=== block 1 ===
<file path="src/rtl/fetch_pkg.sv">
// Shared types and helpers for the instruction-fetch front end.
package fetch_pkg;

   localparam int XLEN_DEF       = 32;
   localparam int INSN_WIDTH_DEF = 32;

   typedef enum logic [1:0] {
      FS_RUN,
      FS_WAIT,
      FS_DRAIN
   } fetch_state_e;

   typedef struct packed {
      logic [XLEN_DEF-1:0]       pc;
      logic [INSN_WIDTH_DEF-1:0] insn;
   } fetch_entry_t;

   // Slot-offset width; a 1-wide block still gets one (always zero) bit.
   function automatic int off_width(input int fw);
      return (fw > 1) ? $clog2(fw) : 1;
   endfunction

endpackage

</file>
<file path="src/rtl/fetch_queue.sv">
// Circular fetch queue: up to FETCH_WIDTH pushes per cycle, one pop, flush.
module fetch_queue
   import fetch_pkg::*;
#(
   parameter  int XLEN        = XLEN_DEF,
   parameter  int INSN_WIDTH  = INSN_WIDTH_DEF,
   parameter  int FETCH_WIDTH = 2,
   parameter  int FQ_DEPTH    = 8,
   localparam int PTR_W       = $clog2(FQ_DEPTH),
   localparam int CNT_W       = PTR_W + 1,
   localparam int OFF_W       = off_width(FETCH_WIDTH),
   localparam int PCNT_W      = $clog2(FETCH_WIDTH + 1)
) (
   input  logic                              clk,
   input  logic                              rst,
   input  logic                              flush_i,
   input  logic [PCNT_W-1:0]                 push_cnt_i,
   input  logic [OFF_W-1:0]                  push_start_i,
   input  logic [XLEN-1:0]                   push_base_i,
   input  logic [FETCH_WIDTH*INSN_WIDTH-1:0] push_data_i,
   input  logic                              pop_i,
   output logic [CNT_W-1:0]                  count_o,
   output logic                              valid_o,
   output logic [INSN_WIDTH-1:0]             head_insn_o,
   output logic [XLEN-1:0]                   head_pc_o
);

   logic [INSN_WIDTH-1:0] insn_q [FQ_DEPTH];
   logic [XLEN-1:0]       pc_q   [FQ_DEPTH];
   logic [PTR_W-1:0]      head_q;
   logic [PTR_W-1:0]      tail_q;
   logic [CNT_W-1:0]      count_q;
   logic                  pop;

   assign valid_o     = (count_q != '0);
   assign pop         = pop_i && valid_o;
   assign count_o     = count_q;
   assign head_insn_o = valid_o ? insn_q[head_q] : '0;
   assign head_pc_o   = valid_o ? pc_q[head_q]   : '0;

   always_ff @(posedge clk) begin
      if (rst || flush_i) begin
         head_q  <= '0;
         tail_q  <= '0;
         count_q <= '0;
      end else begin
         head_q  <= head_q + PTR_W'(pop);
         tail_q  <= tail_q + PTR_W'(push_cnt_i);
         count_q <= count_q + CNT_W'(push_cnt_i) - CNT_W'(pop);
      end
   end

   // Storage is not reset; empty-queue outputs are forced to zero above.
   always_ff @(posedge clk) begin
      if (!rst && !flush_i) begin
         for (int k = 0; k < FETCH_WIDTH; k++) begin
            if (k < int'(push_cnt_i)) begin
               insn_q[tail_q + PTR_W'(k)] <=
                  push_data_i[(int'(push_start_i) + k)*INSN_WIDTH +: INSN_WIDTH];
               pc_q[tail_q + PTR_W'(k)] <=
                  push_base_i + XLEN'(int'(push_start_i) + k);
            end
         end
      end
   end

endmodule

</file>
<file path="src/rtl/fetch_unit.sv">
// Instruction-fetch front end: PC, epoch, request FSM, fetch queue.
// Define FETCH_PERF_CNT_EN to add the perf_* counter outputs.
module fetch_unit
   import fetch_pkg::*;
#(
   parameter int XLEN        = XLEN_DEF,
   parameter int INSN_WIDTH  = INSN_WIDTH_DEF,
   parameter int FETCH_WIDTH = 2,
   parameter int FQ_DEPTH    = 8,
   parameter logic [XLEN-1:0] RESET_PC = '0
) (
   input  logic                              clk,
   input  logic                              rst,
   input  logic                              redirect_valid,
   input  logic [XLEN-1:0]                   redirect_pc,
   output logic                              imem_req_valid,
   input  logic                              imem_req_ready,
   output logic [XLEN-1:0]                   imem_req_addr,
   input  logic                              imem_resp_valid,
   input  logic [FETCH_WIDTH*INSN_WIDTH-1:0] imem_resp_data,
   output logic                              dec_valid,
   input  logic                              dec_ready,
   output logic [INSN_WIDTH-1:0]             dec_insn,
   output logic [XLEN-1:0]                   dec_pc
`ifdef FETCH_PERF_CNT_EN
   ,
   output logic [31:0]                       perf_insn_pushed,
   output logic [31:0]                       perf_stall_full,
   output logic [31:0]                       perf_resp_dropped
`endif
);

   localparam int PTR_W  = $clog2(FQ_DEPTH);
   localparam int CNT_W  = PTR_W + 1;
   localparam int OFF_W  = off_width(FETCH_WIDTH);
   localparam int PCNT_W = $clog2(FETCH_WIDTH + 1);

   fetch_state_e     state_q, state_d;
   logic [XLEN-1:0]  fetch_pc_q, fetch_pc_d;
   logic             epoch_q, epoch_d;
   logic             req_epoch_q, req_epoch_d;
   logic [OFF_W-1:0] req_offset_q, req_offset_d;
   logic [XLEN-1:0]  req_blk_q, req_blk_d;

   logic [XLEN-1:0]   blk_addr;
   logic [OFF_W-1:0]  pc_off;
   logic [CNT_W-1:0]  fq_count;
   logic              free_ok;
   logic              req_valid;
   logic [PCNT_W-1:0] push_cnt;
   logic              stall_full;
   logic              resp_drop;

   assign blk_addr = fetch_pc_q & ~XLEN'(FETCH_WIDTH - 1);
   assign pc_off   = OFF_W'(fetch_pc_q & XLEN'(FETCH_WIDTH - 1));
   assign free_ok  = (CNT_W'(FQ_DEPTH) - fq_count) >= CNT_W'(FETCH_WIDTH);

   assign imem_req_valid = req_valid;
   assign imem_req_addr  = blk_addr;

   always_comb begin
      state_d      = state_q;
      fetch_pc_d   = fetch_pc_q;
      epoch_d      = epoch_q;
      req_epoch_d  = req_epoch_q;
      req_offset_d = req_offset_q;
      req_blk_d    = req_blk_q;
      req_valid    = 1'b0;
      push_cnt     = '0;
      stall_full   = 1'b0;
      resp_drop    = 1'b0;
      unique case (state_q)
         FS_RUN: begin
            req_valid  = !rst && free_ok && !redirect_valid;
            stall_full = !rst && !free_ok;
            if (req_valid && imem_req_ready) begin
               req_epoch_d  = epoch_q;
               req_offset_d = pc_off;
               req_blk_d    = blk_addr;
               fetch_pc_d   = blk_addr + XLEN'(FETCH_WIDTH);
               state_d      = FS_WAIT;
            end
         end
         FS_WAIT: begin
            // A response in the redirect cycle retires the request outright.
            if (imem_resp_valid) begin
               state_d = FS_RUN;
               if (redirect_valid || (req_epoch_q != epoch_q)) begin
                  resp_drop = 1'b1;
               end else begin
                  push_cnt = PCNT_W'(FETCH_WIDTH - int'(req_offset_q));
               end
            end else if (redirect_valid) begin
               state_d = FS_DRAIN;
            end
         end
         FS_DRAIN: begin
            if (imem_resp_valid) begin
               state_d   = FS_RUN;
               resp_drop = 1'b1;
            end
         end
         default: state_d = FS_RUN;
      endcase
      if (redirect_valid) begin
         epoch_d    = ~epoch_q;
         fetch_pc_d = redirect_pc;
      end
   end

   always_ff @(posedge clk) begin
      if (rst) begin
         state_q      <= FS_RUN;
         fetch_pc_q   <= RESET_PC;
         epoch_q      <= 1'b0;
         req_epoch_q  <= 1'b0;
         req_offset_q <= '0;
         req_blk_q    <= '0;
      end else begin
         state_q      <= state_d;
         fetch_pc_q   <= fetch_pc_d;
         epoch_q      <= epoch_d;
         req_epoch_q  <= req_epoch_d;
         req_offset_q <= req_offset_d;
         req_blk_q    <= req_blk_d;
      end
   end

   fetch_queue #(
      .XLEN        (XLEN),
      .INSN_WIDTH  (INSN_WIDTH),
      .FETCH_WIDTH (FETCH_WIDTH),
      .FQ_DEPTH    (FQ_DEPTH)
   ) u_queue (
      .clk          (clk),
      .rst          (rst),
      .flush_i      (redirect_valid),
      .push_cnt_i   (push_cnt),
      .push_start_i (req_offset_q),
      .push_base_i  (req_blk_q),
      .push_data_i  (imem_resp_data),
      .pop_i        (dec_ready),
      .count_o      (fq_count),
      .valid_o      (dec_valid),
      .head_insn_o  (dec_insn),
      .head_pc_o    (dec_pc)
   );

`ifdef FETCH_PERF_CNT_EN
   always_ff @(posedge clk) begin
      if (rst) begin
         perf_insn_pushed  <= '0;
         perf_stall_full   <= '0;
         perf_resp_dropped <= '0;
      end else begin
         perf_insn_pushed  <= perf_insn_pushed + 32'(push_cnt);
         perf_stall_full   <= perf_stall_full + 32'(stall_full);
         perf_resp_dropped <= perf_resp_dropped + 32'(resp_drop);
      end
   end
`endif

endmodule

</file>
<file path="config.mk">
export PLATFORM = sky130hd
export DESIGN_NAME = fetch_unit
export DESIGN_NICKNAME = d
export VERILOG_FILES = /design/src/rtl/fetch_pkg.sv /design/src/rtl/fetch_queue.sv /design/src/rtl/fetch_unit.sv
export SDC_FILE = /design/constraint.sdc
export NUM_CORES = 1
export LEC_CHECK = 0
export CAP_MARGIN = 10
export CORE_AREA = 2 2 334 237
export DETAILED_ROUTE_END_ITERATION = 8
export DIE_AREA = 0 0 336 239
export MAX_ROUTING_LAYER = met4
export SLEW_MARGIN = 30
export SYNTH_ARGS = -nofsm -noshare
export SYNTH_HDL_FRONTEND = slang
export SYNTH_SLANG_ARGS = --single-unit
</file>
<file path="constraint.sdc">
create_clock -name clk -period 8.7 [get_ports clk]
set_input_delay 1.74 -clock clk [delete_from_list [all_inputs] [get_ports clk]]
set_output_delay 1.74 -clock clk [all_outputs]
set_load 0.02 [all_outputs]
</file>
=== block 2 ===
File: config.mk
export PLATFORM = sky130hd
export DESIGN_NAME = dtree_frame_ctrl
export DESIGN_NICKNAME = d
export VERILOG_FILES = /design/src/rtl/dtree_frame_ctrl.sv
export SDC_FILE = /design/constraint.sdc
export NUM_CORES = 1
export LEC_CHECK = 0
export ABC_AREA = 1
export CAP_MARGIN = 30
export CORE_MARGIN = 4
export CORE_UTILIZATION = 23
export DETAILED_ROUTE_END_ITERATION = 16
export GPL_TIMING_DRIVEN = 0
export SETUP_SLACK_MARGIN = 0.4
export SYNTH_ARGS = -nofsm -noshare
export SYNTH_HDL_FRONTEND = slang
export SYNTH_SLANG_ARGS = --single-unit
export TNS_END_PERCENT = 50
File: constraint.sdc
create_clock -name clk -period 2.65 [get_ports clk]
set_input_delay 0.6625 -clock clk [delete_from_list [all_inputs] [get_ports clk]]
set_output_delay 0.6625 -clock clk [all_outputs]
set_load 0.03 [all_outputs]
File: src/rtl/dtree_frame_ctrl.sv
// dtree_frame_ctrl: sequencing controller for the combinational decision-tree
// classifier. It collects one frame of NUM_FEAT feature bytes from a serial
// stream, holds them on tree_feat, waits EVAL_CYCLES for the tree to settle,
// latches tree_class and returns it over a valid/ready handshake.
// Malformed frames (short or long) return out_err=1 with out_class=0.
//
// Ports:
//   clk, rst                  clock, synchronous active-high reset
//   in_valid/in_ready         byte stream handshake
//   in_data, in_last          feature byte, end-of-frame marker
//   tree_feat                 feature registers, slot k at [k*FEAT_W +: FEAT_W]
//   tree_class                classifier result (sampled at the end of EVAL)
//   out_valid/out_ready       result handshake
//   out_class, out_err        latched class, malformed-frame flag
//   busy                      low only when idle between frames
//   sample_count              saturating count of error-free results delivered
module dtree_frame_ctrl #(
    parameter int unsigned NUM_FEAT    = 5,
    parameter int unsigned FEAT_W      = 8,
    parameter int unsigned CLASS_W     = 5,
    parameter int unsigned EVAL_CYCLES = 3,
    parameter int unsigned CNT_W       = 16
) (
    input  logic                         clk,
    input  logic                         rst,
    input  logic                         in_valid,
    output logic                         in_ready,
    input  logic [FEAT_W-1:0]            in_data,
    input  logic                         in_last,
    output logic [NUM_FEAT*FEAT_W-1:0]   tree_feat,
    input  logic [CLASS_W-1:0]           tree_class,
    output logic                         out_valid,
    input  logic                         out_ready,
    output logic [CLASS_W-1:0]           out_class,
    output logic                         out_err,
    output logic                         busy,
    output logic [CNT_W-1:0]             sample_count
);

    localparam int unsigned IDX_W  = (NUM_FEAT > 1) ? $clog2(NUM_FEAT) : 1;
    localparam int unsigned EC_W   = $clog2(EVAL_CYCLES + 1);
    localparam int unsigned FEAT_TW = NUM_FEAT * FEAT_W;

    typedef enum logic [1:0] {
        S_LOAD   = 2'd0,
        S_DRAIN  = 2'd1,
        S_EVAL   = 2'd2,
        S_RESULT = 2'd3
    } state_t;

    state_t               state, state_n;
    logic [IDX_W-1:0]     idx, idx_n;
    logic [EC_W-1:0]      cnt, cnt_n;
    logic [FEAT_TW-1:0]   feat_n;
    logic [CLASS_W-1:0]   class_n;
    logic                 err_n;
    logic                 valid_n;
    logic [CNT_W-1:0]     count_n;
    logic                 in_ready_n;
    logic                 busy_n;
    logic                 in_xfer;

    assign in_xfer = in_valid && in_ready;

    // State and output registers
    always_ff @(posedge clk) begin
        if (rst) begin
            state        <= S_LOAD;
            idx          <= '0;
            cnt          <= '0;
            tree_feat    <= '0;
            out_class    <= '0;
            out_err      <= 1'b0;
            out_valid    <= 1'b0;
            sample_count <= '0;
            in_ready     <= 1'b1;
            busy         <= 1'b0;
        end else begin
            state        <= state_n;
            idx          <= idx_n;
            cnt          <= cnt_n;
            tree_feat    <= feat_n;
            out_class    <= class_n;
            out_err      <= err_n;
            out_valid    <= valid_n;
            sample_count <= count_n;
            in_ready     <= in_ready_n;
            busy         <= busy_n;
        end
    end

    // Next-state and next-output logic
    always_comb begin
        state_n = state;
        idx_n   = idx;
        cnt_n   = cnt;
        feat_n  = tree_feat;
        class_n = out_class;
        err_n   = out_err;
        valid_n = out_valid;
        count_n = sample_count;

        unique case (state)
            S_LOAD: begin
                if (in_xfer) begin
                    feat_n[idx*FEAT_W +: FEAT_W] = in_data;
                    if (idx == IDX_W'(NUM_FEAT - 1)) begin
                        idx_n = '0;
                        if (in_last) begin
                            state_n = S_EVAL;
                            cnt_n   = EC_W'(EVAL_CYCLES);
                        end else begin
                            state_n = S_DRAIN;
                        end
                    end else if (in_last) begin
                        // Short frame: report an error immediately
                        idx_n   = '0;
                        state_n = S_RESULT;
                        err_n   = 1'b1;
                        class_n = '0;
                        valid_n = 1'b1;
                    end else begin
                        idx_n = idx + IDX_W'(1);
                    end
                end
            end
            S_DRAIN: begin
                if (in_xfer && in_last) begin
                    state_n = S_RESULT;
                    err_n   = 1'b1;
                    class_n = '0;
                    valid_n = 1'b1;
                end
            end
            S_EVAL: begin
                cnt_n = cnt - EC_W'(1);
                if (cnt <= EC_W'(1)) begin
                    cnt_n   = '0;
                    class_n = tree_class;
                    err_n   = 1'b0;
                    state_n = S_RESULT;
                end
            end
            S_RESULT: begin
                // out_valid rises one cycle after entry from EVAL
                if (out_valid && out_ready) begin
                    valid_n = 1'b0;
                    state_n = S_LOAD;
                    if (!out_err && (sample_count != {CNT_W{1'b1}})) begin
                        count_n = sample_count + CNT_W'(1);
                    end
                end else begin
                    valid_n = 1'b1;
                end
            end
            default: state_n = S_LOAD;
        endcase

        in_ready_n = (state_n == S_LOAD) || (state_n == S_DRAIN);
        busy_n     = !((state_n == S_LOAD) && (idx_n == '0));
    end

endmodule

=== block 3 ===
## src/rtl/riscv_defs.sv

```systemverilog
// riscv_defs: core-wide control-field encodings that the decoder produces
// and the multi-cycle controller consumes.
//   rf_wen_e   register-file write enable
//   mem_wen_e  data-memory write enable
//   wb_sel_e   writeback source select
//   pc_sel_e   next-PC source select
package riscv_defs;

  typedef enum logic {
    RF_NONE  = 1'b0,
    RF_WRITE = 1'b1
  } rf_wen_e;

  typedef enum logic {
    MEM_NONE  = 1'b0,
    MEM_WRITE = 1'b1
  } mem_wen_e;

  typedef enum logic [1:0] {
    WB_ALU = 2'd0,
    WB_MEM = 2'd1,
    WB_PC4 = 2'd2
  } wb_sel_e;

  typedef enum logic [1:0] {
    PC_PLUS4    = 2'd0,
    PC_ALU      = 2'd1,
    PC_B_TARGET = 2'd2
  } pc_sel_e;

endpackage

```

## src/rtl/riscv_mc_controller_pkg.sv

```systemverilog
// riscv_mc_controller_pkg: shared types for the multi-cycle sequencer.
//   mc_state_e    sequencer states
//   trap_cause_e  encoding reported on trap_cause_o
package riscv_mc_controller_pkg;

  typedef enum logic [2:0] {
    FETCH  = 3'd0,
    DECODE = 3'd1,
    EXEC   = 3'd2,
    MEM    = 3'd3,
    WB     = 3'd4,
    TRAP   = 3'd5
  } mc_state_e;

  typedef enum logic [1:0] {
    TRAP_ILLEGAL  = 2'd0,
    TRAP_IMEM_TO  = 2'd1,
    TRAP_DMEM_TO  = 2'd2,
    TRAP_MISALIGN = 2'd3
  } trap_cause_e;

endpackage

```

## src/rtl/riscv_mc_controller_ack_timer.sv

```systemverilog
// riscv_ack_timer: counts the cycles a memory request has waited for its ack.
// Parameters:
//   TIMEOUT    cycles a request may wait; 0 disables expiry
// Ports:
//   clk        core clock
//   rst_n      asynchronous active-low reset
//   clear_i    hold the counter at zero (no request outstanding)
//   count_i    request asserted and not acknowledged this cycle
//   expired_o  this is the TIMEOUT-th unacknowledged cycle
module riscv_ack_timer #(
  parameter int TIMEOUT = 16
) (
  input  logic clk,
  input  logic rst_n,
  input  logic clear_i,
  input  logic count_i,
  output logic expired_o
);

  localparam int CW = (TIMEOUT > 1) ? $clog2(TIMEOUT) : 1;
  localparam logic [CW-1:0] LAST = CW'((TIMEOUT > 0) ? (TIMEOUT - 1) : 0);

  logic [CW-1:0] cnt_q, cnt_d;

  // The counter holds the number of unacknowledged cycles already seen, so
  // the request expires during the cycle in which it reaches TIMEOUT.
  assign expired_o = (TIMEOUT != 0) && count_i && (cnt_q == LAST);

  always_comb begin
    cnt_d = cnt_q;
    if (clear_i) begin
      cnt_d = '0;
    end else if (count_i && !expired_o) begin
      cnt_d = cnt_q + CW'(1);
    end
  end

  always_ff @(posedge clk or negedge rst_n) begin
    if (!rst_n) begin
      cnt_q <= '0;
    end else begin
      cnt_q <= cnt_d;
    end
  end

endmodule

```

## src/rtl/riscv_mc_controller.sv

```systemverilog
// riscv_mc_controller: multi-cycle sequencer for the single-issue RV32I core.
// Owns PC and IR, drives the imem/dmem request handshakes and steps each
// instruction through FETCH/DECODE/EXEC/MEM/WB. Traps (sticky until reset)
// on illegal instruction, memory ack timeout or misaligned next PC.
// Parameters: RESET_PC (PC after reset), TIMEOUT (ack wait limit, 0 = none).
// Ports:
//   imem_req/imem_addr/imem_ack/imem_rdata   instruction fetch handshake
//   ir_o                                     instruction register to decoder
//   dec_valid, dec_rf_wen, dec_mem_wen,
//   dec_wb_sel, dec_pc_sel                   decoder control fields
//   alu_out, br_taken, br_target             datapath results
//   dmem_req/dmem_we/dmem_ack                data access handshake
//   rf_we, retire_o                          1-cycle writeback/retire pulses
//   pc_o, trap_o, trap_cause_o               architectural status
// Optional feature (macro RISCV_MC_PERF_EN): adds 64-bit cycle_cnt_o and
// instret_o performance counters.
module riscv_mc_controller
  import riscv_defs::*;
  import riscv_mc_controller_pkg::*;
#(
  parameter logic [31:0] RESET_PC = 32'h0000_0000,
  parameter int          TIMEOUT  = 16
) (
  input  logic        clk,
  input  logic        rst_n,
  output logic        imem_req,
  output logic [31:0] imem_addr,
  input  logic        imem_ack,
  input  logic [31:0] imem_rdata,
  output logic [31:0] ir_o,
  input  logic        dec_valid,
  input  rf_wen_e     dec_rf_wen,
  input  mem_wen_e    dec_mem_wen,
  input  wb_sel_e     dec_wb_sel,
  input  pc_sel_e     dec_pc_sel,
  input  logic [31:0] alu_out,
  input  logic        br_taken,
  input  logic [31:0] br_target,
  output logic        dmem_req,
  output logic        dmem_we,
  input  logic        dmem_ack,
  output logic        rf_we,
  output logic        retire_o,
  output logic [31:0] pc_o,
  output logic        trap_o,
  output logic [1:0]  trap_cause_o
`ifdef RISCV_MC_PERF_EN
  ,
  output logic [63:0] cycle_cnt_o,
  output logic [63:0] instret_o
`endif
);

  mc_state_e   state_q, state_d;
  trap_cause_e cause_q, cause_d;
  logic [31:0] pc_q, pc_d;
  logic [31:0] ir_q, ir_d;
  logic [31:0] alu_q, alu_d;
  rf_wen_e     rf_wen_q, rf_wen_d;
  mem_wen_e    mem_wen_q, mem_wen_d;
  wb_sel_e     wb_sel_q, wb_sel_d;
  pc_sel_e     pc_sel_q, pc_sel_d;
  // Low from reset until the first clock edge afterwards, so no request is
  // visible while reset is asserted or in the cycle it is released.
  logic        run_q;

  logic [31:0] pc_plus4;
  logic [31:0] next_pc;
  logic        misalign;
  logic        tmr_clear;
  logic        tmr_count;
  logic        tmr_expired;

  assign pc_plus4 = pc_q + 32'd4;

  always_comb begin
    case (pc_sel_q)
      PC_ALU:      next_pc = alu_q;
      PC_B_TARGET: next_pc = br_taken ? br_target : pc_plus4;
      default:     next_pc = pc_plus4;
    endcase
  end

  assign misalign = (next_pc[1:0] != 2'b00);

  assign imem_req     = run_q && (state_q == FETCH);
  assign imem_addr    = pc_q;
  assign dmem_req     = (state_q == MEM);
  assign dmem_we      = (state_q == MEM) && (mem_wen_q == MEM_WRITE);
  assign rf_we        = (state_q == WB) && (rf_wen_q == RF_WRITE);
  assign retire_o     = (state_q == WB) && !misalign;
  assign ir_o         = ir_q;
  assign pc_o         = pc_q;
  assign trap_o       = (state_q == TRAP);
  assign trap_cause_o = cause_q;

  // The timer only runs while a request is outstanding; every other state
  // holds it cleared, which gives a fresh count on entry to FETCH or MEM.
  assign tmr_clear = (state_q != FETCH) && (state_q != MEM);
  assign tmr_count = (imem_req && !imem_ack) || (dmem_req && !dmem_ack);

  riscv_ack_timer #(
    .TIMEOUT (TIMEOUT)
  ) u_ack_timer (
    .clk       (clk),
    .rst_n     (rst_n),
    .clear_i   (tmr_clear),
    .count_i   (tmr_count),
    .expired_o (tmr_expired)
  );

  always_comb begin
    state_d   = state_q;
    cause_d   = cause_q;
    pc_d      = pc_q;
    ir_d      = ir_q;
    alu_d     = alu_q;
    rf_wen_d  = rf_wen_q;
    mem_wen_d = mem_wen_q;
    wb_sel_d  = wb_sel_q;
    pc_sel_d  = pc_sel_q;
    case (state_q)
      FETCH: begin
        // Ack is checked before expiry so a last-cycle ack still completes.
        if (imem_req) begin
          if (imem_ack) begin
            ir_d    = imem_rdata;
            state_d = DECODE;
          end else if (tmr_expired) begin
            cause_d = TRAP_IMEM_TO;
            state_d = TRAP;
          end
        end
      end
      DECODE: begin
        if (!dec_valid) begin
          cause_d = TRAP_ILLEGAL;
          state_d = TRAP;
        end else begin
          rf_wen_d  = dec_rf_wen;
          mem_wen_d = dec_mem_wen;
          wb_sel_d  = dec_wb_sel;
          pc_sel_d  = dec_pc_sel;
          state_d   = EXEC;
        end
      end
      EXEC: begin
        alu_d = alu_out;
        if ((wb_sel_q == WB_MEM) || (mem_wen_q == MEM_WRITE)) begin
          state_d = MEM;
        end else begin
          state_d = WB;
        end
      end
      MEM: begin
        if (dmem_ack) begin
          state_d = WB;
        end else if (tmr_expired) begin
          cause_d = TRAP_DMEM_TO;
          state_d = TRAP;
        end
      end
      WB: begin
        // A misaligned target keeps the faulting PC visible in pc_o.
        if (misalign) begin
          cause_d = TRAP_MISALIGN;
          state_d = TRAP;
        end else begin
          pc_d    = next_pc;
          state_d = FETCH;
        end
      end
      default: begin
        state_d = TRAP;
      end
    endcase
  end

  always_ff @(posedge clk or negedge rst_n) begin
    if (!rst_n) begin
      state_q   <= FETCH;
      cause_q   <= TRAP_ILLEGAL;
      pc_q      <= RESET_PC;
      ir_q      <= '0;
      alu_q     <= '0;
      rf_wen_q  <= RF_NONE;
      mem_wen_q <= MEM_NONE;
      wb_sel_q  <= WB_ALU;
      pc_sel_q  <= PC_PLUS4;
      run_q     <= 1'b0;
    end else begin
      state_q   <= state_d;
      cause_q   <= cause_d;
      pc_q      <= pc_d;
      ir_q      <= ir_d;
      alu_q     <= alu_d;
      rf_wen_q  <= rf_wen_d;
      mem_wen_q <= mem_wen_d;
      wb_sel_q  <= wb_sel_d;
      pc_sel_q  <= pc_sel_d;
      run_q     <= 1'b1;
    end
  end

`ifdef RISCV_MC_PERF_EN
  logic [63:0] cycle_cnt_q, cycle_cnt_d;
  logic [63:0] instret_q, instret_d;

  always_comb begin
    cycle_cnt_d = cycle_cnt_q;
    instret_d   = instret_q;
    if (state_q != TRAP) begin
      cycle_cnt_d = cycle_cnt_q + 64'd1;
    end
    if (retire_o) begin
      instret_d = instret_q + 64'd1;
    end
  end

  always_ff @(posedge clk or negedge rst_n) begin
    if (!rst_n) begin
      cycle_cnt_q <= '0;
      instret_q   <= '0;
    end else begin
      cycle_cnt_q <= cycle_cnt_d;
      instret_q   <= instret_d;
    end
  end

  assign cycle_cnt_o = cycle_cnt_q;
  assign instret_o   = instret_q;
`endif

endmodule
```

## config.mk

```make
export PLATFORM = sky130hd
export DESIGN_NAME = riscv_mc_controller
export DESIGN_NICKNAME = d
export VERILOG_FILES = /design/src/rtl/riscv_defs.sv /design/src/rtl/riscv_mc_controller_pkg.sv /design/src/rtl/riscv_mc_controller_ack_timer.sv /design/src/rtl/riscv_mc_controller.sv
export SDC_FILE = /design/constraint.sdc
export NUM_CORES = 1
export LEC_CHECK = 0
export ABC_CLOCK_PERIOD_IN_PS = 4000
export CORE_MARGIN = 5
export CORE_UTILIZATION = 50
export DETAILED_ROUTE_END_ITERATION = 10
export PLACE_DENSITY = 0.87
export SYNTH_ARGS = -nofsm -noshare
export SYNTH_HDL_FRONTEND = slang
export SYNTH_HIERARCHICAL = 1
export SYNTH_SLANG_ARGS = --single-unit
```

## constraint.sdc

```tcl
create_clock -name clk -period 4 [get_ports clk]
set_input_delay 0.4 -clock clk [delete_from_list [all_inputs] [get_ports clk]]
set_output_delay 0.4 -clock clk [all_outputs]
set_load 0.03 [all_outputs]
```

Figure 1. A small window of the routed layout (block 3).
Region (48, 48) to (73, 73) um. Cells in gray, sequential cells in the stronger gray; small squares are vias.
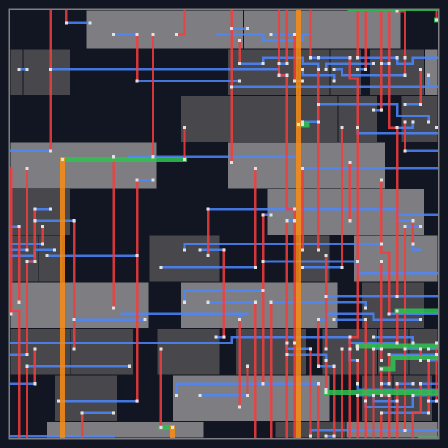
legend:
  green:
    layer: M3
  blue:
    layer: M1
  orange:
    layer: M4
  red:
    layer: M2
sequential cells in the window: 9
most frequent: dfrtp_1 (9), a21oi_1 (4), clkdlybuf4s50_1 (4)
netlist names of flops here include: `alu_q` (5), `imem_addr` (2), `trap_cause_o` (2)
cells with their middle in the window: 31

==> flow_metrics.tcl, block 3 <==
# implementation run metrics
set metrics [dict create \
    crit_cells 7 \
    endpoint_kind "output pin" \
    swShare_pct 45.6 \
    warning_count 28 \
    ys_cells 606 \
    met3_usage_pct 11.2 \
    first_iter_violations 650 \
    syn_inst 606 \
    wl_met1_um 6940 \
    yosys.area.top_type "dfrtp_1" \
    holdWs_ns 0.137 \
    design_area_um2 8460 \
    xor_share_pct 0 \
    arrival_ns 2.64 \
    drc 0 \
    htree_levels 3 \
    status "finished, final reports clean" \
    core_um2 12100 \
    fin_skew_ns 0.00962 \
    numCtsBuffers 9 \
    fin_nets 880 \
    ys_seq_share_pct 45.3 \
]
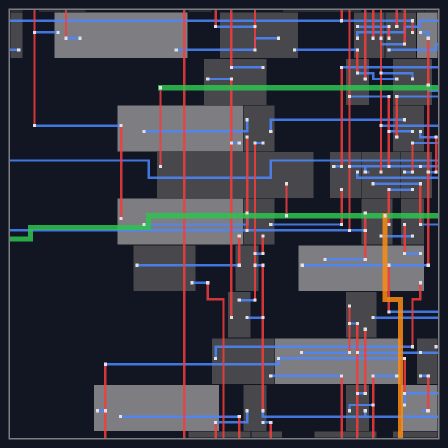
Figure 2: block 2, a small window of the routed layout.
Region (54, 54) to (79, 79) um. Cells in gray, sequential cells in the stronger gray; small squares are vias.
legend:
  green:
    layer: M3
  red:
    layer: M2
  blue:
    layer: M1
  orange:
    layer: M4
netlist names of flops here include: `tree_feat` (5), `idx` (1)
cells with their middle in the window: 30
most frequent: a21oi_1 (6), nand2_1 (5), dfxtp_1 (5)
sequential cells in the window: 6

Figure 3. Sequential cells colored by netlist name (block 2).
Drawn at 3 px/um. Other sequential cells in the stronger gray, the rest of the logic in the fainter gray.
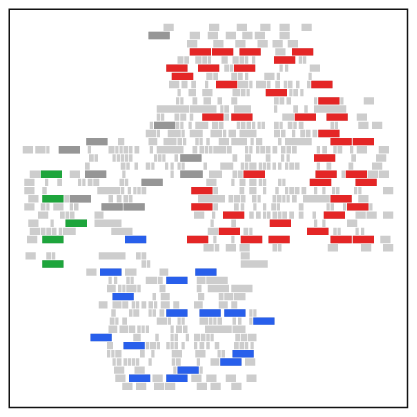
legend:
  blue:
    name_in_the_netlist: `sample_count`
    sequential_cells: 16
    where: south
  red:
    name_in_the_netlist: `tree_feat`
    sequential_cells: 40
  green:
    name_in_the_netlist: `out_class`
    sequential_cells: 5
    where: west

==> flow_metrics.tcl, block 2 <==
# implementation run metrics
set metrics [dict create \
    first_iter_violations 188 \
    core_um2 15100 \
    yosys_area_um2 3550 \
    nonClkBufAreaFrac_pct 19.4 \
    seq_cell_count 72 \
    portBuffers 82 \
    pwr-share-clk_pct 46.3 \
    ys_top_cells_by_count "94 x nor2_1, 80 x nand2_1, 72 x dfxtp_1" \
    ys_seq_elements 72 \
    antenna_found_initial 0 \
    required_ns 1.99 \
    avgSynthCellArea_um2 7.32 \
    ys_sh_aoi_pct 13.4 \
    clk_share_pct 6.56 \
    grt_max_degree 15 \
    inverters 38 \
    fp-utilization_pct 23.5 \
    status "finished, final reports clean" \
    logic_family "simple AND/OR/NAND/NOR gates" \
    gr-total-overflow 0 \
    taps 188 \
    hp-class "reg2reg" \
    top_power_group "the clock network" \
    powerSeq_mw 1.15 \
    timing.fmax_ghz 0.463 \
    regMostFlops "tree_feat" \
    drc 0 \
    largest_reg_flops 40 \
    highest_layer "met4" \
    tightest_slew_ns 0.648 \
    relSlewSlack_pct 56.8 \
    path_cells "clkdlybuf4s50_1" \
    synth.most_common_cell "nor2_1" \
    grt_busiest_layer "met2" \
    htree_levels 3 \
    dp_cells 755 \
    logic_area_um2 1870 \
]
Figure 4. Cell sizes after repair (block 1).
Drawn at 1.5 px/um.
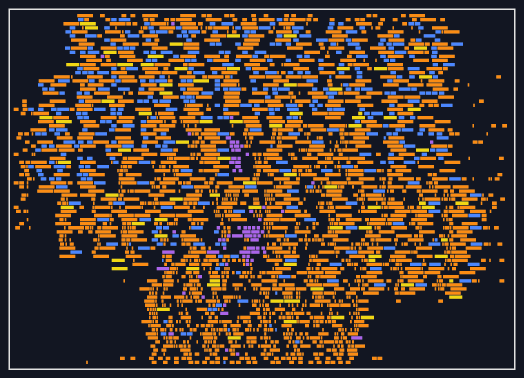
legend:
  purple:
    size: x3 and x4
    cells: 69
    share: 2.8%
    most_used: buf_4
  blue:
    size: x2
    cells: 422
    share: 17%
    most_used: mux2_2
  yellow:
    size: x6 and larger
    cells: 77
    share: 3.1%
    most_used: clkbuf_16
  orange:
    size: x1 and smaller
    cells: 1905
    share: 77%
    most_used: edfxtp_1
Synth-to-Final Area Change: 16.2%
Final Instance Area: 35500 um2
worst setup margin: 2.13 ns

==> flow_metrics.tcl, block 1 <==
# implementation run metrics
set metrics [dict create \
    fp-utilization_pct 39.4 \
    core_um2 77600 \
    lay_top_count "edfxtp_1" \
    logic_family "multiplexers" \
    ant_nets 0 \
    pg_clk_mw 2.67 \
    warning_count 27 \
    finalSetupViolCount 0 \
    use_met2_pct 33.2 \
    powerSeq_mw 3.17 \
    fin_skew_ns 0.0343 \
    finalCriticalPeriod_ns 6.57 \
    yosys_area_um2 30600 \
    status "finished, final reports clean" \
    cts.path.max_buffers 3 \
    post_cts_buffers 0 \
    r2r_slack_ns 4.80 \
    gr-total-overflow 0 \
    drive_above_1_share_pct 23.0 \
    htree_levels 2 \
    hold_depth 2 \
    grt.total_usage_pct 21.5 \
    ff_type "edfxtp_1" \
    slowest_delay_ns 0.86 \
    comb_share_pct 36.1 \
    n_clock_buffer 88 \
    intPower_mw 5.28 \
    top_regs "u_queue.insn_q (256), u_queue.pc_q (256), fetch_pc_q (32)" \
    required_ns 6.96 \
    synthSimpleGateAreaFrac_pct 9.79 \
]

==> screenshots <==
Congestion heat map.
panel A
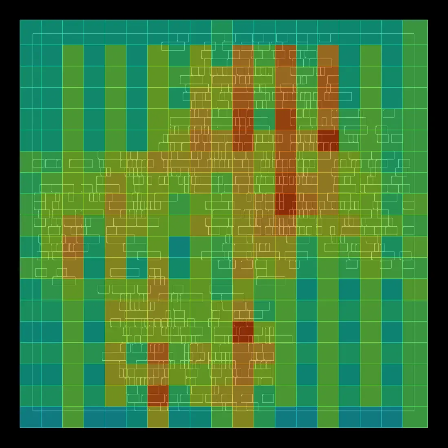
panel B
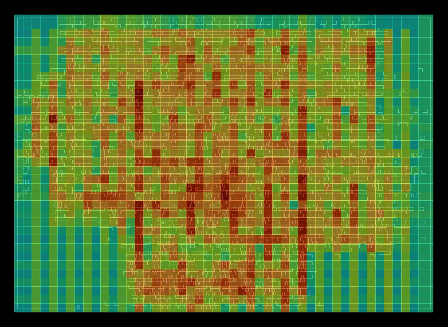
panel C
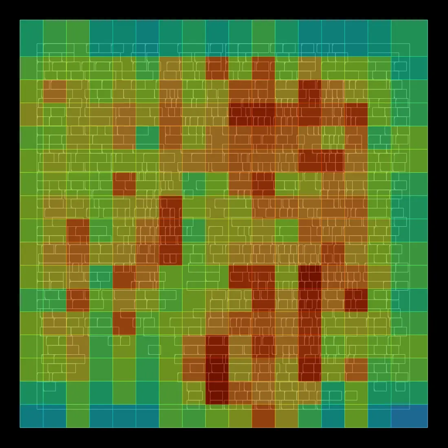
The one with the lowest track usage is panel A.
For block 1, see panel B.
For block 3, see panel C.
For block 2, see panel A.


=== block 4 ===
Figure 5. Cell sizes after repair (block 4).
Drawn at 2 px/um.
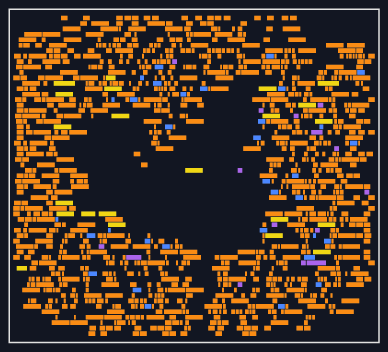

## src/rtl/hazard_requester_pkg.sv

```systemverilog
// Shared types for the hazard requester: memory access classes, the
// per-stage metadata record, flush FSM states and the hazard bus payloads.
package riscv_defines;

  typedef enum logic [1:0] {
    MEM_NONE  = 2'd0,
    MEM_LOAD  = 2'd1,
    MEM_STORE = 2'd2
  } mem_access_t;

  typedef struct packed {
    logic        valid;
    logic [4:0]  rs1;
    logic [4:0]  rs2;
    logic [4:0]  rd;
    logic        regwrite;
    mem_access_t memaccess;
  } stage_meta_t;

  typedef enum logic [1:0] {
    IDLE  = 2'd0,
    FLUSH = 2'd1,
    ACK   = 2'd2
  } flush_state_t;

  // Bubble: invalid, no register traffic, no memory access (MEM_NONE == 0).
  localparam stage_meta_t STAGE_BUBBLE = '0;

  typedef struct packed {
    logic [4:0]  rs1_d;
    logic [4:0]  rs2_d;
    logic [4:0]  rs1_e;
    logic [4:0]  rs2_e;
    logic [4:0]  rd_e;
    mem_access_t memaccess_e;
    logic        regwrite_m;
    logic [4:0]  rd_m;
    logic [4:0]  rs2_m;
    mem_access_t memaccess_m;
    logic        regwrite_w;
    logic [4:0]  rd_w;
    logic        mispredict;
    logic        flushflag;
  } hazard_req_t;

  typedef struct packed {
    logic raw_data;
    logic load_use;
    logic store_data;
    logic mispredict;
  } hazard_cause_t;

  typedef struct packed {
    logic          flush_e;
    logic          flush_m;
    hazard_cause_t hazard_cause;
  } hazard_res_t;

  // Builds the E-stage record from decode; an invalid slot never writes a
  // register nor touches memory, whatever decode left on those lines.
  function automatic stage_meta_t make_meta(
    input logic        valid,
    input logic [4:0]  rs1,
    input logic [4:0]  rs2,
    input logic [4:0]  rd,
    input logic        regwrite,
    input mem_access_t memaccess
  );
    stage_meta_t m;
    m.valid     = valid;
    m.rs1       = rs1;
    m.rs2       = rs2;
    m.rd        = rd;
    m.regwrite  = regwrite & valid;
    m.memaccess = valid ? memaccess : MEM_NONE;
    return m;
  endfunction

endpackage

```

## src/rtl/hazard_requester_if.sv

```systemverilog
// Hazard bus between the pipeline (requester) and the hazard unit (resolver).
interface hazard_interface;
  import riscv_defines::*;

  hazard_req_t req;
  hazard_res_t res;

  modport requester (output req, input res);
  modport resolver  (input req, output res);

endinterface

```

## src/rtl/hazard_requester_event_counter.sv

```systemverilog
// Single saturating event counter; clear wins over increment.
module hazard_event_counter #(
  parameter int unsigned CNT_W = 32
) (
  input  logic             clk,
  input  logic             rst_n,
  input  logic             inc,
  input  logic             clr,
  output logic [CNT_W-1:0] cnt
);

  logic [CNT_W-1:0] cnt_q, cnt_d;

  // Next count: clear, else saturating increment.
  always_comb begin
    cnt_d = cnt_q;
    if (clr) begin
      cnt_d = '0;
    end else if (inc && (cnt_q != '1)) begin
      cnt_d = cnt_q + CNT_W'(1);
    end
  end

  // Count register.
  always_ff @(posedge clk or negedge rst_n) begin
    if (!rst_n) begin
      cnt_q <= '0;
    end else begin
      cnt_q <= cnt_d;
    end
  end

  assign cnt = cnt_q;

endmodule

```

## src/rtl/hazard_requester.sv

```systemverilog
// Pipeline-side hazard requester: tracks E/M/W hazard metadata, drives the
// hazard request bus, applies resolver flushes to its own stage registers,
// sequences trap/fence flushes and counts hazard events per cause.
module hazard_requester
  import riscv_defines::*;
#(
  parameter int unsigned CNT_W        = 32,
  parameter int unsigned FLUSH_CYCLES = 2
) (
  input  logic                clk,
  input  logic                rst_n,
  hazard_interface.requester  hazard_bus,
  input  logic                valid_d,
  input  logic [4:0]          rs1_d,
  input  logic [4:0]          rs2_d,
  input  logic [4:0]          rd_d,
  input  logic                regwrite_d,
  input  mem_access_t         memaccess_d,
  input  logic                mispredict_e,
  input  logic                flush_req,
  output logic                flush_ack,
  input  logic                cnt_clear,
  output logic [CNT_W-1:0]    cnt_raw_data,
  output logic [CNT_W-1:0]    cnt_load_use,
  output logic [CNT_W-1:0]    cnt_store_data,
  output logic [CNT_W-1:0]    cnt_mispredict
);

  localparam int unsigned FCW = (FLUSH_CYCLES > 1) ? $clog2(FLUSH_CYCLES) : 1;

  stage_meta_t  e_q, e_d;
  stage_meta_t  m_q, m_d;
  stage_meta_t  w_q, w_d;
  flush_state_t state_q, state_d;
  logic [FCW-1:0] fcnt_q, fcnt_d;
  logic         flushflag;

  // Stage advance: resolver flushes replace the incoming record with a bubble.
  always_comb begin
    e_d = hazard_bus.res.flush_e ? STAGE_BUBBLE
                                 : make_meta(valid_d, rs1_d, rs2_d, rd_d,
                                             regwrite_d, memaccess_d);
    m_d = hazard_bus.res.flush_m ? STAGE_BUBBLE : e_q;
    w_d = m_q;
  end

  // E/M/W stage registers.
  always_ff @(posedge clk or negedge rst_n) begin
    if (!rst_n) begin
      e_q <= STAGE_BUBBLE;
      m_q <= STAGE_BUBBLE;
      w_q <= STAGE_BUBBLE;
    end else begin
      e_q <= e_d;
      m_q <= m_d;
      w_q <= w_d;
    end
  end

  // Flush FSM next state and outputs; requests are only sampled in IDLE.
  always_comb begin
    state_d   = state_q;
    fcnt_d    = fcnt_q;
    flushflag = 1'b0;
    flush_ack = 1'b0;
    unique case (state_q)
      IDLE: begin
        if (flush_req) begin
          state_d = FLUSH;
          fcnt_d  = FCW'(FLUSH_CYCLES - 1);
        end
      end
      FLUSH: begin
        flushflag = 1'b1;
        if (fcnt_q == '0) begin
          state_d = ACK;
        end else begin
          fcnt_d = fcnt_q - FCW'(1);
        end
      end
      ACK: begin
        flush_ack = 1'b1;
        state_d   = IDLE;
      end
      default: begin
        state_d = IDLE;
      end
    endcase
  end

  // Flush FSM state and hold counter.
  always_ff @(posedge clk or negedge rst_n) begin
    if (!rst_n) begin
      state_q <= IDLE;
      fcnt_q  <= '0;
    end else begin
      state_q <= state_d;
      fcnt_q  <= fcnt_d;
    end
  end

  // Request bus: purely combinational from stage registers and decode inputs.
  always_comb begin
    hazard_bus.req             = '0;
    hazard_bus.req.rs1_d       = rs1_d;
    hazard_bus.req.rs2_d       = rs2_d;
    hazard_bus.req.rs1_e       = e_q.rs1;
    hazard_bus.req.rs2_e       = e_q.rs2;
    hazard_bus.req.rd_e        = e_q.rd;
    hazard_bus.req.memaccess_e = e_q.memaccess;
    hazard_bus.req.regwrite_m  = m_q.regwrite & m_q.valid;
    hazard_bus.req.rd_m        = m_q.rd;
    hazard_bus.req.rs2_m       = m_q.rs2;
    hazard_bus.req.memaccess_m = m_q.memaccess;
    hazard_bus.req.regwrite_w  = w_q.regwrite & w_q.valid;
    hazard_bus.req.rd_w        = w_q.rd;
    hazard_bus.req.mispredict  = mispredict_e & e_q.valid;
    hazard_bus.req.flushflag   = flushflag;
  end

  // W keeps the full record for traceability; only rd/regwrite leave the block.
  logic unused_meta;
  assign unused_meta = ^{m_q.rs1, w_q.rs1, w_q.rs2, w_q.memaccess};

  hazard_event_counter #(.CNT_W(CNT_W)) u_cnt_raw_data (
    .clk   (clk),
    .rst_n (rst_n),
    .inc   (hazard_bus.res.hazard_cause.raw_data),
    .clr   (cnt_clear),
    .cnt   (cnt_raw_data)
  );

  hazard_event_counter #(.CNT_W(CNT_W)) u_cnt_load_use (
    .clk   (clk),
    .rst_n (rst_n),
    .inc   (hazard_bus.res.hazard_cause.load_use),
    .clr   (cnt_clear),
    .cnt   (cnt_load_use)
  );

  hazard_event_counter #(.CNT_W(CNT_W)) u_cnt_store_data (
    .clk   (clk),
    .rst_n (rst_n),
    .inc   (hazard_bus.res.hazard_cause.store_data),
    .clr   (cnt_clear),
    .cnt   (cnt_store_data)
  );

  hazard_event_counter #(.CNT_W(CNT_W)) u_cnt_mispredict (
    .clk   (clk),
    .rst_n (rst_n),
    .inc   (hazard_bus.res.hazard_cause.mispredict),
    .clr   (cnt_clear),
    .cnt   (cnt_mispredict)
  );

endmodule
```

## src/flat_wrapper.sv

```systemverilog
// flat-port wrapper written by rule: the top's interface ports become plain ports
module hazard_requester_flat import riscv_defines::*;
#(
  parameter int unsigned CNT_W        = 32,
  parameter int unsigned FLUSH_CYCLES = 2
)
  (clk, rst_n, valid_d, rs1_d, rs2_d, rd_d, regwrite_d, memaccess_d, mispredict_e, flush_req, flush_ack, cnt_clear, cnt_raw_data, cnt_load_use, cnt_store_data, cnt_mispredict, hazard_bus_req, hazard_bus_res);
  hazard_interface hazard_bus_i ();
  input  logic clk;
  input  logic rst_n;
  input  logic valid_d;
  input  logic [4:0] rs1_d;
  input  logic [4:0] rs2_d;
  input  logic [4:0] rd_d;
  input  logic regwrite_d;
  input  mem_access_t memaccess_d;
  input  logic mispredict_e;
  input  logic flush_req;
  output logic flush_ack;
  input  logic cnt_clear;
  output logic [CNT_W-1:0] cnt_raw_data;
  output logic [CNT_W-1:0] cnt_load_use;
  output logic [CNT_W-1:0] cnt_store_data;
  output logic [CNT_W-1:0] cnt_mispredict;
  output wire logic [$bits(hazard_bus_i.req)-1:0] hazard_bus_req;
  input wire logic [$bits(hazard_bus_i.res)-1:0] hazard_bus_res;
  assign hazard_bus_req = hazard_bus_i.req;
  assign hazard_bus_i.res = hazard_bus_res;
  hazard_requester #(.CNT_W(CNT_W), .FLUSH_CYCLES(FLUSH_CYCLES)) u_core (.clk(clk), .rst_n(rst_n), .hazard_bus(hazard_bus_i), .valid_d(valid_d), .rs1_d(rs1_d), .rs2_d(rs2_d), .rd_d(rd_d), .regwrite_d(regwrite_d), .memaccess_d(memaccess_d), .mispredict_e(mispredict_e), .flush_req(flush_req), .flush_ack(flush_ack), .cnt_clear(cnt_clear), .cnt_raw_data(cnt_raw_data), .cnt_load_use(cnt_load_use), .cnt_store_data(cnt_store_data), .cnt_mispredict(cnt_mispredict));
endmodule
```

## config.mk

```make
export PLATFORM = sky130hd
export DESIGN_NAME = hazard_requester_flat
export DESIGN_NICKNAME = d
export VERILOG_FILES = /design/src/rtl/hazard_requester_pkg.sv /design/src/rtl/hazard_requester_if.sv /design/src/rtl/hazard_requester_event_counter.sv /design/src/rtl/hazard_requester.sv /design/src/flat_wrapper.sv
export SDC_FILE = /design/constraint.sdc
export NUM_CORES = 1
export LEC_CHECK = 0
export CAP_MARGIN = 20
export CORE_ASPECT_RATIO = 0.9
export CORE_UTILIZATION = 30
export CTS_CLUSTER_DIAMETER = 60
export DETAILED_ROUTE_END_ITERATION = 8
export PLACE_DENSITY = 0.55
export SLEW_MARGIN = 40
export SYNTH_ARGS = -nofsm -noshare
export SYNTH_HDL_FRONTEND = slang
export SYNTH_SLANG_ARGS = --single-unit
export TNS_END_PERCENT = 50
```

## constraint.sdc

```tcl
create_clock -name clk -period 6.4 [get_ports clk]
set_input_delay 1.28 -clock clk [delete_from_list [all_inputs] [get_ports clk]]
set_output_delay 1.28 -clock clk [all_outputs]
set_load 0.01 [all_outputs]
```

=== block 5 ===
==> config.mk <==
export PLATFORM = sky130hd
export DESIGN_NAME = core_sequencer_flat
export DESIGN_NICKNAME = d
export VERILOG_FILES = /design/src/rtl/core_sequencer_if.sv /design/src/rtl/core_sequencer.sv /design/src/flat_wrapper.sv
export SDC_FILE = /design/constraint.sdc
export NUM_CORES = 1
export LEC_CHECK = 0
export CORE_MARGIN = 2
export CORE_UTILIZATION = 45
export DETAILED_ROUTE_END_ITERATION = 12
export GPL_ROUTABILITY_DRIVEN = 1
export PLACE_DENSITY = 0.82
export REMOVE_ABC_BUFFERS = 1
export SETUP_SLACK_MARGIN = 0.15
export SYNTH_ARGS = -nofsm -noshare
export SYNTH_HDL_FRONTEND = slang
export SYNTH_SLANG_ARGS = --single-unit
export TNS_END_PERCENT = 10
==> constraint.sdc <==
create_clock -name clk -period 3.45 [get_ports clk]
set_clock_uncertainty 0.15 [all_clocks]
set_input_delay 0.69 -clock clk [delete_from_list [all_inputs] [get_ports clk]]
set_output_delay 0.69 -clock clk [all_outputs]
set_load 0.005 [all_outputs]
==> src/rtl/core_sequencer_if.sv <==
// Instruction and data memory handshake bundle between the core sequencer and its memories.
interface core_sequencer_if #(
    parameter int unsigned XLEN = 32
);
    logic            imem_req;
    logic [XLEN-1:0] imem_addr;
    logic            imem_ready;
    logic [XLEN-1:0] imem_rdata;
    logic            dmem_req;
    logic            dmem_ready;

    modport master (
        output imem_req,
        output imem_addr,
        input  imem_ready,
        input  imem_rdata,
        output dmem_req,
        input  dmem_ready
    );

    modport slave (
        input  imem_req,
        input  imem_addr,
        output imem_ready,
        output imem_rdata,
        input  dmem_req,
        output dmem_ready
    );
endinterface

==> src/rtl/core_sequencer.sv <==
// Multi-cycle control FSM sequencing fetch/decode/execute/mem/writeback with run, single-step
// and halt control, misaligned-target trapping and a retired-instruction counter.
module core_sequencer #(
    parameter int unsigned      XLEN         = 32,
    parameter logic [XLEN-1:0]  RESET_VECTOR = '0,
    parameter int unsigned      CNT_W        = 32
) (
    input  logic              clk,
    input  logic              reset,
    input  logic              enable,
    input  logic              step_req,
    input  logic              halt_req,
    core_sequencer_if.master  mem,
    output logic [XLEN-1:0]   instr,
    input  logic              needs_mem,
    input  logic              wb_en_dec,
    input  logic [1:0]        pc_jmp,
    input  logic              branch_taken,
    input  logic [XLEN-1:0]   imm,
    input  logic [XLEN-1:0]   jalr_target,
    output logic [XLEN-1:0]   pc,
    output logic [XLEN-1:0]   link_addr,
    output logic              rf_we,
    output logic [2:0]        state,
    output logic [CNT_W-1:0]  retired,
    output logic              halted,
    output logic              misalign
);

    typedef enum logic [2:0] {
        S_IDLE      = 3'd0,
        S_FETCH     = 3'd1,
        S_DECODE    = 3'd2,
        S_EXECUTE   = 3'd3,
        S_MEM       = 3'd4,
        S_WRITEBACK = 3'd5,
        S_HALT      = 3'd6
    } state_e;

    localparam logic [XLEN-1:0] NOP_INSTR = XLEN'(32'h0000_0013);

    state_e           state_q, state_d;
    logic [XLEN-1:0]  pc_q, pc_d;
    logic [XLEN-1:0]  instr_q, instr_d;
    logic [CNT_W-1:0] retired_q, retired_d;
    logic             misalign_q, misalign_d;
    logic             step_mode_q, step_mode_d;
    logic             step_from_halt_q, step_from_halt_d;
    logic             pending_halt_q, pending_halt_d;

    logic [XLEN-1:0]  pc_plus4;
    logic [XLEN-1:0]  pc_plus_imm;
    logic [XLEN-1:0]  target;
    logic             target_misaligned;
    logic             rf_we_d;

    assign pc_plus4    = pc_q + XLEN'(4);
    assign pc_plus_imm = pc_q + imm;

    always_comb begin
        target = pc_plus4;
        unique case (pc_jmp)
            2'd0: target = pc_plus4;
            2'd1: target = branch_taken ? pc_plus_imm : pc_plus4;
            2'd2: target = pc_plus_imm;
            2'd3: target = {jalr_target[XLEN-1:1], 1'b0};
            default: target = pc_plus4;
        endcase
    end

    assign target_misaligned = |target[1:0];

    always_ff @(posedge clk) begin
        if (reset) begin
            state_q          <= S_IDLE;
            pc_q             <= RESET_VECTOR;
            instr_q          <= NOP_INSTR;
            retired_q        <= '0;
            misalign_q       <= 1'b0;
            step_mode_q      <= 1'b0;
            step_from_halt_q <= 1'b0;
            pending_halt_q   <= 1'b0;
        end else begin
            state_q          <= state_d;
            pc_q             <= pc_d;
            instr_q          <= instr_d;
            retired_q        <= retired_d;
            misalign_q       <= misalign_d;
            step_mode_q      <= step_mode_d;
            step_from_halt_q <= step_from_halt_d;
            pending_halt_q   <= pending_halt_d;
        end
    end

    always_comb begin
        state_d          = state_q;
        pc_d             = pc_q;
        instr_d          = instr_q;
        retired_d        = retired_q;
        misalign_d       = misalign_q;
        step_mode_d      = step_mode_q;
        step_from_halt_d = step_from_halt_q;
        pending_halt_d   = pending_halt_q;
        rf_we_d          = 1'b0;

        unique case (state_q)
            S_IDLE: begin
                if (halt_req) begin
                    state_d = S_HALT;
                end else if (step_req) begin
                    state_d          = S_FETCH;
                    step_mode_d      = 1'b1;
                    step_from_halt_d = 1'b0;
                end else if (enable) begin
                    state_d          = S_FETCH;
                    step_mode_d      = 1'b0;
                    step_from_halt_d = 1'b0;
                end
            end
            S_FETCH: begin
                if (halt_req) pending_halt_d = 1'b1;
                if (mem.imem_ready) begin
                    instr_d = mem.imem_rdata;
                    state_d = S_DECODE;
                end
            end
            S_DECODE: begin
                if (halt_req) pending_halt_d = 1'b1;
                state_d = S_EXECUTE;
            end
            S_EXECUTE: begin
                if (halt_req) pending_halt_d = 1'b1;
                state_d = needs_mem ? S_MEM : S_WRITEBACK;
            end
            S_MEM: begin
                if (halt_req) pending_halt_d = 1'b1;
                if (mem.dmem_ready) state_d = S_WRITEBACK;
            end
            S_WRITEBACK: begin
                if (target_misaligned) begin
                    misalign_d = 1'b1;
                    state_d    = S_HALT;
                end else begin
                    pc_d      = target;
                    rf_we_d   = wb_en_dec;
                    retired_d = retired_q + CNT_W'(1);
                    if (halt_req || pending_halt_q) begin
                        state_d = S_HALT;
                    end else if (step_mode_q) begin
                        state_d = step_from_halt_q ? S_HALT : S_IDLE;
                    end else if (enable) begin
                        state_d = S_FETCH;
                    end else begin
                        state_d = S_IDLE;
                    end
                end
            end
            S_HALT: begin
                if (step_req) begin
                    state_d          = S_FETCH;
                    step_mode_d      = 1'b1;
                    step_from_halt_d = 1'b1;
                end
            end
            default: state_d = S_IDLE;
        endcase

        // A halt request latched mid-instruction is consumed by whichever path reaches HALT.
        if (state_d == S_HALT) pending_halt_d = 1'b0;
    end

    assign mem.imem_req  = (state_q == S_FETCH);
    assign mem.imem_addr = pc_q;
    assign mem.dmem_req  = (state_q == S_MEM);

    assign instr     = instr_q;
    assign pc        = pc_q;
    assign link_addr = pc_plus4;
    assign rf_we     = rf_we_d;
    assign state     = state_q;
    assign retired   = retired_q;
    assign halted    = (state_q == S_HALT);
    assign misalign  = misalign_q;

endmodule

==> src/flat_wrapper.sv <==
// flat-port wrapper written by rule: the top's interface ports become plain ports
module core_sequencer_flat 
#(
    parameter int unsigned      XLEN         = 32,
    parameter logic [XLEN-1:0]  RESET_VECTOR = '0,
    parameter int unsigned      CNT_W        = 32
)
  (clk, reset, enable, step_req, halt_req, instr, needs_mem, wb_en_dec, pc_jmp, branch_taken, imm, jalr_target, pc, link_addr, rf_we, state, retired, halted, misalign, mem_imem_req, mem_imem_addr, mem_imem_ready, mem_imem_rdata, mem_dmem_req, mem_dmem_ready);
  core_sequencer_if #(.XLEN(XLEN)) mem_i ();
  input  logic clk;
  input  logic reset;
  input  logic enable;
  input  logic step_req;
  input  logic halt_req;
  output logic [XLEN-1:0] instr;
  input  logic needs_mem;
  input  logic wb_en_dec;
  input  logic [1:0] pc_jmp;
  input  logic branch_taken;
  input  logic [XLEN-1:0] imm;
  input  logic [XLEN-1:0] jalr_target;
  output logic [XLEN-1:0] pc;
  output logic [XLEN-1:0] link_addr;
  output logic rf_we;
  output logic [2:0] state;
  output logic [CNT_W-1:0] retired;
  output logic halted;
  output logic misalign;
  output wire logic [$bits(mem_i.imem_req)-1:0] mem_imem_req;
  output wire logic [$bits(mem_i.imem_addr)-1:0] mem_imem_addr;
  input wire logic [$bits(mem_i.imem_ready)-1:0] mem_imem_ready;
  input wire logic [$bits(mem_i.imem_rdata)-1:0] mem_imem_rdata;
  output wire logic [$bits(mem_i.dmem_req)-1:0] mem_dmem_req;
  input wire logic [$bits(mem_i.dmem_ready)-1:0] mem_dmem_ready;
  assign mem_imem_req = mem_i.imem_req;
  assign mem_imem_addr = mem_i.imem_addr;
  assign mem_i.imem_ready = mem_imem_ready;
  assign mem_i.imem_rdata = mem_imem_rdata;
  assign mem_dmem_req = mem_i.dmem_req;
  assign mem_i.dmem_ready = mem_dmem_ready;
  core_sequencer #(.XLEN(XLEN), .RESET_VECTOR(RESET_VECTOR), .CNT_W(CNT_W)) u_core (.clk(clk), .reset(reset), .enable(enable), .step_req(step_req), .halt_req(halt_req), .mem(mem_i), .instr(instr), .needs_mem(needs_mem), .wb_en_dec(wb_en_dec), .pc_jmp(pc_jmp), .branch_taken(branch_taken), .imm(imm), .jalr_target(jalr_target), .pc(pc), .link_addr(link_addr), .rf_we(rf_we), .state(state), .retired(retired), .halted(halted), .misalign(misalign));
endmodule
=== block 6 ===
## config.mk

```make
export PLATFORM = sky130hd
export DESIGN_NAME = sram_arbiter_flat
export DESIGN_NICKNAME = d
export VERILOG_FILES = /design/src/rtl/sram_arb_pkg.sv /design/src/rtl/sram_arbiter_if.sv /design/src/rtl/sram_arb_pick.sv /design/src/rtl/sram_arbiter.sv /design/src/flat_wrapper.sv
export SDC_FILE = /design/constraint.sdc
export NUM_CORES = 1
export LEC_CHECK = 0
export CELL_PAD_IN_SITES_DETAIL_PLACEMENT = 1
export CELL_PAD_IN_SITES_GLOBAL_PLACEMENT = 1
export CORE_MARGIN = 2
export CORE_UTILIZATION = 30
export CTS_BUF_LIST = sky130_fd_sc_hd__clkbuf_16
export CTS_CLUSTER_SIZE = 28
export DETAILED_ROUTE_END_ITERATION = 10
export GPL_ROUTABILITY_DRIVEN = 0
export PLACE_DENSITY = 0.87
export SLEW_MARGIN = 20
export SYNTH_ARGS = -nofsm -noshare
export SYNTH_HDL_FRONTEND = slang
export SYNTH_SLANG_ARGS = --single-unit
```

## constraint.sdc

```tcl
create_clock -name clk -period 2 [get_ports clk]
set_input_delay 0.6 -clock clk [delete_from_list [all_inputs] [get_ports clk]]
set_output_delay 0.6 -clock clk [all_outputs]
set_load 0.02 [all_outputs]
```

## src/rtl/sram_arb_pkg.sv

```systemverilog
// ============================================================================
// Module   : sram_arb_pkg
// Brief    : Shared types and width defaults for the SRAM arbiter slice.
// Revision : 1.0 - initial release
// ============================================================================
`default_nettype none

package sram_arb_pkg;

    localparam int c_ADDR_W = 16;
    localparam int c_DATA_W = 32;

    typedef enum logic [0:0] {
        IDLE   = 1'b0,
        ACCESS = 1'b1
    } state_t;

    typedef enum logic [0:0] {
        OWN_I = 1'b0,
        OWN_D = 1'b1
    } owner_t;

endpackage

`default_nettype wire

```

## src/rtl/sram_arbiter_if.sv

```systemverilog
// ============================================================================
// Module   : sram_arbiter_if
// Brief    : Fetch/data request ports and SRAM macro signals of the arbiter.
// Revision : 1.0 - initial release
// ============================================================================
`default_nettype none

interface sram_arbiter_if
    import sram_arb_pkg::*;
#(
    parameter int ADDR_W = c_ADDR_W,
    parameter int DATA_W = c_DATA_W
);
    logic              i_req;
    logic [ADDR_W-1:0] i_addr;
    logic              i_gnt;
    logic              i_done;
    logic [DATA_W-1:0] i_rdata;

    logic              d_req;
    logic              d_we;
    logic [ADDR_W-1:0] d_addr;
    logic [DATA_W-1:0] d_wdata;
    logic              d_gnt;
    logic              d_done;
    logic [DATA_W-1:0] d_rdata;

    logic              sram_w_en;
    logic [ADDR_W-1:0] sram_addr;
    logic [DATA_W-1:0] sram_wdata;
    logic [DATA_W-1:0] sram_rdata;

    // Requester side together with the SRAM macro model.
    modport master (
        output i_req, i_addr, d_req, d_we, d_addr, d_wdata, sram_rdata,
        input  i_gnt, i_done, i_rdata, d_gnt, d_done, d_rdata,
        input  sram_w_en, sram_addr, sram_wdata
    );

    modport slave (
        input  i_req, i_addr, d_req, d_we, d_addr, d_wdata, sram_rdata,
        output i_gnt, i_done, i_rdata, d_gnt, d_done, d_rdata,
        output sram_w_en, sram_addr, sram_wdata
    );

endinterface

`default_nettype wire

```

## src/rtl/sram_arb_pick.sv

```systemverilog
// ============================================================================
// Module   : sram_arb_pick
// Brief    : Combinational winner select; SRAM_ARB_RR_EN enables round-robin,
//            otherwise the data port has fixed priority.
// Revision : 1.0 - initial release
// ============================================================================
`default_nettype none

module sram_arb_pick
    import sram_arb_pkg::*;
(
    input  wire logic   i_req,
    input  wire logic   d_req,
`ifdef SRAM_ARB_RR_EN
    input  wire owner_t rr_last,
`endif
    output logic        any_req,
    output owner_t      winner
);

    always_comb begin
        any_req = i_req | d_req;
        winner  = d_req ? OWN_D : OWN_I;
`ifdef SRAM_ARB_RR_EN
        // On a conflict the port not served last goes first.
        if (i_req && d_req) begin
            winner = (rr_last == OWN_D) ? OWN_I : OWN_D;
        end
`endif
    end

endmodule

`default_nettype wire

```

## src/rtl/sram_arbiter.sv

```systemverilog
// ============================================================================
// Module   : sram_arbiter
// Brief    : Two-port (fetch/data) arbiter and access sequencer for a shared
//            single-port SRAM. Build option: SRAM_ARB_RR_EN (round-robin).
// Revision : 1.0 - initial release
// ============================================================================
`default_nettype none

module sram_arbiter
    import sram_arb_pkg::*;
#(
    parameter int ADDR_W = c_ADDR_W,
    parameter int DATA_W = c_DATA_W
)(
    input  wire logic     clk,
    input  wire logic     rst,
    sram_arbiter_if.slave bus
);

    state_t            r_state;
    state_t            w_next_state;
    logic              w_latch;
    logic              w_any_req;
    owner_t            w_winner;
    owner_t            r_owner;
    logic              r_we;
    logic [ADDR_W-1:0] r_addr;
    logic [DATA_W-1:0] r_wdata;
    logic              r_i_done;
    logic              r_d_done;
    logic [DATA_W-1:0] r_i_rdata;
    logic [DATA_W-1:0] r_d_rdata;
    logic              w_access;

`ifdef SRAM_ARB_RR_EN
    owner_t            r_rr_last;

    always_ff @(posedge clk) begin
        if (rst) begin
            r_rr_last <= OWN_I;
        end else if (w_latch) begin
            r_rr_last <= w_winner;
        end
    end
`endif

    sram_arb_pick u_pick (
        .i_req   (bus.i_req),
        .d_req   (bus.d_req),
`ifdef SRAM_ARB_RR_EN
        .rr_last (r_rr_last),
`endif
        .any_req (w_any_req),
        .winner  (w_winner)
    );

    always_ff @(posedge clk) begin
        if (rst) begin
            r_state <= IDLE;
        end else begin
            r_state <= w_next_state;
        end
    end

    always_comb begin
        w_next_state = r_state;
        w_latch      = 1'b0;
        case (r_state)
            IDLE: begin
                if (w_any_req) begin
                    w_next_state = ACCESS;
                    w_latch      = 1'b1;
                end
            end
            ACCESS:  w_next_state = IDLE;
            default: w_next_state = IDLE;
        endcase
    end

    // Reset during ACCESS aborts the cycle: no enable, no grant.
    assign w_access = (r_state == ACCESS) && !rst;

    always_ff @(posedge clk) begin
        if (rst) begin
            r_owner   <= OWN_I;
            r_we      <= 1'b0;
            r_addr    <= '0;
            r_wdata   <= '0;
            r_i_done  <= 1'b0;
            r_d_done  <= 1'b0;
            r_i_rdata <= '0;
            r_d_rdata <= '0;
        end else begin
            if (w_latch) begin
                r_owner <= w_winner;
                if (w_winner == OWN_D) begin
                    r_addr  <= bus.d_addr;
                    r_we    <= bus.d_we;
                    r_wdata <= bus.d_wdata;
                end else begin
                    r_addr  <= bus.i_addr;
                    r_we    <= 1'b0;
                end
            end
            r_i_done <= (r_state == ACCESS) && (r_owner == OWN_I);
            r_d_done <= (r_state == ACCESS) && (r_owner == OWN_D);
            if ((r_state == ACCESS) && !r_we) begin
                if (r_owner == OWN_I) begin
                    r_i_rdata <= bus.sram_rdata;
                end else begin
                    r_d_rdata <= bus.sram_rdata;
                end
            end
        end
    end

    assign bus.i_gnt      = w_access && (r_owner == OWN_I);
    assign bus.d_gnt      = w_access && (r_owner == OWN_D);
    assign bus.i_done     = r_i_done;
    assign bus.d_done     = r_d_done;
    assign bus.i_rdata    = r_i_rdata;
    assign bus.d_rdata    = r_d_rdata;
    assign bus.sram_w_en  = w_access && r_we;
    assign bus.sram_addr  = r_addr;
    assign bus.sram_wdata = r_wdata;

endmodule

`default_nettype wire

```

## src/flat_wrapper.sv

```systemverilog
// flat-port wrapper written by rule: the top's interface ports become plain ports
module sram_arbiter_flat import sram_arb_pkg::*;
#(
    parameter int ADDR_W = c_ADDR_W,
    parameter int DATA_W = c_DATA_W
)
  (clk, rst, bus_i_req, bus_i_addr, bus_d_req, bus_d_we, bus_d_addr, bus_d_wdata, bus_sram_rdata, bus_i_gnt, bus_i_done, bus_i_rdata, bus_d_gnt, bus_d_done, bus_d_rdata, bus_sram_w_en, bus_sram_addr, bus_sram_wdata);
  sram_arbiter_if #(.ADDR_W(ADDR_W), .DATA_W(DATA_W)) bus_i ();
  input  wire logic clk;
  input  wire logic rst;
  input wire logic [$bits(bus_i.i_req)-1:0] bus_i_req;
  input wire logic [$bits(bus_i.i_addr)-1:0] bus_i_addr;
  input wire logic [$bits(bus_i.d_req)-1:0] bus_d_req;
  input wire logic [$bits(bus_i.d_we)-1:0] bus_d_we;
  input wire logic [$bits(bus_i.d_addr)-1:0] bus_d_addr;
  input wire logic [$bits(bus_i.d_wdata)-1:0] bus_d_wdata;
  input wire logic [$bits(bus_i.sram_rdata)-1:0] bus_sram_rdata;
  output wire logic [$bits(bus_i.i_gnt)-1:0] bus_i_gnt;
  output wire logic [$bits(bus_i.i_done)-1:0] bus_i_done;
  output wire logic [$bits(bus_i.i_rdata)-1:0] bus_i_rdata;
  output wire logic [$bits(bus_i.d_gnt)-1:0] bus_d_gnt;
  output wire logic [$bits(bus_i.d_done)-1:0] bus_d_done;
  output wire logic [$bits(bus_i.d_rdata)-1:0] bus_d_rdata;
  output wire logic [$bits(bus_i.sram_w_en)-1:0] bus_sram_w_en;
  output wire logic [$bits(bus_i.sram_addr)-1:0] bus_sram_addr;
  output wire logic [$bits(bus_i.sram_wdata)-1:0] bus_sram_wdata;
  assign bus_i.i_req = bus_i_req;
  assign bus_i.i_addr = bus_i_addr;
  assign bus_i.d_req = bus_d_req;
  assign bus_i.d_we = bus_d_we;
  assign bus_i.d_addr = bus_d_addr;
  assign bus_i.d_wdata = bus_d_wdata;
  assign bus_i.sram_rdata = bus_sram_rdata;
  assign bus_i_gnt = bus_i.i_gnt;
  assign bus_i_done = bus_i.i_done;
  assign bus_i_rdata = bus_i.i_rdata;
  assign bus_d_gnt = bus_i.d_gnt;
  assign bus_d_done = bus_i.d_done;
  assign bus_d_rdata = bus_i.d_rdata;
  assign bus_sram_w_en = bus_i.sram_w_en;
  assign bus_sram_addr = bus_i.sram_addr;
  assign bus_sram_wdata = bus_i.sram_wdata;
  sram_arbiter #(.ADDR_W(ADDR_W), .DATA_W(DATA_W)) u_core (.clk(clk), .rst(rst), .bus(bus_i));
endmodule
```

Figure 6. A small window of the routed layout (block 6).
Region (50, 50) to (75, 75) um. Cells in gray, sequential cells in the stronger gray; small squares are vias.
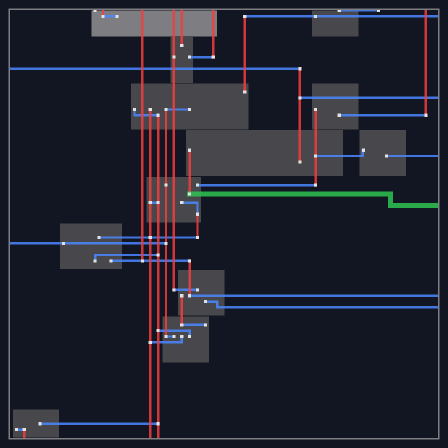
legend:
  red:
    layer: M2
  green:
    layer: M3
  blue:
    layer: M1
cells with their middle in the window: 12
netlist names of flops here include: `u_core.bus.d_rdata` (1)
sequential cells in the window: 1
most frequent: buf_4 (5)

==> flow_metrics.tcl, block 6 <==
# implementation run metrics
set metrics [dict create \
    status "finished, final reports clean" \
    wl_met1_um 5760 \
    numCtsBuffers 17 \
    seqCellArea_um2 2340 \
    nonClkBufAreaFrac_pct 34.6 \
    r2r_slack_ns 0.49 \
    final_core_util_pct 53.0 \
    top_power_group "the clock network" \
    logic_family "simple AND/OR/NAND/NOR gates" \
    ff_type "dfxtp_1" \
    synth_nets 615 \
    setup_slack_ns 0.0366 \
    wl_um 15200 \
    p_per_area_nw_per_um2 879 \
    hp-class "reg2reg" \
    yosys-top-cells-area "dfxtp_1 54%, nand2_1 16%, a21oi_1 11%" \
    holdWs_ns 0.453 \
    dr_wl_met3_um 1170 \
    taps 180 \
    intPower_mw 4.90 \
    final_layout_top_logic_cells "188 x nand2_1, 133 x clkdlybuf4s50_1, 116 x dfxtp_1" \
    hold_path_end "u_core.bus.d_rdata[10]$_SDFFE_PP0P_" \
    timing.fmax_ghz 0.509 \
    grt.total_usage_pct 19.7 \
    pg_clk_mw 2.95 \
    yosys_warnings 0 \
    ys_sh_aoi_pct 14.6 \
    syn_inst 514 \
    seq_cell_count 117 \
    place_area_um2 6670 \
    chip_area_um2 15400 \
    htree_levels 4 \
    yosysUniqueCellTypes 23 \
    via_per_inst 4.75 \
    grt_busiest_layer "met2" \
    startpoint "u_core.bus.sram_addr[14]$_SDFFE_PP0P_" \
    syn_area_um2 4330 \
    first_iter_violations 191 \
    fin_crit_sh_pct 98.2 \
    use_met2_pct 37.0 \
    rows 43 \
]
Figure 7. Signal wires on met2 (block 4).
Drawn at 2 px/um.
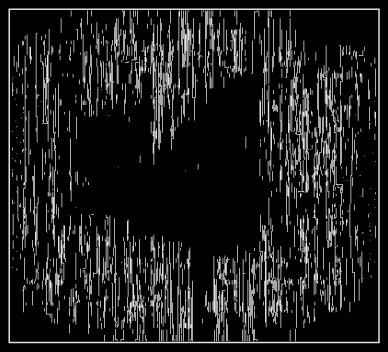
main direction: vertical
longest straight run: 66.5 um
share of all routed wire: 43%
wire length on this layer: 10100 um
nets with wire on the layer: 918

Notes on Figure 5 above:
legend:
  yellow:
    size: x6 and larger
    cells: 22
    share: 2.0%
    most_used: clkbuf_16
  blue:
    size: x2
    cells: 33
    share: 3.0%
    most_used: mux2_2
  orange:
    size: x1 and smaller
    cells: 1025
    share: 94%
    most_used: clkdlybuf4s50_1
  purple:
    size: x3 and x4
    cells: 15
    share: 1.4%
    most_used: buf_4
Synth-to-Final Area Change: 30.3%
Final Instance Area: 11700 um2
worst setup margin: 2.75 ns

==> flow_metrics.tcl, block 4 <==
# implementation run metrics
set metrics [dict create \
    cts_hold_buf 0 \
    place_area_um2 11100 \
    holdWs_ns 0.369 \
    fin_nets 1116 \
    clkLatencyLatePin_ns 0.43 \
    p_per_area_nw_per_um2 200 \
    ys_seq_share_pct 47.8 \
    p_leak_nw 4.42 \
    endpoint_kind "output pin" \
    seq-cell-share_pct 36.7 \
    hold_path_end "u_core.w_q[18]$_DFF_PN0_" \
    die_h_um 166 \
    startpoint "mispredict_e" \
    drive_above_1_share_pct 6.39 \
    grt_pass1_vias 7096 \
    status "finished, final reports clean" \
    clk_share_pct 4.90 \
    synth_nets 970 \
    required_ns 5.12 \
    seq_power_share_pct 48.3 \
    wl_per_cell_um 15.9 \
    first_iter_violations 498 \
    dr.pass1.iters 7 \
]
Figure 8. Sequential cells colored by netlist name (block 5).
Drawn at 3 px/um. Other sequential cells in the stronger gray, the rest of the logic in the fainter gray.
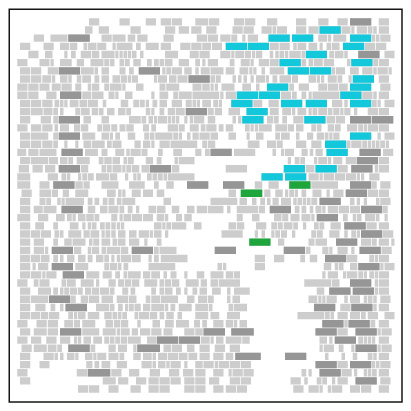
legend:
  green:
    name_in_the_netlist: `u_core.state`
    sequential_cells: 3
  cyan:
    name_in_the_netlist: `u_core.retired`
    sequential_cells: 32
    where: north-east
not colored: 68

==> flow_metrics.tcl, block 5 <==
# implementation run metrics
set metrics [dict create \
    fa_ha_area_share_pct 6.02 \
    wl_um 24500 \
    intPower_mw 2.87 \
    wl_met1_um 9330 \
    dp_cells 1423 \
    yosys-top-cells-area "dfxtp_1 29%, a21oi_1 6.4%, nand2_1 6.3%" \
    highest_layer "met4" \
    clk_share_pct 2.85 \
    hold_depth 2 \
    cp_top_family "simple AND/OR/NAND/NOR gates" \
    worst_setup_path_start_kind "flop" \
    stdcell_count 1456 \
    nonClkBufAreaFrac_pct 31.7 \
    status "finished, final reports clean" \
    crit_cells 8 \
]


==> notes/layouts.md <==
Pictures saved along the way, in no particular order.

Cell sizes after repair.
Drawn at 4 px/um.
Plate I
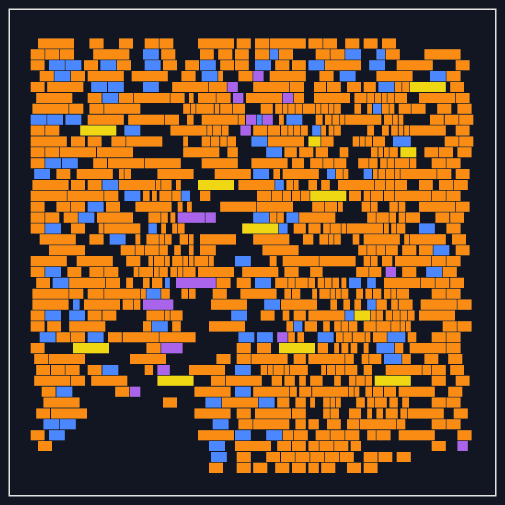
Plate II
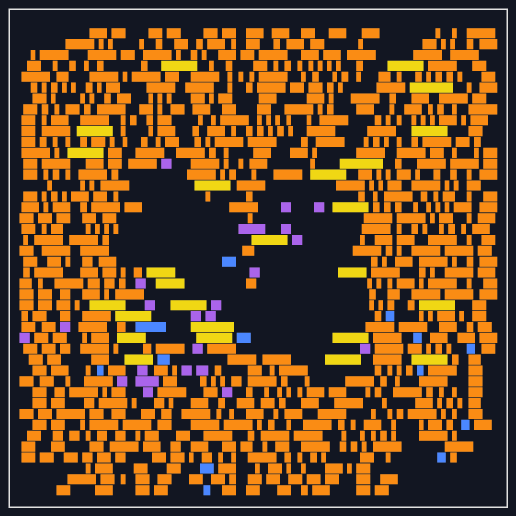
Plate III
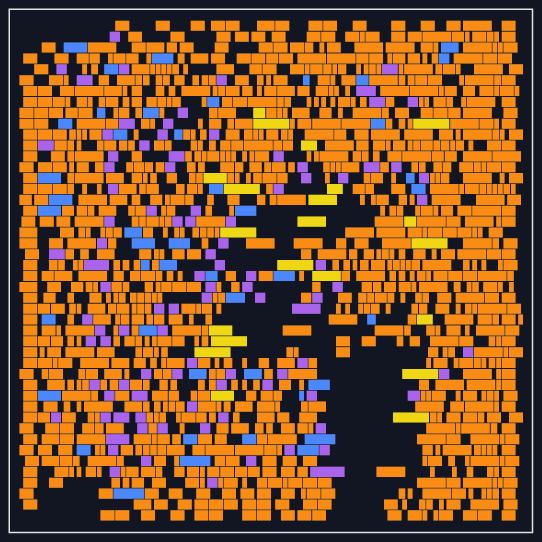
Plate IV
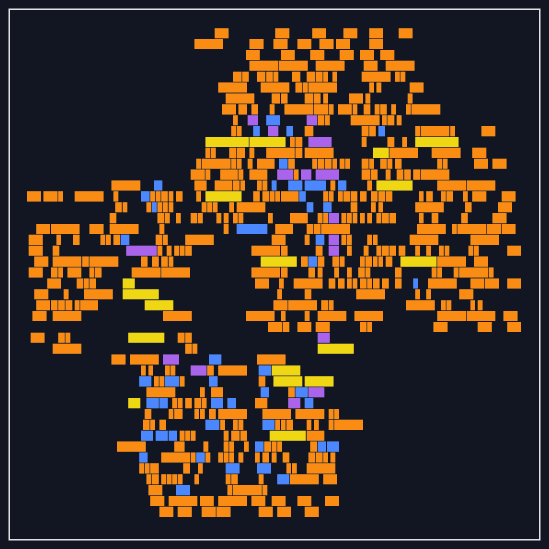
- fewest cells: Plate IV
- most cells: Plate III
Plate II: block 6
Plate I: block 3
Plate IV: block 2
Plate III: block 5

Key to Plate III:
legend:
  yellow:
    size: x6 and larger
    cells: 21
    share: 1.7%
    most_used: clkbuf_16
  blue:
    size: x2
    cells: 44
    share: 3.5%
    most_used: nor3_2
  purple:
    size: x3 and x4
    cells: 97
    share: 7.8%
    most_used: buf_4
  orange:
    size: x1 and smaller
    cells: 1078
    share: 87%
    most_used: clkdlybuf4s50_1


==> gallery <==
Signal wires on met2.
(a)
Drawn at 3 px/um.
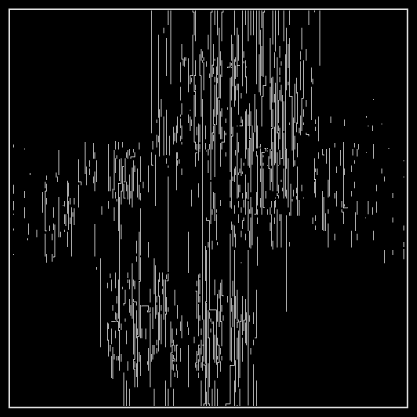
(b)
Drawn at 3 px/um.
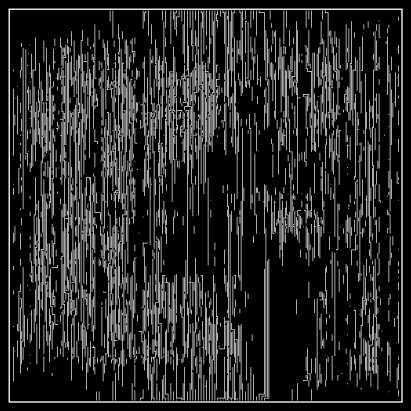
(c)
Drawn at 1 px/um.
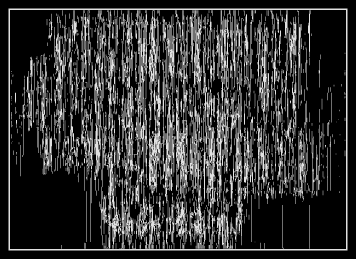
(d)
Drawn at 3 px/um.
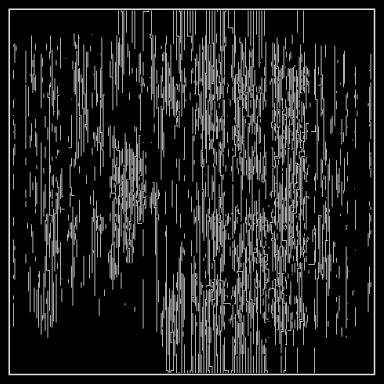
(e)
Drawn at 3 px/um.
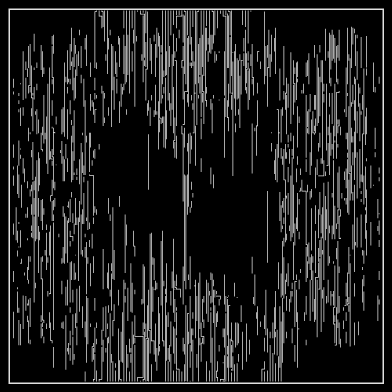
block 2 -> (a)
block 1 -> (c)
block 5 -> (b)
block 3 -> (d)
block 6 -> (e)
- largest die: (c)

No activity file was given, so power comes from the tool's default toggle rates.
